=== design 1 ===
### Routing congestion map, design 1

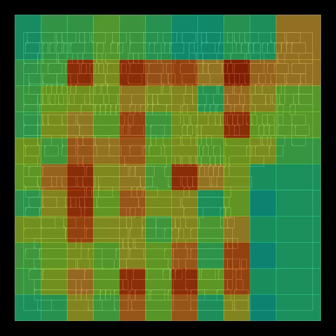

===== src/rtl/sram_port_pkg.sv =====
// rtl/sram_port_pkg.sv - shared types and parameter-legality helpers for the SRAM port driver
package sram_port_pkg;

  // Which requester wins the next contended cycle.
  typedef enum logic {
    WRITE_FIRST = 1'b0,
    READ_FIRST  = 1'b1
  } prio_e;

  // Each mask bit must cover a whole, equal-sized slice of the data word.
  function automatic bit mask_w_legal(input int data_w, input int mask_w);
    return (mask_w > 0) && ((data_w % mask_w) == 0);
  endfunction

  // Two entries are the minimum that lets reads stream at one per cycle.
  function automatic bit resp_depth_legal(input int depth);
    return depth >= 2;
  endfunction

endpackage


===== src/rtl/sram_resp_fifo.sv =====
// rtl/sram_resp_fifo.sv - register-based read-response queue
module sram_resp_fifo #(
  parameter int DATA_W     = 20,
  parameter int RESP_DEPTH = 2
) (
  input  logic                                clock,
  input  logic                                reset,
  input  logic                                push,
  input  logic [DATA_W-1:0]                   din,
  input  logic                                pop,
  output logic [DATA_W-1:0]                   dout,
  output logic [$clog2(RESP_DEPTH+1)-1:0]     count,
  output logic                                empty
);

  localparam int CNT_W = $clog2(RESP_DEPTH + 1);
  localparam int PTR_W = (RESP_DEPTH > 1) ? $clog2(RESP_DEPTH) : 1;

  logic [DATA_W-1:0] mem_q [RESP_DEPTH];
  logic [PTR_W-1:0]  wr_ptr_q, wr_ptr_d;
  logic [PTR_W-1:0]  rd_ptr_q, rd_ptr_d;
  logic [CNT_W-1:0]  count_q, count_d;
  logic              pop_ok;

  function automatic logic [PTR_W-1:0] next_ptr(input logic [PTR_W-1:0] p);
    return (p == PTR_W'(RESP_DEPTH - 1)) ? '0 : p + 1'b1;
  endfunction

  // Next-state for pointers and occupancy; a pop on an empty queue is ignored.
  always_comb begin
    pop_ok   = pop & (count_q != '0);
    wr_ptr_d = push   ? next_ptr(wr_ptr_q) : wr_ptr_q;
    rd_ptr_d = pop_ok ? next_ptr(rd_ptr_q) : rd_ptr_q;
    count_d  = count_q + CNT_W'(push) - CNT_W'(pop_ok);
  end

  // Pointer and occupancy registers; reset flushes the queue.
  always_ff @(posedge clock or posedge reset) begin
    if (reset) begin
      wr_ptr_q <= '0;
      rd_ptr_q <= '0;
      count_q  <= '0;
    end else begin
      wr_ptr_q <= wr_ptr_d;
      rd_ptr_q <= rd_ptr_d;
      count_q  <= count_d;
    end
  end

  // Data storage needs no reset: an entry is only visible after it was written.
  always_ff @(posedge clock) begin
    if (push) mem_q[wr_ptr_q] <= din;
  end

  // The credit scheme upstream must keep occupancy within the queue size.
  always @(posedge clock) begin
    if (!reset) assert (count_q <= CNT_W'(RESP_DEPTH));
  end

  assign empty = (count_q == '0);
  assign count = count_q;
  assign dout  = empty ? '0 : mem_q[rd_ptr_q];

endmodule


===== src/rtl/sram_rw_port_driver.sv =====
// rtl/sram_rw_port_driver.sv - arbitrates write/read requests onto a 1-cycle-latency masked SRAM RW port
module sram_rw_port_driver
  import sram_port_pkg::*;
#(
  parameter int ADDR_W     = 10,
  parameter int DATA_W     = 20,
  parameter int MASK_W     = 10,
  parameter int RESP_DEPTH = 2
) (
  input  logic              clock,
  input  logic              reset,
  input  logic              wreq_valid,
  output logic              wreq_ready,
  input  logic [ADDR_W-1:0] wreq_addr,
  input  logic [MASK_W-1:0] wreq_mask,
  input  logic [DATA_W-1:0] wreq_data,
  input  logic              rreq_valid,
  output logic              rreq_ready,
  input  logic [ADDR_W-1:0] rreq_addr,
  output logic              rresp_valid,
  input  logic              rresp_ready,
  output logic [DATA_W-1:0] rresp_data,
  output logic [ADDR_W-1:0] RW0_addr,
  output logic              RW0_en,
  output logic              RW0_wmode,
  output logic [MASK_W-1:0] RW0_wmask,
  output logic [DATA_W-1:0] RW0_wdata,
  input  logic [DATA_W-1:0] RW0_rdata
);

  localparam int CNT_W = $clog2(RESP_DEPTH + 1);

  if (!mask_w_legal(DATA_W, MASK_W)) begin : g_bad_mask
    $error("MASK_W must divide DATA_W");
  end
  if (!resp_depth_legal(RESP_DEPTH)) begin : g_bad_depth
    $error("RESP_DEPTH must be at least 2");
  end

  prio_e            prio_q, prio_d;
  logic             inflight_q, inflight_d;
  logic [CNT_W-1:0] q_count;
  logic             q_empty;
  logic [CNT_W:0]   credit_use;
  logic             pop, rd_ok, contend, grant_w, grant_r;

  // Credit check, arbitration and next-state for prio/inflight.
  always_comb begin
    pop        = ~q_empty & rresp_ready;
    credit_use = {1'b0, q_count} + (CNT_W + 1)'(inflight_q) - (CNT_W + 1)'(pop);
    rd_ok      = credit_use < (CNT_W + 1)'(RESP_DEPTH);
    contend    = wreq_valid & rreq_valid & rd_ok;
    grant_w    = ~reset & wreq_valid & ~(contend & (prio_q == READ_FIRST));
    grant_r    = ~reset & rreq_valid & rd_ok & ~grant_w;
    inflight_d = grant_r;
    prio_d     = prio_q;
    if (contend) prio_d = (prio_q == WRITE_FIRST) ? READ_FIRST : WRITE_FIRST;
  end

  // Drive the macro from whichever request won; zeros when idle so its read register holds.
  always_comb begin
    RW0_en    = grant_w | grant_r;
    RW0_wmode = grant_w;
    RW0_addr  = '0;
    RW0_wmask = '0;
    RW0_wdata = '0;
    if (grant_w) begin
      RW0_addr  = wreq_addr;
      RW0_wmask = wreq_mask;
      RW0_wdata = wreq_data;
    end else if (grant_r) begin
      RW0_addr  = rreq_addr;
    end
  end

  // Round-robin priority and the one-deep in-flight read marker.
  always_ff @(posedge clock or posedge reset) begin
    if (reset) begin
      prio_q     <= WRITE_FIRST;
      inflight_q <= 1'b0;
    end else begin
      prio_q     <= prio_d;
      inflight_q <= inflight_d;
    end
  end

  sram_resp_fifo #(
    .DATA_W     (DATA_W),
    .RESP_DEPTH (RESP_DEPTH)
  ) u_resp_fifo (
    .clock (clock),
    .reset (reset),
    .push  (inflight_q),
    .din   (RW0_rdata),
    .pop   (pop),
    .dout  (rresp_data),
    .count (q_count),
    .empty (q_empty)
  );

  assign wreq_ready  = grant_w;
  assign rreq_ready  = grant_r;
  assign rresp_valid = ~q_empty;

endmodule


===== config.mk =====
export PLATFORM = sky130hd
export DESIGN_NAME = sram_rw_port_driver
export DESIGN_NICKNAME = d
export VERILOG_FILES = /design/src/rtl/sram_port_pkg.sv /design/src/rtl/sram_resp_fifo.sv /design/src/rtl/sram_rw_port_driver.sv
export SDC_FILE = /design/constraint.sdc
export NUM_CORES = 1
export LEC_CHECK = 0
export ABC_AREA = 1
export CORE_MARGIN = 2
export CORE_UTILIZATION = 41
export DETAILED_ROUTE_END_ITERATION = 10
export PLACE_DENSITY = 0.85
export SLEW_MARGIN = 20
export SYNTH_ARGS = -nofsm -noshare
export SYNTH_HDL_FRONTEND = slang
export SYNTH_HIERARCHICAL = 1
export SYNTH_SLANG_ARGS = --single-unit

===== constraint.sdc =====
create_clock -name clock -period 8 [get_ports clock]
set_clock_uncertainty 0.1 [all_clocks]
set_input_delay 1.2 -clock clock [delete_from_list [all_inputs] [get_ports clock]]
set_output_delay 1.2 -clock clock [all_outputs]
set_load 0.05 [all_outputs]

=== design 2 ===
$ cat src/rtl/text_line_scheduler.sv
`timescale 1ns/1ps
`default_nettype none
// ============================================================================
// Module      : text_line_scheduler
// Description : Renders the resolution banner and lag readout scanline bitmaps
//               into shadow buffers; commits them on line_start.
//               Optional macro TEXT_INVERT_EN: char_data bit7 = inverse video.
// Revision    : 1.0 - initial release
// ============================================================================
module text_line_scheduler #(
   parameter int RES_CHARS = 40,
   parameter int LAG_CHARS = 60,
   parameter int CHAR_AW   = 7
) (
   input  logic                     clock,
   input  logic                     reset,
   input  logic                     line_start,
   input  logic                     res_active,
   input  logic [3:0]               res_row,
   input  logic                     lag_active,
   input  logic [3:0]               lag_row,
   output logic [CHAR_AW-1:0]       char_addr,
   input  logic [7:0]               char_data,
   output logic [11:0]              font_addr,
   input  logic [7:0]               font_data,
   output logic [RES_CHARS*8-1:0]   resolution_line,
   output logic [LAG_CHARS*8-1:0]   lagdisplay_line,
   output logic                     busy,
   output logic                     overrun
);

   localparam int MAX_CHARS = (RES_CHARS > LAG_CHARS) ? RES_CHARS : LAG_CHARS;
   localparam int IDX_W     = (MAX_CHARS > 1) ? $clog2(MAX_CHARS) : 1;
   localparam logic [IDX_W-1:0]   c_RES_LAST = IDX_W'(RES_CHARS - 1);
   localparam logic [IDX_W-1:0]   c_LAG_LAST = IDX_W'(LAG_CHARS - 1);
   localparam logic [CHAR_AW-1:0] c_LAG_BASE = CHAR_AW'(RES_CHARS);

   typedef enum logic [2:0] {
      S_IDLE      = 3'd0,
      S_RES_ADDR  = 3'd1,
      S_RES_FONT  = 3'd2,
      S_RES_STORE = 3'd3,
      S_LAG_ADDR  = 3'd4,
      S_LAG_FONT  = 3'd5,
      S_LAG_STORE = 3'd6
   } state_t;

   state_t                   r_state;
   state_t                   w_state_nxt;
   logic [IDX_W-1:0]         r_idx;
   logic                     r_res_active;
   logic                     r_lag_active;
   logic [3:0]               r_res_row;
   logic [3:0]               r_lag_row;
   logic [RES_CHARS*8-1:0]   r_shadow_res;
   logic [LAG_CHARS*8-1:0]   r_shadow_lag;
   logic [RES_CHARS*8-1:0]   r_res_line;
   logic [LAG_CHARS*8-1:0]   r_lag_line;
   logic [CHAR_AW-1:0]       r_char_addr;
   logic [11:0]              r_font_addr;
   logic                     r_overrun;
   logic [CHAR_AW-1:0]       w_char_addr;
   logic [11:0]              w_font_addr;
   logic [7:0]               w_code;
   logic [7:0]               w_store_byte;

`ifdef TEXT_INVERT_EN
   logic                     r_inv;
   assign w_code       = {1'b0, char_data[6:0]};
   assign w_store_byte = font_data ^ {8{r_inv}};
`else
   assign w_code       = char_data;
   assign w_store_byte = font_data;
`endif

   always_ff @(posedge clock) begin
      if (reset) begin
         r_state <= S_IDLE;
      end else begin
         r_state <= w_state_nxt;
      end
   end

   // Addresses are combinational in their active state and otherwise hold the last driven value.
   always_comb begin
      w_state_nxt = r_state;
      w_char_addr = r_char_addr;
      w_font_addr = r_font_addr;
      case (r_state)
         S_RES_ADDR: begin
            if (!r_res_active) begin
               w_state_nxt = S_LAG_ADDR;
            end else begin
               w_char_addr = CHAR_AW'(r_idx);
               w_state_nxt = S_RES_FONT;
            end
         end
         S_RES_FONT: begin
            w_font_addr = {w_code, r_res_row};
            w_state_nxt = S_RES_STORE;
         end
         S_RES_STORE: begin
            w_state_nxt = (r_idx == c_RES_LAST) ? S_LAG_ADDR : S_RES_ADDR;
         end
         S_LAG_ADDR: begin
            if (!r_lag_active) begin
               w_state_nxt = S_IDLE;
            end else begin
               w_char_addr = c_LAG_BASE + CHAR_AW'(r_idx);
               w_state_nxt = S_LAG_FONT;
            end
         end
         S_LAG_FONT: begin
            w_font_addr = {w_code, r_lag_row};
            w_state_nxt = S_LAG_STORE;
         end
         S_LAG_STORE: begin
            w_state_nxt = (r_idx == c_LAG_LAST) ? S_IDLE : S_LAG_ADDR;
         end
         default: begin
            w_state_nxt = S_IDLE;
         end
      endcase
      if (line_start) begin
         w_state_nxt = S_RES_ADDR;
      end
   end

   always_ff @(posedge clock) begin
      if (reset) begin
         r_idx        <= '0;
         r_res_active <= 1'b0;
         r_lag_active <= 1'b0;
         r_res_row    <= '0;
         r_lag_row    <= '0;
         r_shadow_res <= '0;
         r_shadow_lag <= '0;
         r_res_line   <= '0;
         r_lag_line   <= '0;
         r_char_addr  <= '0;
         r_font_addr  <= '0;
         r_overrun    <= 1'b0;
`ifdef TEXT_INVERT_EN
         r_inv        <= 1'b0;
`endif
      end else begin
         r_char_addr <= w_char_addr;
         r_font_addr <= w_font_addr;
         r_overrun   <= line_start && (r_state != S_IDLE);
         // A new line always wins over an in-flight store; the partial shadow is committed as is.
         if (line_start) begin
            r_res_line   <= r_shadow_res;
            r_lag_line   <= r_shadow_lag;
            r_res_active <= res_active;
            r_res_row    <= res_row;
            r_lag_active <= lag_active;
            r_lag_row    <= lag_row;
            r_idx        <= '0;
         end else begin
            case (r_state)
               S_RES_ADDR: begin
                  if (!r_res_active) begin
                     r_shadow_res <= '0;
                  end
               end
               S_RES_STORE: begin
                  for (int i = 0; i < RES_CHARS; i++) begin
                     if (r_idx == IDX_W'(i)) begin
                        r_shadow_res[(RES_CHARS-1-i)*8 +: 8] <= w_store_byte;
                     end
                  end
                  r_idx <= (r_idx == c_RES_LAST) ? '0 : r_idx + IDX_W'(1);
               end
               S_LAG_ADDR: begin
                  if (!r_lag_active) begin
                     r_shadow_lag <= '0;
                  end
               end
               S_LAG_STORE: begin
                  for (int i = 0; i < LAG_CHARS; i++) begin
                     if (r_idx == IDX_W'(i)) begin
                        r_shadow_lag[(LAG_CHARS-1-i)*8 +: 8] <= w_store_byte;
                     end
                  end
                  r_idx <= (r_idx == c_LAG_LAST) ? '0 : r_idx + IDX_W'(1);
               end
`ifdef TEXT_INVERT_EN
               S_RES_FONT, S_LAG_FONT: begin
                  r_inv <= char_data[7];
               end
`endif
               default: begin
               end
            endcase
         end
      end
   end

   assign char_addr       = w_char_addr;
   assign font_addr       = w_font_addr;
   assign resolution_line = r_res_line;
   assign lagdisplay_line = r_lag_line;
   assign busy            = (r_state != S_IDLE);
   assign overrun         = r_overrun;

endmodule
`default_nettype wire

$ cat config.mk
export PLATFORM = sky130hd
export DESIGN_NAME = text_line_scheduler
export DESIGN_NICKNAME = d
export VERILOG_FILES = /design/src/rtl/text_line_scheduler.sv
export SDC_FILE = /design/constraint.sdc
export NUM_CORES = 2
export LEC_CHECK = 0
export ABC_AREA = 0
export CORE_MARGIN = 1.5
export CORE_UTILIZATION = 40
export DETAILED_ROUTE_END_ITERATION = 16
export SYNTH_ARGS = -nofsm -noshare
export SYNTH_HDL_FRONTEND = slang
export SYNTH_SLANG_ARGS = --single-unit
$ cat constraint.sdc
create_clock -name clock -period 2.3 [get_ports clock]
set_input_delay 0.23 -clock clock [delete_from_list [all_inputs] [get_ports clock]]
set_output_delay 0.23 -clock clock [all_outputs]
set_load 0.02 [all_outputs]
=== design 3 ===
[src/rtl/trax_pkg.sv]
// Shared definitions for the Trax move parser: tile codes, move field layout,
// ASCII constants, parser state encoding and character-class helpers.
package trax_pkg;

  localparam int MOVE_W    = 22;
  localparam int FIELD_W   = 10;
  localparam int TILE_LSB  = 20;
  localparam int ROW_LSB   = 10;
  localparam int COL_LSB   = 0;

  localparam logic [1:0] TILE_PLUS   = 2'd0;
  localparam logic [1:0] TILE_SLASH  = 2'd1;
  localparam logic [1:0] TILE_BSLASH = 2'd2;

  localparam logic [7:0] ASC_AT     = 8'h40;
  localparam logic [7:0] ASC_Z      = 8'h5A;
  localparam logic [7:0] ASC_0      = 8'h30;
  localparam logic [7:0] ASC_9      = 8'h39;
  localparam logic [7:0] ASC_PLUS   = 8'h2B;
  localparam logic [7:0] ASC_SLASH  = 8'h2F;
  localparam logic [7:0] ASC_BSLASH = 8'h5C;
  localparam logic [7:0] ASC_SPACE  = 8'h20;
  localparam logic [7:0] ASC_CR     = 8'h0D;
  localparam logic [7:0] ASC_LF     = 8'h0A;

  typedef enum logic [1:0] {
    S_COL  = 2'd0,
    S_ROW0 = 2'd1,
    S_ROW  = 2'd2,
    S_TILE = 2'd3
  } parse_state_e;

  function automatic logic is_col(input logic [7:0] c);
    return (c >= ASC_AT) && (c <= ASC_Z);
  endfunction

  function automatic logic is_digit(input logic [7:0] c);
    return (c >= ASC_0) && (c <= ASC_9);
  endfunction

  function automatic logic is_ws(input logic [7:0] c);
    return (c == ASC_SPACE) || (c == ASC_CR) || (c == ASC_LF);
  endfunction

  function automatic logic is_tile(input logic [7:0] c);
    return (c == ASC_PLUS) || (c == ASC_SLASH) || (c == ASC_BSLASH);
  endfunction

  function automatic logic [1:0] tile_code(input logic [7:0] c);
    logic [1:0] t;
    t = TILE_PLUS;
    if (c == ASC_SLASH)  t = TILE_SLASH;
    if (c == ASC_BSLASH) t = TILE_BSLASH;
    return t;
  endfunction

endpackage

[src/rtl/trax_move_parser.sv]
// Byte-serial Trax move parser (<column><row><tile>) with a one-entry output holding register.
// Optional inter-byte idle timeout enabled by defining TRAX_PARSER_TIMEOUT_EN.
module trax_move_parser
  import trax_pkg::*;
#(
  parameter logic [23:0] TIMEOUT_CYCLES = 24'd1000000
) (
  input  logic                clock,
  input  logic                reset,
  input  logic [7:0]          rx_data,
  input  logic                rx_valid,
  output logic [MOVE_W-1:0]   move_out,
  output logic                move_valid,
  input  logic                move_ready,
  output logic                parse_err
);

  parse_state_e       state;
  logic [FIELD_W-1:0] col_lat;
  logic [FIELD_W-1:0] row_acc;
  logic [1:0]         dig_cnt;
  logic               timed_out;

  logic [FIELD_W-1:0] digit_val;
  logic [FIELD_W-1:0] row_next;
  logic [FIELD_W-1:0] col_val;
  logic               out_blocked;

  // row_acc is at most 99 whenever a third digit is folded in, so x10 fits in 10 bits
  assign digit_val   = {6'd0, rx_data[3:0]};
  assign row_next    = {row_acc[6:0], 3'b000} + {row_acc[8:0], 1'b0} + digit_val;
  assign col_val     = {5'd0, rx_data[4:0]};
  assign out_blocked = move_valid && !move_ready;

`ifdef TRAX_PARSER_TIMEOUT_EN
  logic [23:0] idle_cnt;

  assign timed_out = (state != S_COL) && !rx_valid && ((idle_cnt + 24'd1) == TIMEOUT_CYCLES);

  always_ff @(posedge clock or negedge reset) begin
    if (!reset) begin
      idle_cnt <= 24'd0;
    end else if (rx_valid || (state == S_COL) || timed_out) begin
      idle_cnt <= 24'd0;
    end else begin
      idle_cnt <= idle_cnt + 24'd1;
    end
  end
`else
  logic timeout_unused;
  assign timeout_unused = ^TIMEOUT_CYCLES;
  assign timed_out      = 1'b0;
`endif

  always_ff @(posedge clock or negedge reset) begin
    if (!reset) begin
      state      <= S_COL;
      col_lat    <= '0;
      row_acc    <= '0;
      dig_cnt    <= 2'd0;
      move_out   <= '0;
      move_valid <= 1'b0;
      parse_err  <= 1'b0;
    end else begin
      parse_err <= 1'b0;
      if (move_valid && move_ready) begin
        move_valid <= 1'b0;
      end

      if (timed_out) begin
        state     <= S_COL;
        parse_err <= 1'b1;
      end else if (state == S_TILE) begin
        // Commit cycle: any byte landing here is discarded
        state <= S_COL;
        if (rx_valid) parse_err <= 1'b1;
      end else if (rx_valid) begin
        case (state)
          S_COL: begin
            if (is_col(rx_data)) begin
              col_lat <= col_val;
              row_acc <= '0;
              dig_cnt <= 2'd0;
              state   <= S_ROW0;
            end else if (!is_ws(rx_data)) begin
              parse_err <= 1'b1;
            end
          end
          S_ROW0: begin
            if (is_digit(rx_data)) begin
              row_acc <= digit_val;
              dig_cnt <= 2'd1;
              state   <= S_ROW;
            end else begin
              parse_err <= 1'b1;
              state     <= S_COL;
            end
          end
          S_ROW: begin
            if (is_digit(rx_data) && (dig_cnt != 2'd3)) begin
              row_acc <= row_next;
              dig_cnt <= dig_cnt + 2'd1;
            end else if (is_tile(rx_data)) begin
              state <= S_TILE;
              // A held, unaccepted move is never overwritten
              if (out_blocked) begin
                parse_err <= 1'b1;
              end else begin
                move_out   <= {tile_code(rx_data), row_acc, col_lat};
                move_valid <= 1'b1;
              end
            end else begin
              parse_err <= 1'b1;
              state     <= S_COL;
            end
          end
          default: state <= S_COL;
        endcase
      end
    end
  end

endmodule

[config.mk]
export PLATFORM = sky130hd
export DESIGN_NAME = trax_move_parser
export DESIGN_NICKNAME = d
export VERILOG_FILES = /design/src/rtl/trax_pkg.sv /design/src/rtl/trax_move_parser.sv
export SDC_FILE = /design/constraint.sdc
export NUM_CORES = 1
export LEC_CHECK = 0
export CAP_MARGIN = 20
export CORE_AREA = 5 5 94 88
export DETAILED_ROUTE_END_ITERATION = 7
export DIE_AREA = 0 0 99 93
export GPL_ROUTABILITY_DRIVEN = 0
export GPL_TIMING_DRIVEN = 0
export HOLD_SLACK_MARGIN = 0.12
export MAX_ROUTING_LAYER = met4
export PLACE_DENSITY_LB_ADDON = 0.12
export SLEW_MARGIN = 25
export SYNTH_ARGS = -nofsm -noshare
export SYNTH_HDL_FRONTEND = slang
export SYNTH_SLANG_ARGS = --single-unit
[constraint.sdc]
create_clock -name clock -period 2.5 [get_ports clock]
set_clock_uncertainty 0.1 [all_clocks]
set_input_delay 0.375 -clock clock [delete_from_list [all_inputs] [get_ports clock]]
set_output_delay 0.375 -clock clock [all_outputs]
set_load 0.02 [all_outputs]

==> notes/layouts.md <==
Pictures saved along the way, in no particular order.

M2 wires.
shot_01.png
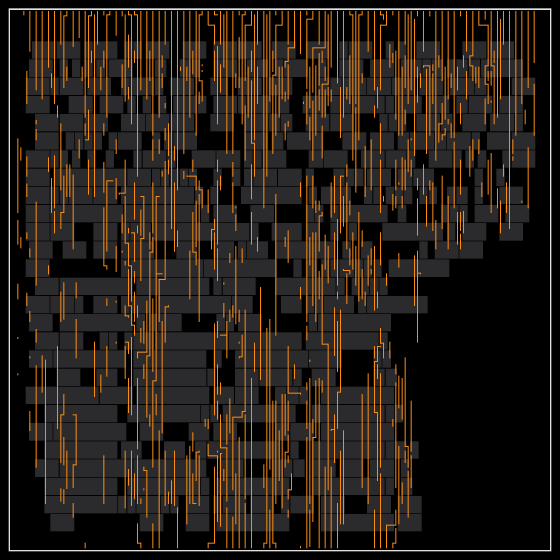
shot_02.png
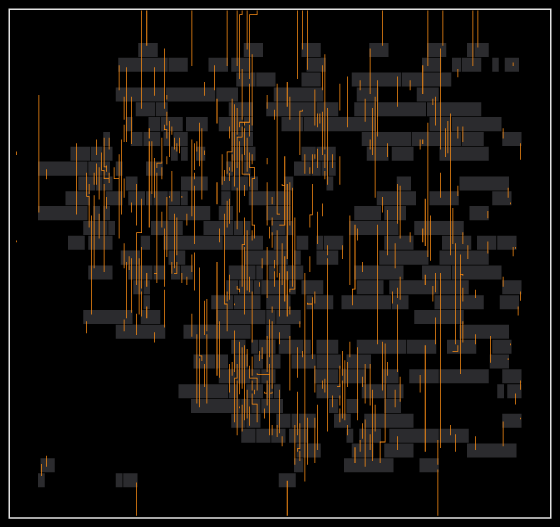
shot_03.png
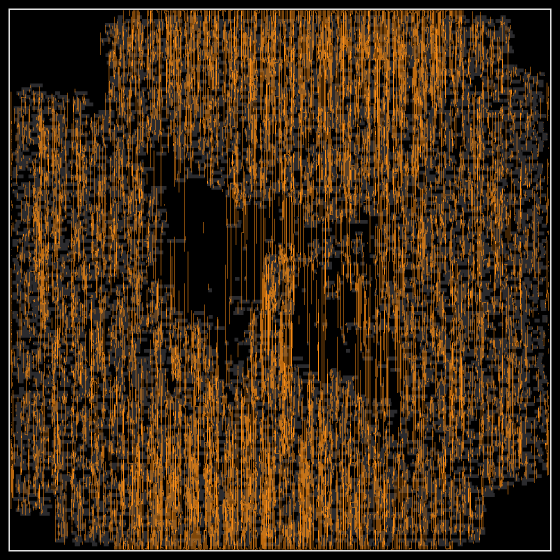
design 2 -> shot_03.png
design 3 -> shot_02.png
design 1 -> shot_01.png

### The metal 3 layer, design 3

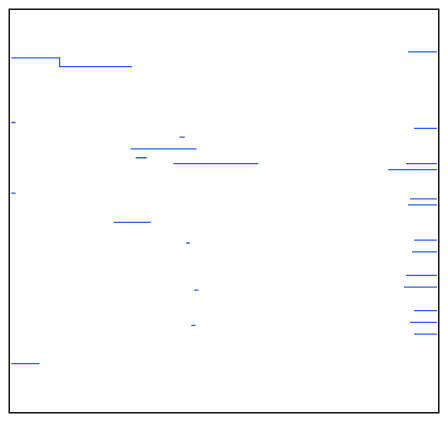
nets with wire on the layer	22
longest straight run	19.3 microns
wire length on this layer	167 microns
share of all routed wire	3.2%
drt total wl: 5.23 mm
vias post-DR: 1761
met3 Use GR: 0.0268

==> Changelog: implementation, design 3 <==
### Changed

* Outcome: finished clean
* Worst-path clk slew at ~70 ps
* Most used logic cell in the final layout: dfrtp_1
* Overall power at 1.93 mW
* Yosys stat area at 2430 sq um
* Period utilisation layout at 0.968
* Setup violations, final at 0
* Crit path launch type: flop
* First-pass GRT wire length at between 8 and 9 mm
* Signal buf overhead at 0.159
* Largest combinational cell category by area: multiplexers
* Met1 Use GR at 0.176
* DRT met1 WL at roughly 2.7 mm
* Reg2reg path depth at 8
* Flop pwr share at 0.394
* Bufs w/o clock at 52
* Max-cap viol count at 0
* Fp_density at 0.336
* Worst-path cell chain: fa_1 > inv_1 > fa_2 > nor2b_2 > o21a_1 > o21a_1 > o211ai_1 > mux2_2
* Pwr Density at between 600 and 700 nW/um^2
* Die Wd at slightly below 100 microns
* Crit path from: row_acc[2]$_DFFE_PN0P_
* Nets@finish at 301
* Synth Register Bits at 38
* DRC violations left at 0
* RSZ-0062 raised after global routing: true
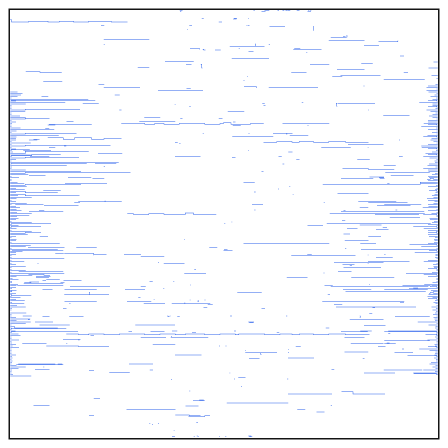
*The metal 3 layer, design 2*
nets with wire on the layer	575
share of all routed wire	5.0%
wire length on this layer	9920 microns
longest straight run	97.8 microns
vias post-DR: 42700
drt total wl: 197 mm

==> Changelog: implementation, design 2 <==
### Changed

* Nets@finish at 6476
* Most frequent cells in the layout: 1636 x dfxtp_1, 1611 x mux2i_1, 848 x nor2_1
* IO buf count at 849
* Area after DPL at 71100 sq um
* Setup TNS at -2370 ps
* Cell Rows at approximately 140
* Grt total ovfl at 0
* DRT iter0 DRCs at roughly 2500
* Setup violations, final at 16
* Number of enable flip-flop cells at 0
* Worst-path cell chain: and4bb_2 > buf_6 > inv_2 > a311o_1 > nand2_2 > buf_6
* Cts bufs inserted at about 170
* FF/Latch Area at 32800 sq um
* Failing checks: setup timing
* Top cells by area: dfxtp_1 56%, mux2i_1 27%, nand2_1 5.4%, nor2_1 5.4%, clkbuf_1 1.7%
* Final setup margin at -204 ps
* Die Wd at 387 microns
* M2 GR Usage at 0.421
* Slew @ Worst Pin at a little over 900 ps
* Diode count at 4
* Combinational Area at 25000 sq um
* Combinational group share of total power at 0.033
* Fin area at slightly below 80000 sq um
* Pwr Density at approximately 750 nW/um^2
* Sequential power at between 20 and 30 mW
* Outcome: complete, but fails checks
* Post-synth ARST share at 0
* Clk pwr share at 0.478
### M4 wires, design 1

Supply wires on this layer in gray.
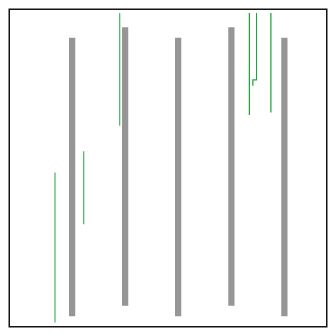
nets with wire on the layer	6
main direction	vertical
share of all routed wire	2.4%
drt total wl: 6.59 mm
vias post-DR: 2161

Notes on 'Routing congestion map' of design 1 above:
gr usage total: 0.201
fin util: 0.687
M2 GR Usage: 0.364
met3 Use GR: 0.0456
Routed wire per std cell: 14.0 microns

==> Changelog: implementation, design 1 <==
### Changed

* Outcome: finished clean
* Clk pwr share at 0.109
* Crit path capture: RW0_addr[0]
* Placed cell count at approximately 460
* Area after DPL at ~3800 sq um
* Hpwl dp at ~5.1 mm
* Top Usage Layer GRT: met2
* CP Depth at 14
* Crit path launch type: input port
* Largest reg by FF count: u_resp_fifo/mem_q
* Commonest cells in the netlist: 64 x nand2_1, 50 x inv_1, 40 x edfxtp_1, 35 x nor2_1, 22 x nand3_1
* Crit path buf inv count at 5
* Nets@finish at 477
* Core Area at about 5600 sq um
* Worst-path cell chain: clkdlybuf4s50_1 > inv_1 > nor2_1 > ha_1 > inv_1 > nand2_1 > fa_1 > inv_1 > a21oi_2 > nand4_1 > nand2_2 > nand3_1 > nand2_1 > clkdlybuf4s50_1
* Number of non-clock inverters at around 53
* RSZ-0062 raised after global routing: false
* Yosys stat area at ~2400 sq um
* Final Hold Viols at 0
* Synth top cell by count: nand2_1
* Signal buf overhead at 0.361
* Worst slew margin at 0.310
* Routed wl met3 at approximately 350 microns
* Post-route ant nets at 0
* Aoi share at 0.0657
* Synthesized area per cell at a little over 9 sq um

=== design 4 ===
### Met1 routing, design 4

The bar under the picture is 50 microns long. Supply wires on this layer in gray.
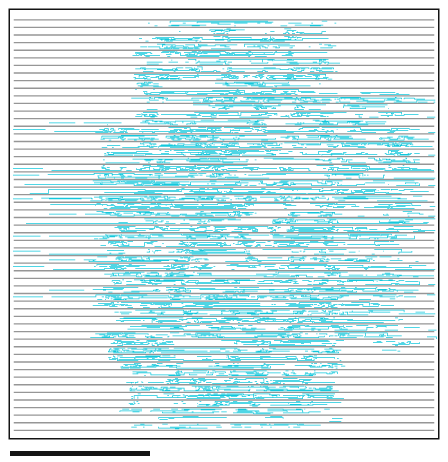

**config.mk**
```make
export PLATFORM = sky130hd
export DESIGN_NAME = alu_flag_stage
export DESIGN_NICKNAME = d
export VERILOG_FILES = /design/src/rtl/alu_pkg.sv /design/src/rtl/alu_flag_stage_cond_check.sv /design/src/rtl/alu_flag_stage.sv
export SDC_FILE = /design/constraint.sdc
export NUM_CORES = 1
export LEC_CHECK = 0
export CAP_MARGIN = 20
export CORE_UTILIZATION = 30
export CTS_BUF_LIST = sky130_fd_sc_hd__clkbuf_16
export DETAILED_ROUTE_END_ITERATION = 16
export PLACE_DENSITY = 0.6
export SLEW_MARGIN = 20
export SYNTH_ARGS = -nofsm -noshare
export SYNTH_HDL_FRONTEND = slang
export SYNTH_SLANG_ARGS = --single-unit
```
**constraint.sdc**
```tcl
create_clock -name clk -period 12.8 [get_ports clk]
set_clock_uncertainty 0.2 [all_clocks]
set_input_delay 2.56 -clock clk [delete_from_list [all_inputs] [get_ports clk]]
set_output_delay 2.56 -clock clk [all_outputs]
set_load 0.005 [all_outputs]
```
**src/rtl/alu_pkg.sv**
```systemverilog
// Shared types and helpers for the ARM-style execute stage: opcodes,
// condition codes and NZCV flag bit positions.
package alu_pkg;

    typedef enum logic [3:0] {
        OP_AND = 4'h0, OP_EOR = 4'h1, OP_SUB = 4'h2, OP_RSB = 4'h3,
        OP_ADD = 4'h4, OP_ADC = 4'h5, OP_SBC = 4'h6, OP_RSC = 4'h7,
        OP_TST = 4'h8, OP_TEQ = 4'h9, OP_CMP = 4'hA, OP_CMN = 4'hB,
        OP_ORR = 4'hC, OP_MOV = 4'hD, OP_BIC = 4'hE, OP_MVN = 4'hF
    } alu_op_e;

    typedef enum logic [3:0] {
        COND_EQ = 4'h0, COND_NE = 4'h1, COND_CS = 4'h2, COND_CC = 4'h3,
        COND_MI = 4'h4, COND_PL = 4'h5, COND_VS = 4'h6, COND_VC = 4'h7,
        COND_HI = 4'h8, COND_LS = 4'h9, COND_GE = 4'hA, COND_LT = 4'hB,
        COND_GT = 4'hC, COND_LE = 4'hD, COND_AL = 4'hE, COND_NV = 4'hF
    } cond_e;

    localparam int FLAG_N = 3;
    localparam int FLAG_Z = 2;
    localparam int FLAG_C = 1;
    localparam int FLAG_V = 0;

    // Compare ops update flags unconditionally (on pass) and never write Rd.
    function automatic logic is_compare(input alu_op_e op);
        return op inside {OP_TST, OP_TEQ, OP_CMP, OP_CMN};
    endfunction

    function automatic logic is_arith(input alu_op_e op);
        return op inside {OP_SUB, OP_RSB, OP_ADD, OP_ADC, OP_SBC, OP_RSC, OP_CMP, OP_CMN};
    endfunction

endpackage

```
**src/rtl/alu_flag_stage_cond_check.sv**
```systemverilog
// Combinational ARM condition-field evaluation against the current NZCV flags.
module cond_check
    import alu_pkg::*;
(
    input  logic [3:0] cond,
    input  logic [3:0] flags,
    output logic       pass
);

    logic n, z, c, v;

    assign n = flags[FLAG_N];
    assign z = flags[FLAG_Z];
    assign c = flags[FLAG_C];
    assign v = flags[FLAG_V];

    // NOTE: default assignment first so no path through the case leaves pass unassigned (no latch).
    always_comb begin
        pass = 1'b0;
        unique case (cond_e'(cond))
            COND_EQ: pass = z;
            COND_NE: pass = !z;
            COND_CS: pass = c;
            COND_CC: pass = !c;
            COND_MI: pass = n;
            COND_PL: pass = !n;
            COND_VS: pass = v;
            COND_VC: pass = !v;
            COND_HI: pass = c && !z;
            COND_LS: pass = !c || z;
            COND_GE: pass = (n == v);
            COND_LT: pass = (n != v);
            COND_GT: pass = !z && (n == v);
            COND_LE: pass = z || (n != v);
            COND_AL: pass = 1'b1;
            COND_NV: pass = 1'b0;
        endcase
    end

endmodule

```
**src/rtl/alu_flag_stage.sv**
```systemverilog
// Execute stage: ARM data-processing ALU with architectural NZCV register,
// condition evaluation and a 1-cycle registered result.
module alu_flag_stage
    import alu_pkg::*;
#(
    parameter int WIDTH = 32
) (
    input  logic             clk,
    input  logic             reset,
    input  logic             stall,
    input  logic             in_valid,
    input  logic [3:0]       cond,
    input  logic [3:0]       opcode,
    input  logic             set_flags,
    input  logic [WIDTH-1:0] a,
    input  logic [WIDTH-1:0] b,
    input  logic             shifter_carry,
    output logic             out_valid,
    output logic [WIDTH-1:0] result,
    output logic             write_en,
    output logic             cond_pass,
    output logic [3:0]       flags,
    output logic             carry_flag
);

    alu_op_e          op;
    logic             pass_comb;
    logic [WIDTH-1:0] add_x, add_y;
    logic             add_cin;
    logic [WIDTH:0]   sum;
    logic             add_v;
    logic [WIDTH-1:0] alu_result;
    logic [3:0]       flags_next;
    logic             flag_update;

    assign op         = alu_op_e'(opcode);
    assign carry_flag = flags[FLAG_C];

    cond_check u_cond_check (
        .cond  (cond),
        .flags (flags),
        .pass  (pass_comb)
    );

    // Subtraction is x + ~y + cin so every arithmetic op shares one adder.
    always_comb begin
        add_x   = a;
        add_y   = b;
        add_cin = 1'b0;
        unique case (op)
            OP_SUB, OP_CMP: begin add_x = a; add_y = ~b; add_cin = 1'b1;             end
            OP_RSB:         begin add_x = b; add_y = ~a; add_cin = 1'b1;             end
            OP_ADC:         begin add_x = a; add_y = b;  add_cin = flags[FLAG_C];    end
            OP_SBC:         begin add_x = a; add_y = ~b; add_cin = flags[FLAG_C];    end
            OP_RSC:         begin add_x = b; add_y = ~a; add_cin = flags[FLAG_C];    end
            default:        begin add_x = a; add_y = b;  add_cin = 1'b0;             end
        endcase
    end

    assign sum   = {1'b0, add_x} + {1'b0, add_y} + {{WIDTH{1'b0}}, add_cin};
    assign add_v = (add_x[WIDTH-1] == add_y[WIDTH-1]) && (sum[WIDTH-1] != add_x[WIDTH-1]);

    always_comb begin
        alu_result = sum[WIDTH-1:0];
        unique case (op)
            OP_AND, OP_TST: alu_result = a & b;
            OP_EOR, OP_TEQ: alu_result = a ^ b;
            OP_ORR:         alu_result = a | b;
            OP_MOV:         alu_result = b;
            OP_BIC:         alu_result = a & ~b;
            OP_MVN:         alu_result = ~b;
            default:        alu_result = sum[WIDTH-1:0];
        endcase
    end

    // Logical ops take C from the shifter and leave V alone.
    always_comb begin
        flags_next         = flags;
        flags_next[FLAG_N] = alu_result[WIDTH-1];
        flags_next[FLAG_Z] = (alu_result == '0);
        if (is_arith(op)) begin
            flags_next[FLAG_C] = sum[WIDTH];
            flags_next[FLAG_V] = add_v;
        end else begin
            flags_next[FLAG_C] = shifter_carry;
        end
    end

    assign flag_update = in_valid && pass_comb && (set_flags || is_compare(op));

    // NOTE: sequential state uses non-blocking assignments so every register samples pre-edge values.
    always_ff @(posedge clk) begin
        if (reset) begin
            out_valid <= 1'b0;
            result    <= '0;
            write_en  <= 1'b0;
            cond_pass <= 1'b0;
            flags     <= 4'b0000;
        end else if (!stall) begin
            out_valid <= in_valid;
            write_en  <= in_valid && pass_comb && !is_compare(op);
            cond_pass <= in_valid && pass_comb;
            if (in_valid) begin
                result <= alu_result;
            end
            if (flag_update) begin
                flags <= flags_next;
            end
        end
    end

endmodule

```
=== design 5 ===
### src/rtl/alu_seq_pkg.sv
// alu_seq_pkg: shared definitions for the registered ALU.
//   - opcode encodings OP_ADD..OP_MUL
//   - FSM state encodings ST_IDLE / ST_MUL / ST_HOLD
//   - flag vector bit ordering (FLAG_C/Z/N/V) and a packing helper
package alu_seq_pkg;

  localparam logic [2:0] OP_ADD = 3'b000;
  localparam logic [2:0] OP_SUB = 3'b001;
  localparam logic [2:0] OP_SLT = 3'b010;
  localparam logic [2:0] OP_XOR = 3'b011;
  localparam logic [2:0] OP_AND = 3'b100;
  localparam logic [2:0] OP_OR  = 3'b101;
  localparam logic [2:0] OP_SLL = 3'b110;
  localparam logic [2:0] OP_MUL = 3'b111;

  typedef enum logic [1:0] {
    ST_IDLE = 2'd0,
    ST_MUL  = 2'd1,
    ST_HOLD = 2'd2
  } state_t;

  // Flag vector layout: {carry, zero, negative, overflow}
  localparam int FLAG_W = 4;
  localparam int FLAG_C = 3;
  localparam int FLAG_Z = 2;
  localparam int FLAG_N = 1;
  localparam int FLAG_V = 0;

  function automatic logic [FLAG_W-1:0] pack_flags(input logic c, input logic z,
                                                   input logic n, input logic v);
    logic [FLAG_W-1:0] f;
    f         = '0;
    f[FLAG_C] = c;
    f[FLAG_Z] = z;
    f[FLAG_N] = n;
    f[FLAG_V] = v;
    return f;
  endfunction

endpackage

### src/rtl/alu_seq_core.sv
// alu_seq_core: combinational result/flag generator for the single-cycle ops.
// Ports:
//   op        in  3      operation select
//   a, b      in  WIDTH  operands
//   carry_in  in  1      carry input (ADD only)
//   result    out WIDTH  operation result
//   flags     out 4      {carry, zero, negative, overflow}
// OP_MUL is not handled here: it yields result 0 (zero=1, other flags 0),
// which is exactly the behaviour wanted when the multiplier is compiled out.
module alu_seq_core
  import alu_seq_pkg::*;
#(
  parameter int WIDTH = 8
) (
  input  logic [2:0]        op,
  input  logic [WIDTH-1:0]  a,
  input  logic [WIDTH-1:0]  b,
  input  logic              carry_in,
  output logic [WIDTH-1:0]  result,
  output logic [FLAG_W-1:0] flags
);

  localparam int SHW = $clog2(WIDTH);

  logic [WIDTH:0] sum;
  logic [WIDTH:0] diff;
  logic           c;
  logic           v;

  assign sum  = {1'b0, a} + {1'b0, b} + {{WIDTH{1'b0}}, carry_in};
  assign diff = {1'b0, a} - {1'b0, b};

  always_comb begin
    result = '0;
    c      = 1'b0;
    v      = 1'b0;
    case (op)
      OP_ADD: begin
        result = sum[WIDTH-1:0];
        c      = sum[WIDTH];
        // operands agree in sign, result disagrees
        v      = (a[WIDTH-1] == b[WIDTH-1]) && (sum[WIDTH-1] != a[WIDTH-1]);
      end
      OP_SUB: begin
        result = diff[WIDTH-1:0];
        c      = ~diff[WIDTH];  // carry = no borrow
        v      = (a[WIDTH-1] != b[WIDTH-1]) && (diff[WIDTH-1] != a[WIDTH-1]);
      end
      OP_SLT:  result = {{(WIDTH-1){1'b0}}, ($signed(a) < $signed(b))};
      OP_XOR:  result = a ^ b;
      OP_AND:  result = a & b;
      OP_OR:   result = a | b;
      OP_SLL:  result = a << b[SHW-1:0];
      default: result = '0;
    endcase
    flags = pack_flags(c, (result == '0), result[WIDTH-1], v);
  end

endmodule

### src/rtl/alu_seq.sv
// alu_seq: registered ALU with valid/ready handshake on both sides.
// Optional macro ALU_SEQ_MUL_EN adds a WIDTH-iteration shift-add multiplier
// for op 111; without it op 111 completes in one cycle with result 0.
// Ports:
//   clk, rst            clock (rising edge), synchronous active-high reset
//   in_valid/in_ready   request handshake; op, a, b, carry_in sampled on accept
//   out_valid/out_ready response handshake
//   result              WIDTH-bit result
//   carry_out, zero, negative, overflow   status flags
module alu_seq
  import alu_seq_pkg::*;
#(
  parameter int WIDTH = 8,
  parameter int CNT_W = $clog2(WIDTH) + 1
) (
  input  logic             clk,
  input  logic             rst,
  input  logic             in_valid,
  output logic             in_ready,
  input  logic [2:0]       op,
  input  logic [WIDTH-1:0] a,
  input  logic [WIDTH-1:0] b,
  input  logic             carry_in,
  output logic             out_valid,
  input  logic             out_ready,
  output logic [WIDTH-1:0] result,
  output logic             carry_out,
  output logic             zero,
  output logic             negative,
  output logic             overflow
);

  if (WIDTH < 4 || WIDTH > 32) begin : g_bad_width
    $error("alu_seq: WIDTH must be in 4..32");
  end
  if (CNT_W != $clog2(WIDTH) + 1) begin : g_bad_cnt
    $error("alu_seq: CNT_W is derived from WIDTH and must not be overridden");
  end

  state_t            state, state_n;
  logic [WIDTH-1:0]  res_q;
  logic [FLAG_W-1:0] flg_q;
  logic [WIDTH-1:0]  core_res;
  logic [FLAG_W-1:0] core_flg;
  logic              accept;
  logic              is_mul;

  alu_seq_core #(.WIDTH(WIDTH)) u_core (
    .op       (op),
    .a        (a),
    .b        (b),
    .carry_in (carry_in),
    .result   (core_res),
    .flags    (core_flg)
  );

  // HOLD accepts only when its own result leaves this same edge
  assign in_ready  = (state == ST_IDLE) || ((state == ST_HOLD) && out_ready);
  assign out_valid = (state == ST_HOLD);
  assign accept    = in_valid && in_ready;

`ifdef ALU_SEQ_MUL_EN
  assign is_mul = (op == OP_MUL);

  logic [2*WIDTH-1:0] mcand;
  logic [2*WIDTH-1:0] acc;
  logic [WIDTH-1:0]   mplier;
  logic [CNT_W-1:0]   cnt;
  logic               mul_done;

  // WIDTH iterations, then one cycle to register result and flags
  assign mul_done = (cnt == CNT_W'(WIDTH));

  always_ff @(posedge clk) begin
    if (rst) begin
      mcand  <= '0;
      acc    <= '0;
      mplier <= '0;
      cnt    <= '0;
    end else if (accept && is_mul) begin
      mcand  <= {{WIDTH{1'b0}}, a};
      mplier <= b;
      acc    <= '0;
      cnt    <= '0;
    end else if ((state == ST_MUL) && !mul_done) begin
      if (mplier[0]) acc <= acc + mcand;
      mcand  <= mcand << 1;
      mplier <= mplier >> 1;
      cnt    <= cnt + 1'b1;
    end
  end
`else
  assign is_mul = 1'b0;
`endif

  always_ff @(posedge clk) begin
    if (rst) state <= ST_IDLE;
    else     state <= state_n;
  end

  always_comb begin
    state_n = state;
    case (state)
      ST_IDLE, ST_HOLD: begin
        if (accept)                           state_n = is_mul ? ST_MUL : ST_HOLD;
        else if ((state == ST_HOLD) && out_ready) state_n = ST_IDLE;
      end
`ifdef ALU_SEQ_MUL_EN
      ST_MUL: if (mul_done) state_n = ST_HOLD;
`endif
      default: state_n = ST_IDLE;
    endcase
  end

  always_ff @(posedge clk) begin
    if (rst) begin
      res_q <= '0;
      flg_q <= '0;
    end else if (accept && !is_mul) begin
      res_q <= core_res;
      flg_q <= core_flg;
    end
`ifdef ALU_SEQ_MUL_EN
    else if ((state == ST_MUL) && mul_done) begin
      res_q <= acc[WIDTH-1:0];
      flg_q <= pack_flags(1'b0, (acc[WIDTH-1:0] == '0), acc[WIDTH-1],
                          |acc[2*WIDTH-1:WIDTH]);
    end
`endif
  end

  assign result    = res_q;
  assign carry_out = flg_q[FLAG_C];
  assign zero      = flg_q[FLAG_Z];
  assign negative  = flg_q[FLAG_N];
  assign overflow  = flg_q[FLAG_V];

endmodule
### config.mk
export PLATFORM = sky130hd
export DESIGN_NAME = alu_seq
export DESIGN_NICKNAME = d
export VERILOG_FILES = /design/src/rtl/alu_seq_pkg.sv /design/src/rtl/alu_seq_core.sv /design/src/rtl/alu_seq.sv
export SDC_FILE = /design/constraint.sdc
export NUM_CORES = 1
export LEC_CHECK = 0
export ABC_AREA = 0
export CAP_MARGIN = 20
export CELL_PAD_IN_SITES_DETAIL_PLACEMENT = 0
export CELL_PAD_IN_SITES_GLOBAL_PLACEMENT = 2
export CORE_ASPECT_RATIO = 1.75
export CORE_UTILIZATION = 34
export DETAILED_ROUTE_END_ITERATION = 16
export GPL_TIMING_DRIVEN = 0
export HOLD_SLACK_MARGIN = 0.02
export PLACE_DENSITY_LB_ADDON = 0.12
export SETUP_SLACK_MARGIN = 0.05
export SLEW_MARGIN = 20
export SYNTH_ARGS = -nofsm -noshare
export SYNTH_HDL_FRONTEND = slang
export SYNTH_HIERARCHICAL = 1
export SYNTH_SLANG_ARGS = --single-unit
### constraint.sdc
create_clock -name clk -period 8 [get_ports clk]
set_clock_uncertainty 0.2 [all_clocks]
set_input_delay 0.8 -clock clk [delete_from_list [all_inputs] [get_ports clk]]
set_output_delay 0.8 -clock clk [all_outputs]
set_load 0.02 [all_outputs]
=== design 6 ===
File: src/rtl/mult_seq_if.sv
// mult_seq_if: bundles the request side (start, matrices, result, status) and
// the mult_M side (lin/col out, n_in/ovf_in back) of the sequential 5x5 int8
// matrix multiplier.
//   master: requester/mult_M environment (drives start, mat_a, mat_b, n_in, ovf_in)
//   slave : mult_seq itself (drives lin, col, result, ovf, busy, done)
interface mult_seq_if;
  logic         start;
  logic [199:0] mat_a;
  logic [199:0] mat_b;
  logic [79:0]  lin;
  logic [79:0]  col;
  logic [31:0]  n_in;
  logic         ovf_in;
  logic [199:0] result;
  logic         ovf;
  logic         busy;
  logic         done;

  modport master (output start, mat_a, mat_b, n_in, ovf_in,
                  input  lin, col, result, ovf, busy, done);
  modport slave  (input  start, mat_a, mat_b, n_in, ovf_in,
                  output lin, col, result, ovf, busy, done);
endinterface

File: src/rtl/mult_seq.sv
// mult_seq: computes C = A*B for 5x5 signed int8 matrices by walking nine 2x2
// output tiles through an external 2x2 tile multiplier (mult_M). The 5x5
// matrix is treated as 6x6 with a zero row/column 5, so edge tiles use
// all-zero halves and their padded results are discarded.
// Ports:
//   clk  - clock, rising edge
//   rst  - asynchronous active-low reset
//   bus  - mult_seq_if.slave: start/mat_a/mat_b in, result/ovf/busy/done out,
//          lin/col to mult_M, n_in/ovf_in from mult_M
module mult_seq (
  input  logic     clk,
  input  logic     rst,
  mult_seq_if.slave bus
);

  typedef enum logic [2:0] {S_IDLE, S_LOAD, S_ISSUE, S_CAPTURE, S_DONE} state_t;

  state_t            r_state;
  logic [3:0]        r_k;
  logic [199:0]      r_a, r_b;
  logic [79:0]       r_lin, r_col;
  logic [24:0][7:0]  r_res;     // element 24 is C[0][0] (MSB-first packing)
  logic              r_ovf, r_busy, r_done;

  // Row i of a packed matrix; index 5 is the zero padding row.
  function automatic logic [39:0] row_of(input logic [199:0] m, input logic [3:0] i);
    row_of = '0;
    for (int ii = 0; ii < 5; ii++)
      if (i == 4'(ii)) row_of = m[199-40*ii -: 40];
  endfunction

  // Column j of a packed matrix, element i at [39-8i -: 8]; index 5 is zero.
  function automatic logic [39:0] col_of(input logic [199:0] m, input logic [3:0] j);
    col_of = '0;
    for (int jj = 0; jj < 5; jj++)
      if (j == 4'(jj))
        for (int e = 0; e < 5; e++)
          col_of[39-8*e -: 8] = m[199-8*(5*e+jj) -: 8];
  endfunction

  // Current tile origin (used when capturing) and next tile origin (used when
  // loading lin/col on the edge into ISSUE).
  logic [3:0] w_rp, w_cp, w_r, w_c;
  logic [3:0] w_k_nxt, w_rp_nxt, w_cp_nxt, w_r_nxt, w_c_nxt;
  logic [79:0] w_lin_nxt, w_col_nxt;
  logic [3:0]       w_wen;
  logic [3:0][4:0]  w_pos;

  always_comb begin
    w_rp     = r_k / 4'd3;
    w_cp     = r_k % 4'd3;
    w_r      = w_rp << 1;
    w_c      = w_cp << 1;
    w_k_nxt  = (r_state == S_CAPTURE) ? 4'(r_k + 4'd1) : 4'd0;
    w_rp_nxt = w_k_nxt / 4'd3;
    w_cp_nxt = w_k_nxt % 4'd3;
    w_r_nxt  = w_rp_nxt << 1;
    w_c_nxt  = w_cp_nxt << 1;
    w_lin_nxt = {row_of(r_a, w_r_nxt), row_of(r_a, 4'(w_r_nxt + 4'd1))};
    w_col_nxt = {col_of(r_b, w_c_nxt), col_of(r_b, 4'(w_c_nxt + 4'd1))};
    // n_in byte q covers C[r + q/2][c + q%2]; only in-range bytes are kept.
    w_wen = '0;
    w_pos = '0;
    for (int q = 0; q < 4; q++) begin
      w_wen[q] = (4'(w_r + 4'(q/2)) <= 4'd4) && (4'(w_c + 4'(q%2)) <= 4'd4);
      w_pos[q] = 5'(5*(w_r + 4'(q/2)) + (w_c + 4'(q%2)));
    end
  end

  always_ff @(posedge clk or negedge rst) begin
    if (!rst) begin
      r_state <= S_IDLE;
      r_k     <= '0;
      r_a     <= '0;
      r_b     <= '0;
      r_lin   <= '0;
      r_col   <= '0;
      r_res   <= '0;
      r_ovf   <= 1'b0;
      r_busy  <= 1'b0;
      r_done  <= 1'b0;
    end else begin
      r_done <= 1'b0;
      case (r_state)
        S_IDLE: if (bus.start) begin
          r_a     <= bus.mat_a;
          r_b     <= bus.mat_b;
          r_res   <= '0;
          r_ovf   <= 1'b0;
          r_k     <= '0;
          r_busy  <= 1'b1;
          r_state <= S_LOAD;
        end
        S_LOAD: begin
          r_lin   <= w_lin_nxt;
          r_col   <= w_col_nxt;
          r_state <= S_ISSUE;
        end
        S_ISSUE: r_state <= S_CAPTURE;
        S_CAPTURE: begin
          for (int p = 0; p < 25; p++)
            for (int q = 0; q < 4; q++)
              if (w_wen[q] && w_pos[q] == 5'(p))
                r_res[24-p] <= bus.n_in[31-8*q -: 8];
          r_ovf <= r_ovf | bus.ovf_in;
          if (r_k == 4'd8) begin
            r_busy  <= 1'b0;
            r_done  <= 1'b1;
            r_state <= S_DONE;
          end else begin
            r_k     <= 4'(r_k + 4'd1);
            r_lin   <= w_lin_nxt;
            r_col   <= w_col_nxt;
            r_state <= S_ISSUE;
          end
        end
        S_DONE:  r_state <= S_IDLE;
        default: r_state <= S_IDLE;
      endcase
    end
  end

  assign bus.lin    = r_lin;
  assign bus.col    = r_col;
  assign bus.result = r_res;
  assign bus.ovf    = r_ovf;
  assign bus.busy   = r_busy;
  assign bus.done   = r_done;

endmodule

File: src/flat_wrapper.sv
// flat-port wrapper written by rule: the top's interface ports become plain ports
module mult_seq_flat 
  (clk, rst, bus_start, bus_mat_a, bus_mat_b, bus_n_in, bus_ovf_in, bus_lin, bus_col, bus_result, bus_ovf, bus_busy, bus_done);
  mult_seq_if bus_i ();
  input  logic clk;
  input  logic rst;
  input wire logic [$bits(bus_i.start)-1:0] bus_start;
  input wire logic [$bits(bus_i.mat_a)-1:0] bus_mat_a;
  input wire logic [$bits(bus_i.mat_b)-1:0] bus_mat_b;
  input wire logic [$bits(bus_i.n_in)-1:0] bus_n_in;
  input wire logic [$bits(bus_i.ovf_in)-1:0] bus_ovf_in;
  output wire logic [$bits(bus_i.lin)-1:0] bus_lin;
  output wire logic [$bits(bus_i.col)-1:0] bus_col;
  output wire logic [$bits(bus_i.result)-1:0] bus_result;
  output wire logic [$bits(bus_i.ovf)-1:0] bus_ovf;
  output wire logic [$bits(bus_i.busy)-1:0] bus_busy;
  output wire logic [$bits(bus_i.done)-1:0] bus_done;
  assign bus_i.start = bus_start;
  assign bus_i.mat_a = bus_mat_a;
  assign bus_i.mat_b = bus_mat_b;
  assign bus_i.n_in = bus_n_in;
  assign bus_i.ovf_in = bus_ovf_in;
  assign bus_lin = bus_i.lin;
  assign bus_col = bus_i.col;
  assign bus_result = bus_i.result;
  assign bus_ovf = bus_i.ovf;
  assign bus_busy = bus_i.busy;
  assign bus_done = bus_i.done;
  mult_seq u_core (.clk(clk), .rst(rst), .bus(bus_i));
endmodule
File: config.mk
export PLATFORM = sky130hd
export DESIGN_NAME = mult_seq_flat
export DESIGN_NICKNAME = d
export VERILOG_FILES = /design/src/rtl/mult_seq_if.sv /design/src/rtl/mult_seq.sv /design/src/flat_wrapper.sv
export SDC_FILE = /design/constraint.sdc
export NUM_CORES = 1
export LEC_CHECK = 0
export ABC_CLOCK_PERIOD_IN_PS = 5550
export CORE_AREA = 5 5 320 322
export CTS_BUF_LIST = sky130_fd_sc_hd__clkbuf_4 sky130_fd_sc_hd__clkbuf_8
export DETAILED_ROUTE_END_ITERATION = 8
export DIE_AREA = 0 0 325 327
export PLACE_DENSITY = 0.61
export SYNTH_ARGS = -nofsm -noshare
export SYNTH_HDL_FRONTEND = slang
export SYNTH_SLANG_ARGS = --single-unit
export TNS_END_PERCENT = 5
File: constraint.sdc
create_clock -name clk -period 5.55 [get_ports clk]
set_input_delay 0.555 -clock clk [delete_from_list [all_inputs] [get_ports clk]]
set_output_delay 0.555 -clock clk [all_outputs]
set_load 0.01 [all_outputs]
=== design 7 ===
--- config.mk ---
export PLATFORM = sky130hd
export DESIGN_NAME = countdown_timer
export DESIGN_NICKNAME = d
export VERILOG_FILES = /design/src/rtl/countdown_timer.sv
export SDC_FILE = /design/constraint.sdc
export NUM_CORES = 1
export LEC_CHECK = 0
export CAP_MARGIN = 20
export CELL_PAD_IN_SITES_DETAIL_PLACEMENT = 0
export CELL_PAD_IN_SITES_GLOBAL_PLACEMENT = 2
export CORE_MARGIN = 4
export CORE_UTILIZATION = 31
export CTS_CLUSTER_DIAMETER = 80
export DETAILED_ROUTE_END_ITERATION = 16
export HOLD_SLACK_MARGIN = 0.08
export PLACE_DENSITY = 0.84
export SYNTH_ARGS = -nofsm -noshare
export SYNTH_HDL_FRONTEND = slang
export SYNTH_SLANG_ARGS = --single-unit
export TNS_END_PERCENT = 20
--- constraint.sdc ---
create_clock -name clock -period 2.9 [get_ports clock]
set_clock_uncertainty 0.15 [all_clocks]
set_input_delay 0.29 -clock clock [delete_from_list [all_inputs] [get_ports clock]]
set_output_delay 0.29 -clock clock [all_outputs]
set_load 0.01 [all_outputs]
--- src/rtl/countdown_timer.sv ---
// countdown_timer: BCD MM:SS countdown timer for the microwave controller.
// Digits arrive from the keypad controller (digit/loadn/pgt), are shifted into
// a four-digit register, and are counted down once per second while RUNNING.
// The running/done outputs are decoded straight from the registered FSM state.

module countdown_timer #(
    parameter int TICKS_PER_SEC = 1000
) (
    input  logic       clock,
    input  logic       reset,
    input  logic [3:0] digit,
    input  logic       loadn,
    input  logic       pgt,
    input  logic       start,
    input  logic       stop,
    output logic [3:0] min_tens,
    output logic [3:0] min_units,
    output logic [3:0] sec_tens,
    output logic [3:0] sec_units,
    output logic       running,
    output logic       done
);

    // Prescaler is wide enough to hold TICKS_PER_SEC-1; never narrower than one bit.
    localparam int CNT_W = (TICKS_PER_SEC > 1) ? $clog2(TICKS_PER_SEC) : 1;
    localparam logic [CNT_W-1:0] LAST_TICK = CNT_W'(TICKS_PER_SEC - 1);

    typedef enum logic [1:0] {
        ST_IDLE    = 2'd0,
        ST_RUNNING = 2'd1,
        ST_PAUSED  = 2'd2,
        ST_DONE    = 2'd3
    } state_t;

    state_t           state_q, state_d;
    logic [3:0]       min_tens_q, min_tens_d;
    logic [3:0]       min_units_q, min_units_d;
    logic [3:0]       sec_tens_q, sec_tens_d;
    logic [3:0]       sec_units_q, sec_units_d;
    logic [CNT_W-1:0] presc_q, presc_d;
    logic             pgt_q;

    logic             key_event;
    logic             key_valid;
    logic             time_zero;
    logic             tick;

    logic [3:0]       dec_min_tens;
    logic [3:0]       dec_min_units;
    logic [3:0]       dec_sec_tens;
    logic [3:0]       dec_sec_units;
    logic             dec_zero;

    // Key strobe: a rising edge of pgt while the controller holds loadn low.
    assign key_event = pgt & ~pgt_q & ~loadn;
    assign key_valid = key_event && (digit <= 4'd9);

    assign time_zero = (min_tens_q == 4'd0) && (min_units_q == 4'd0) &&
                       (sec_tens_q == 4'd0) && (sec_units_q == 4'd0);

    // The one-second tick only exists while the magnetron is on.
    assign tick = (state_q == ST_RUNNING) && (presc_q == LAST_TICK);

    // One-second BCD decrement of MM:SS with borrows rippling from seconds to minutes.
    always_comb begin
        dec_min_tens  = min_tens_q;
        dec_min_units = min_units_q;
        dec_sec_tens  = sec_tens_q;
        dec_sec_units = sec_units_q;
        if (sec_units_q != 4'd0) begin
            dec_sec_units = sec_units_q - 4'd1;
        end else begin
            dec_sec_units = 4'd9;
            if (sec_tens_q != 4'd0) begin
                dec_sec_tens = sec_tens_q - 4'd1;
            end else begin
                dec_sec_tens = 4'd5;
                if (min_units_q != 4'd0) begin
                    dec_min_units = min_units_q - 4'd1;
                end else begin
                    dec_min_units = 4'd9;
                    dec_min_tens  = min_tens_q - 4'd1;
                end
            end
        end
        dec_zero = (dec_min_tens == 4'd0) && (dec_min_units == 4'd0) &&
                   (dec_sec_tens == 4'd0) && (dec_sec_units == 4'd0);
    end

    // Next-state, time register and prescaler update; stop beats start, start beats key entry.
    always_comb begin
        state_d     = state_q;
        min_tens_d  = min_tens_q;
        min_units_d = min_units_q;
        sec_tens_d  = sec_tens_q;
        sec_units_d = sec_units_q;
        presc_d     = presc_q;

        case (state_q)
            ST_IDLE, ST_PAUSED: begin
                if (stop) begin
                    state_d     = ST_IDLE;
                    min_tens_d  = 4'd0;
                    min_units_d = 4'd0;
                    sec_tens_d  = 4'd0;
                    sec_units_d = 4'd0;
                end else if (start && !time_zero) begin
                    state_d = ST_RUNNING;
                    presc_d = '0;
                end else if (key_valid) begin
                    min_tens_d  = min_units_q;
                    min_units_d = sec_tens_q;
                    sec_tens_d  = sec_units_q;
                    sec_units_d = digit;
                end
            end

            ST_RUNNING: begin
                if (stop) begin
                    state_d = ST_PAUSED;
                end else if (tick) begin
                    presc_d = '0;
                    if (!time_zero) begin
                        min_tens_d  = dec_min_tens;
                        min_units_d = dec_min_units;
                        sec_tens_d  = dec_sec_tens;
                        sec_units_d = dec_sec_units;
                        if (dec_zero) begin
                            state_d = ST_DONE;
                        end
                    end else begin
                        state_d = ST_DONE;
                    end
                end else begin
                    presc_d = presc_q + CNT_W'(1);
                end
            end

            ST_DONE: begin
                if (start || stop || key_event) begin
                    state_d     = ST_IDLE;
                    min_tens_d  = 4'd0;
                    min_units_d = 4'd0;
                    sec_tens_d  = 4'd0;
                    sec_units_d = 4'd0;
                end
            end

            default: begin
                state_d = ST_IDLE;
            end
        endcase
    end

    // State, time digits, prescaler and key-edge history with synchronous reset.
    always_ff @(posedge clock) begin
        if (reset) begin
            state_q     <= ST_IDLE;
            min_tens_q  <= 4'd0;
            min_units_q <= 4'd0;
            sec_tens_q  <= 4'd0;
            sec_units_q <= 4'd0;
            presc_q     <= '0;
            pgt_q       <= 1'b0;
        end else begin
            state_q     <= state_d;
            min_tens_q  <= min_tens_d;
            min_units_q <= min_units_d;
            sec_tens_q  <= sec_tens_d;
            sec_units_q <= sec_units_d;
            presc_q     <= presc_d;
            pgt_q       <= pgt;
        end
    end

    assign min_tens  = min_tens_q;
    assign min_units = min_units_q;
    assign sec_tens  = sec_tens_q;
    assign sec_units = sec_units_q;
    assign running   = (state_q == ST_RUNNING);
    assign done      = (state_q == ST_DONE);

endmodule

### Wire density map, design 7

17 x 17 tiles, from dark blue (low) to red (high), scaled to the fullest tile. Values are wire area over tile area, all layers added.
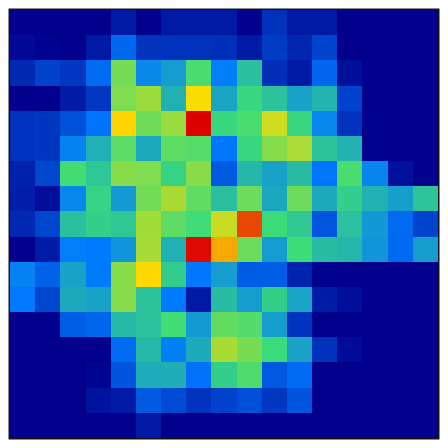
mean over tiles	0.12
nearly empty tiles	30%
fullest tile	0.52
emptiest ninth of the die	bottom right
tiles over half the peak	16%
vias post-DR: 1968
drt total wl: 5.64 mm
gr usage total: 0.157
Routed wire per std cell: 16.5 microns

==> Changelog: implementation, design 7 <==
### Changed

* Yosys top cell by area: dfxtp_1
* Aoi share at 0.304
* Worst R2R Start: presc_q[0]$_SDFFE_PP0P_
* Worst Path Arrival at 2690 ps
* Distinct lib cells at roughly 55
* Clk pwr at roughly 0.33 mW
* Fp_density at 0.328
* Area grow syn2layout at 25.8%
* Top cells by area: dfxtp_1 31%, a21oi_1 8.1%, nor2_1 4.3%, a211oi_1 3.2%, o21ai_0 3.0%
* Filler cell count at around 570
* Crit path buf inv count at 0
* Reg2reg path depth at 6
* Most frequent cells in the layout: 30 x a21oi_1, 29 x dfxtp_1, 27 x clkdlybuf4s50_1
* Seq share, synth at 0.314
* Maximum number of pins on one net before global-route repair at 20
* Slowest stage delay, CP at around 560 ps
* Most used logic cell in the final layout: a21oi_1
* Hold Crit Start: presc_q[9]$_SDFFE_PP0P_
* Cell Rows at 27
* Pint at around 0.75 mW
* Synth Register Bits at 29
* # Cells Yosys at between 200 and 250
* CP required at between 2000 and 3000 ps
* Fin util at 0.413
* IO buf count at 27
* Non-Filler Instances at between 300 and 400
* Flop pwr share at 0.391
* H-tree depth at 2
* Outcome: finished clean
* Max reg flops at 10
* Area fraction in mux cells at 0.0122
* Tool warnings at 27
* DRT met1 WL at ~2.9 mm
* Synth Net Count at roughly 250
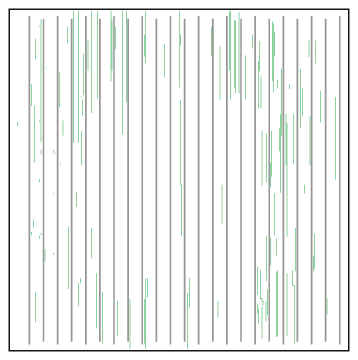
*M4 wires, design 6*
Supply wires on this layer in gray.
wire length on this layer	4360 microns
main direction	vertical
nets with wire on the layer	86
drt total wl: 132 mm
vias post-DR: 30900

### Met1 routing, design 6

The bar under the picture is 100 microns long. Supply wires on this layer in gray.
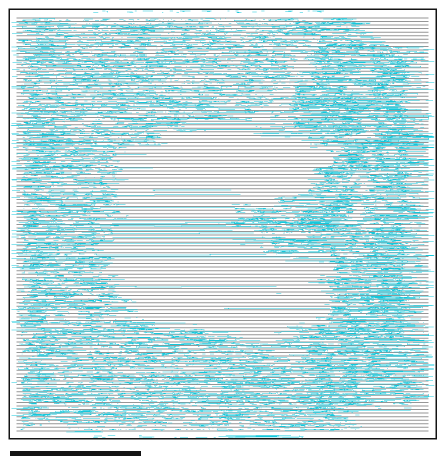
longest straight run	199 microns
share of all routed wire	40%
nets with wire on the layer	4364
main direction	horizontal
met1 Use GR: 0.295

==> Changelog: implementation, design 6 <==
### Changed

* FF/Latch Area at about 19000 sq um
* Mapped Cells at around 3700
* Share of post-route cells with drive strength above 1 at 0.0997
* Diode count at 21
* Fa+ha+maj area frac at 0.00795
* Clock sink count at between 700 and 800
* Synth Net Count at approximately 4100
* Initial antenna violation count at about 45
* Number of non-clock inverters at 27
* Synthesized area per cell at 9.34 sq um
* Vias per cell at 5.27
* Most used logic cell in the final layout: nand2_1
* Die Wd at 325 microns
* Post-route ant nets at 0
* Worst R2R Start: u_core.r_k[3]$_DFFE_PN0P_
* Comb area share at 0.303
* M2 GR Usage at 0.393
* Outcome: finished clean
* Max-area cell class: flip-flops and latches
* Flop pwr share at 0.275
* Worst slack, placed at roughly 60 ps
* Top routing layer in use: met5
* Crit path buf inv count at 3
* DRC violations left at 0
* Largest combinational cell category by area: simple AND/OR/NAND/NOR gates
* Clock buffers at 208
* CP Max Fanout at 8
* Well-Tap Cells at about 1300
* DR pass1 iterations at 6
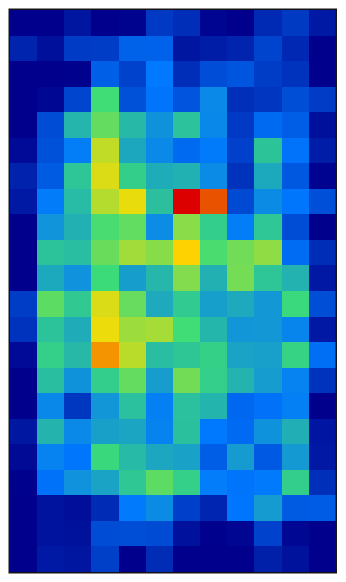
*Wire density map, design 5*
12 x 22 tiles, from dark blue (low) to red (high), scaled to the fullest tile. Values are wire area over tile area, all layers added.
fullest tile	0.56
densest ninth of the die	middle
tiles over half the peak	12%
mean over tiles	0.15
nearly empty tiles	14%
emptiest ninth of the die	top right
gr usage total: 0.201
drt total wl: 6.39 mm
Routed wire per std cell: 16.5 microns
vias post-DR: 2061

==> Changelog: implementation, design 5 <==
### Changed

* Nets@finish at between 300 and 400
* Met2 WL post-DR at ~3.7 mm
* Post-route ant nets at 0
* Worst hold endpoint: result[7]$_SDFFE_PP0P_
* Crit path capture: flg_q[2]$_SDFFE_PP0P_
* Clk pwr at between 0.05 and 0.06 mW
* R2R Path End: result[1]$_SDFFE_PP0P_
* Yosys stat area at approximately 2200 sq um
* Commonest cells in the netlist: 26 x ha_1, 23 x a21oi_1, 23 x inv_1, 19 x nand2_1
* CP required at around 8000 ps
* P_sw at 0.106 mW
* Tool warnings at between 40 and 50
* Comb area share at 0.624
* Aoi share at 0.312
* WS Path Type: input port to flop
* Area fraction in mux cells at 0.0692
* Sequential power at between 0.07 and 0.08 mW
* Outcome: finished clean
* Max reg flops at 8
* Synth Net Count at between 300 and 400
* M2 GR Usage at 0.411
* Yosys warnings at 6
* Reg2reg path depth at 5
* DR pass1 iterations at 4
* CTS tree: done
* Die height at ~110 microns
* Top cells by area: ha_1 15%, dfxtp_1 12%, a21oi_1 5.3%, inv_1 4.0%, nand2_1 3.3%
* # Cells Yosys at 269
* Latency at later pin at approximately 240 ps
* Final GP Congestion at roughly 0.84
* Setup violations, final at 0
* Well-Tap Cells at 80
* Ports at 38
* Clk pwr share at 0.213
* Dominant cell area share at 0.150
* Leak at about 1.1 nW
### The metal 3 layer, design 4

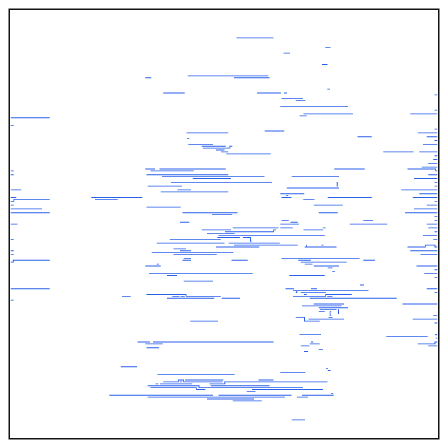
nets with wire on the layer	161
share of all routed wire	7.8%
wire length on this layer	2060 microns
met3 Use GR: 0.0289
vias post-DR: 8142
drt total wl: 26.6 mm

Notes on 'Met1 routing' of design 4 above:
longest straight run	46.0 microns
wire length on this layer	12300 microns
main direction	horizontal
met1 Use GR: 0.313

==> Changelog: implementation, design 4 <==
### Changed

* Flops at 39
* DRT iter0 DRCs at 608
* Yosys top cell by area: ha_1
* Fa+ha+maj area frac at 0.121
* Hold Crit Start: result[31]$_SDFFE_PP0P_
* Outcome: finished clean
* Worst slack, placed at 4630 ps
* Comb power at around 0.4 mW
* Worst slew margin at 0.261
* Routed wl met3 at 2.06 mm
* CTS root buf: clkbuf_16
* Routed wire per std cell at between 15 and 20 microns
* Min-Delay Path Class: flop to flop
* Filler cell count at roughly 2300
* Hold Crit Depth at 2
* Nets@finish at roughly 1300
* Simple-Gate Area Share at 0.246
* Overall power at roughly 0.65 mW
* Endpoint type of the worst setup path: flop
* P_sw at between 0.2 and 0.3 mW

## Gallery

Routing congestion map.
panel A
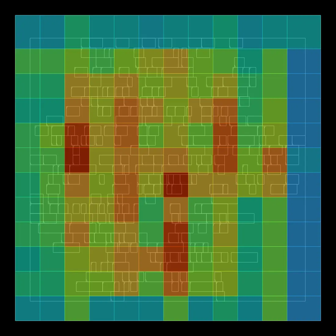
panel B
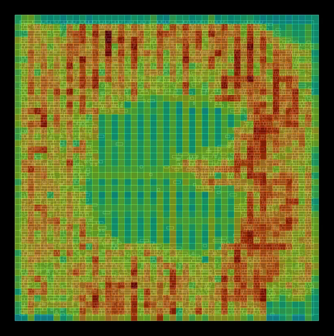
panel C
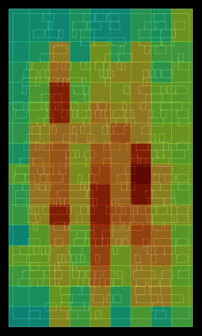
panel D
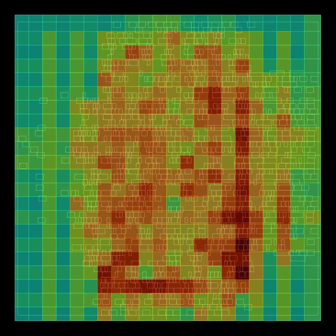
The one with the lowest track usage is panel A.
The one with the most wire per cell is panel B.
- panel C = design 5
- panel D = design 4
- panel B = design 6
- panel A = design 7



==> screenshots <==
The metal 3 layer.
Plate I
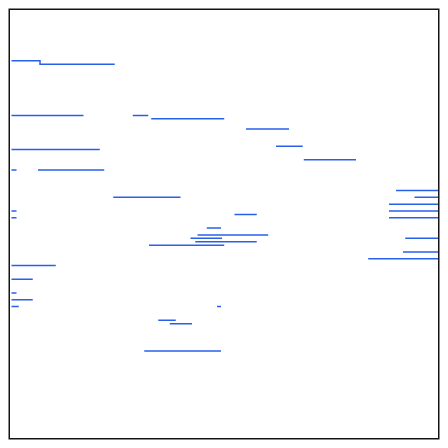
Plate II
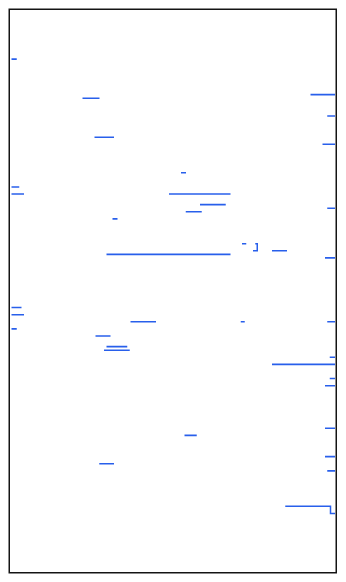
Plate III
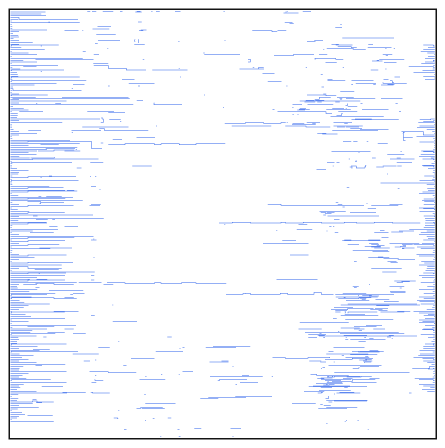
Plate IV
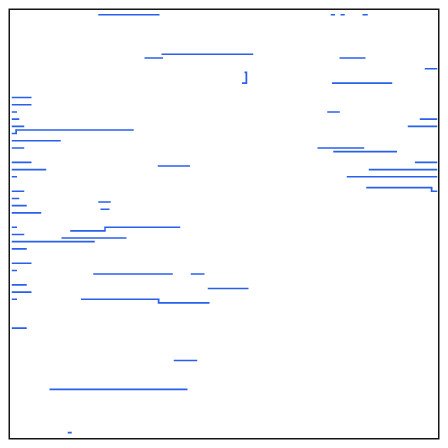
| picture | from |
|---|---|
| Plate I | design 7 |
| Plate III | design 6 |
| Plate IV | design 1 |
| Plate II | design 5 |

Key to Plate IV:
main direction	horizontal
longest straight run	25.8 microns
nets with wire on the layer	48
wire length on this layer	353 microns


## Gallery

M2 wires.
picture 1
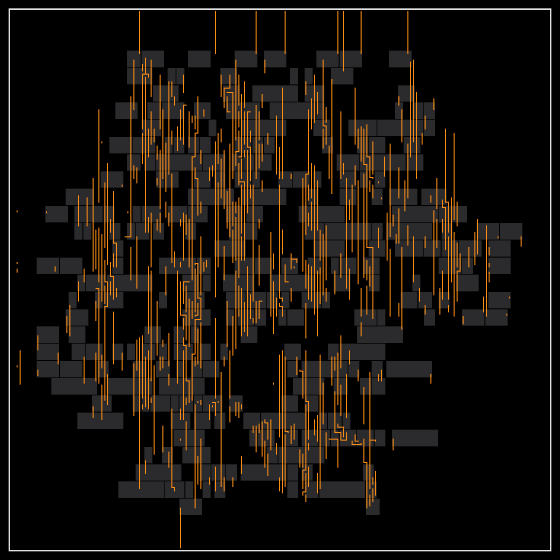
picture 2
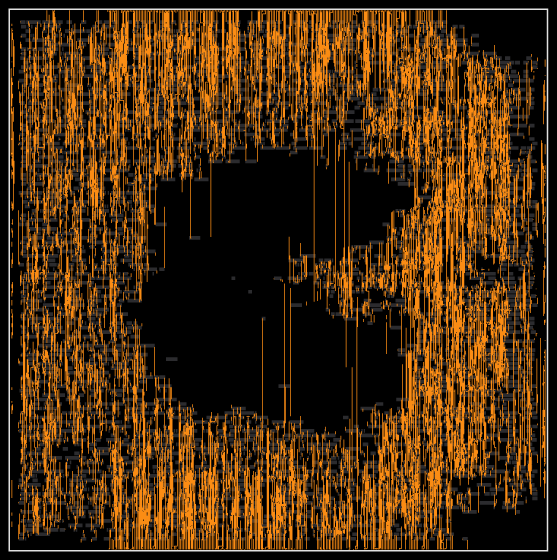
picture 3
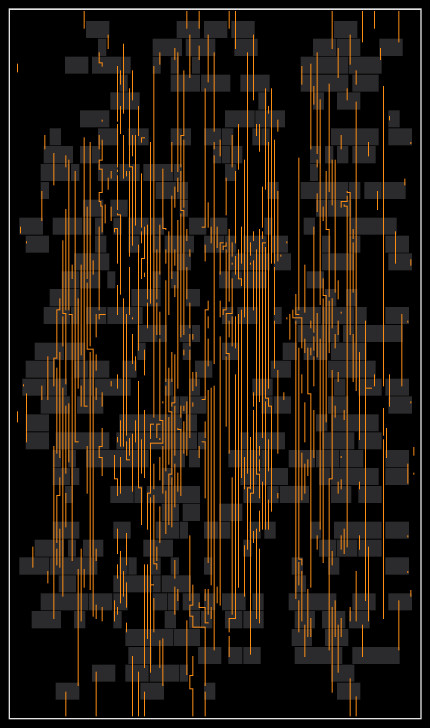
picture 4
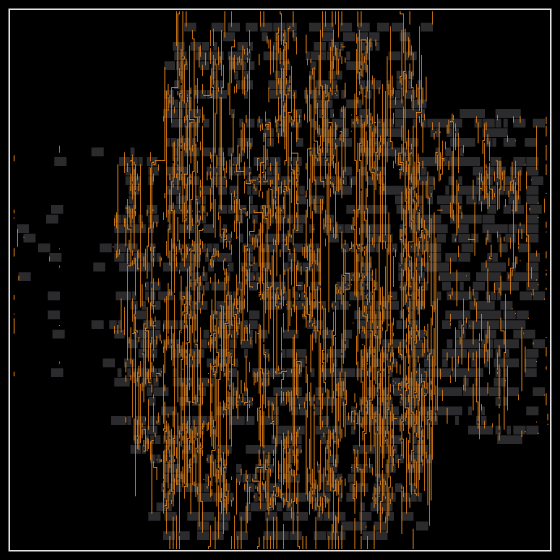
design 5 -> picture 3
design 7 -> picture 1
design 6 -> picture 2
design 4 -> picture 4

Key to picture 3:
wire length on this layer	3700 microns
main direction	vertical
share of all routed wire	58%
longest straight run	63.9 microns
nets with wire on the layer	292

Power and IR drop assume default switching activity.
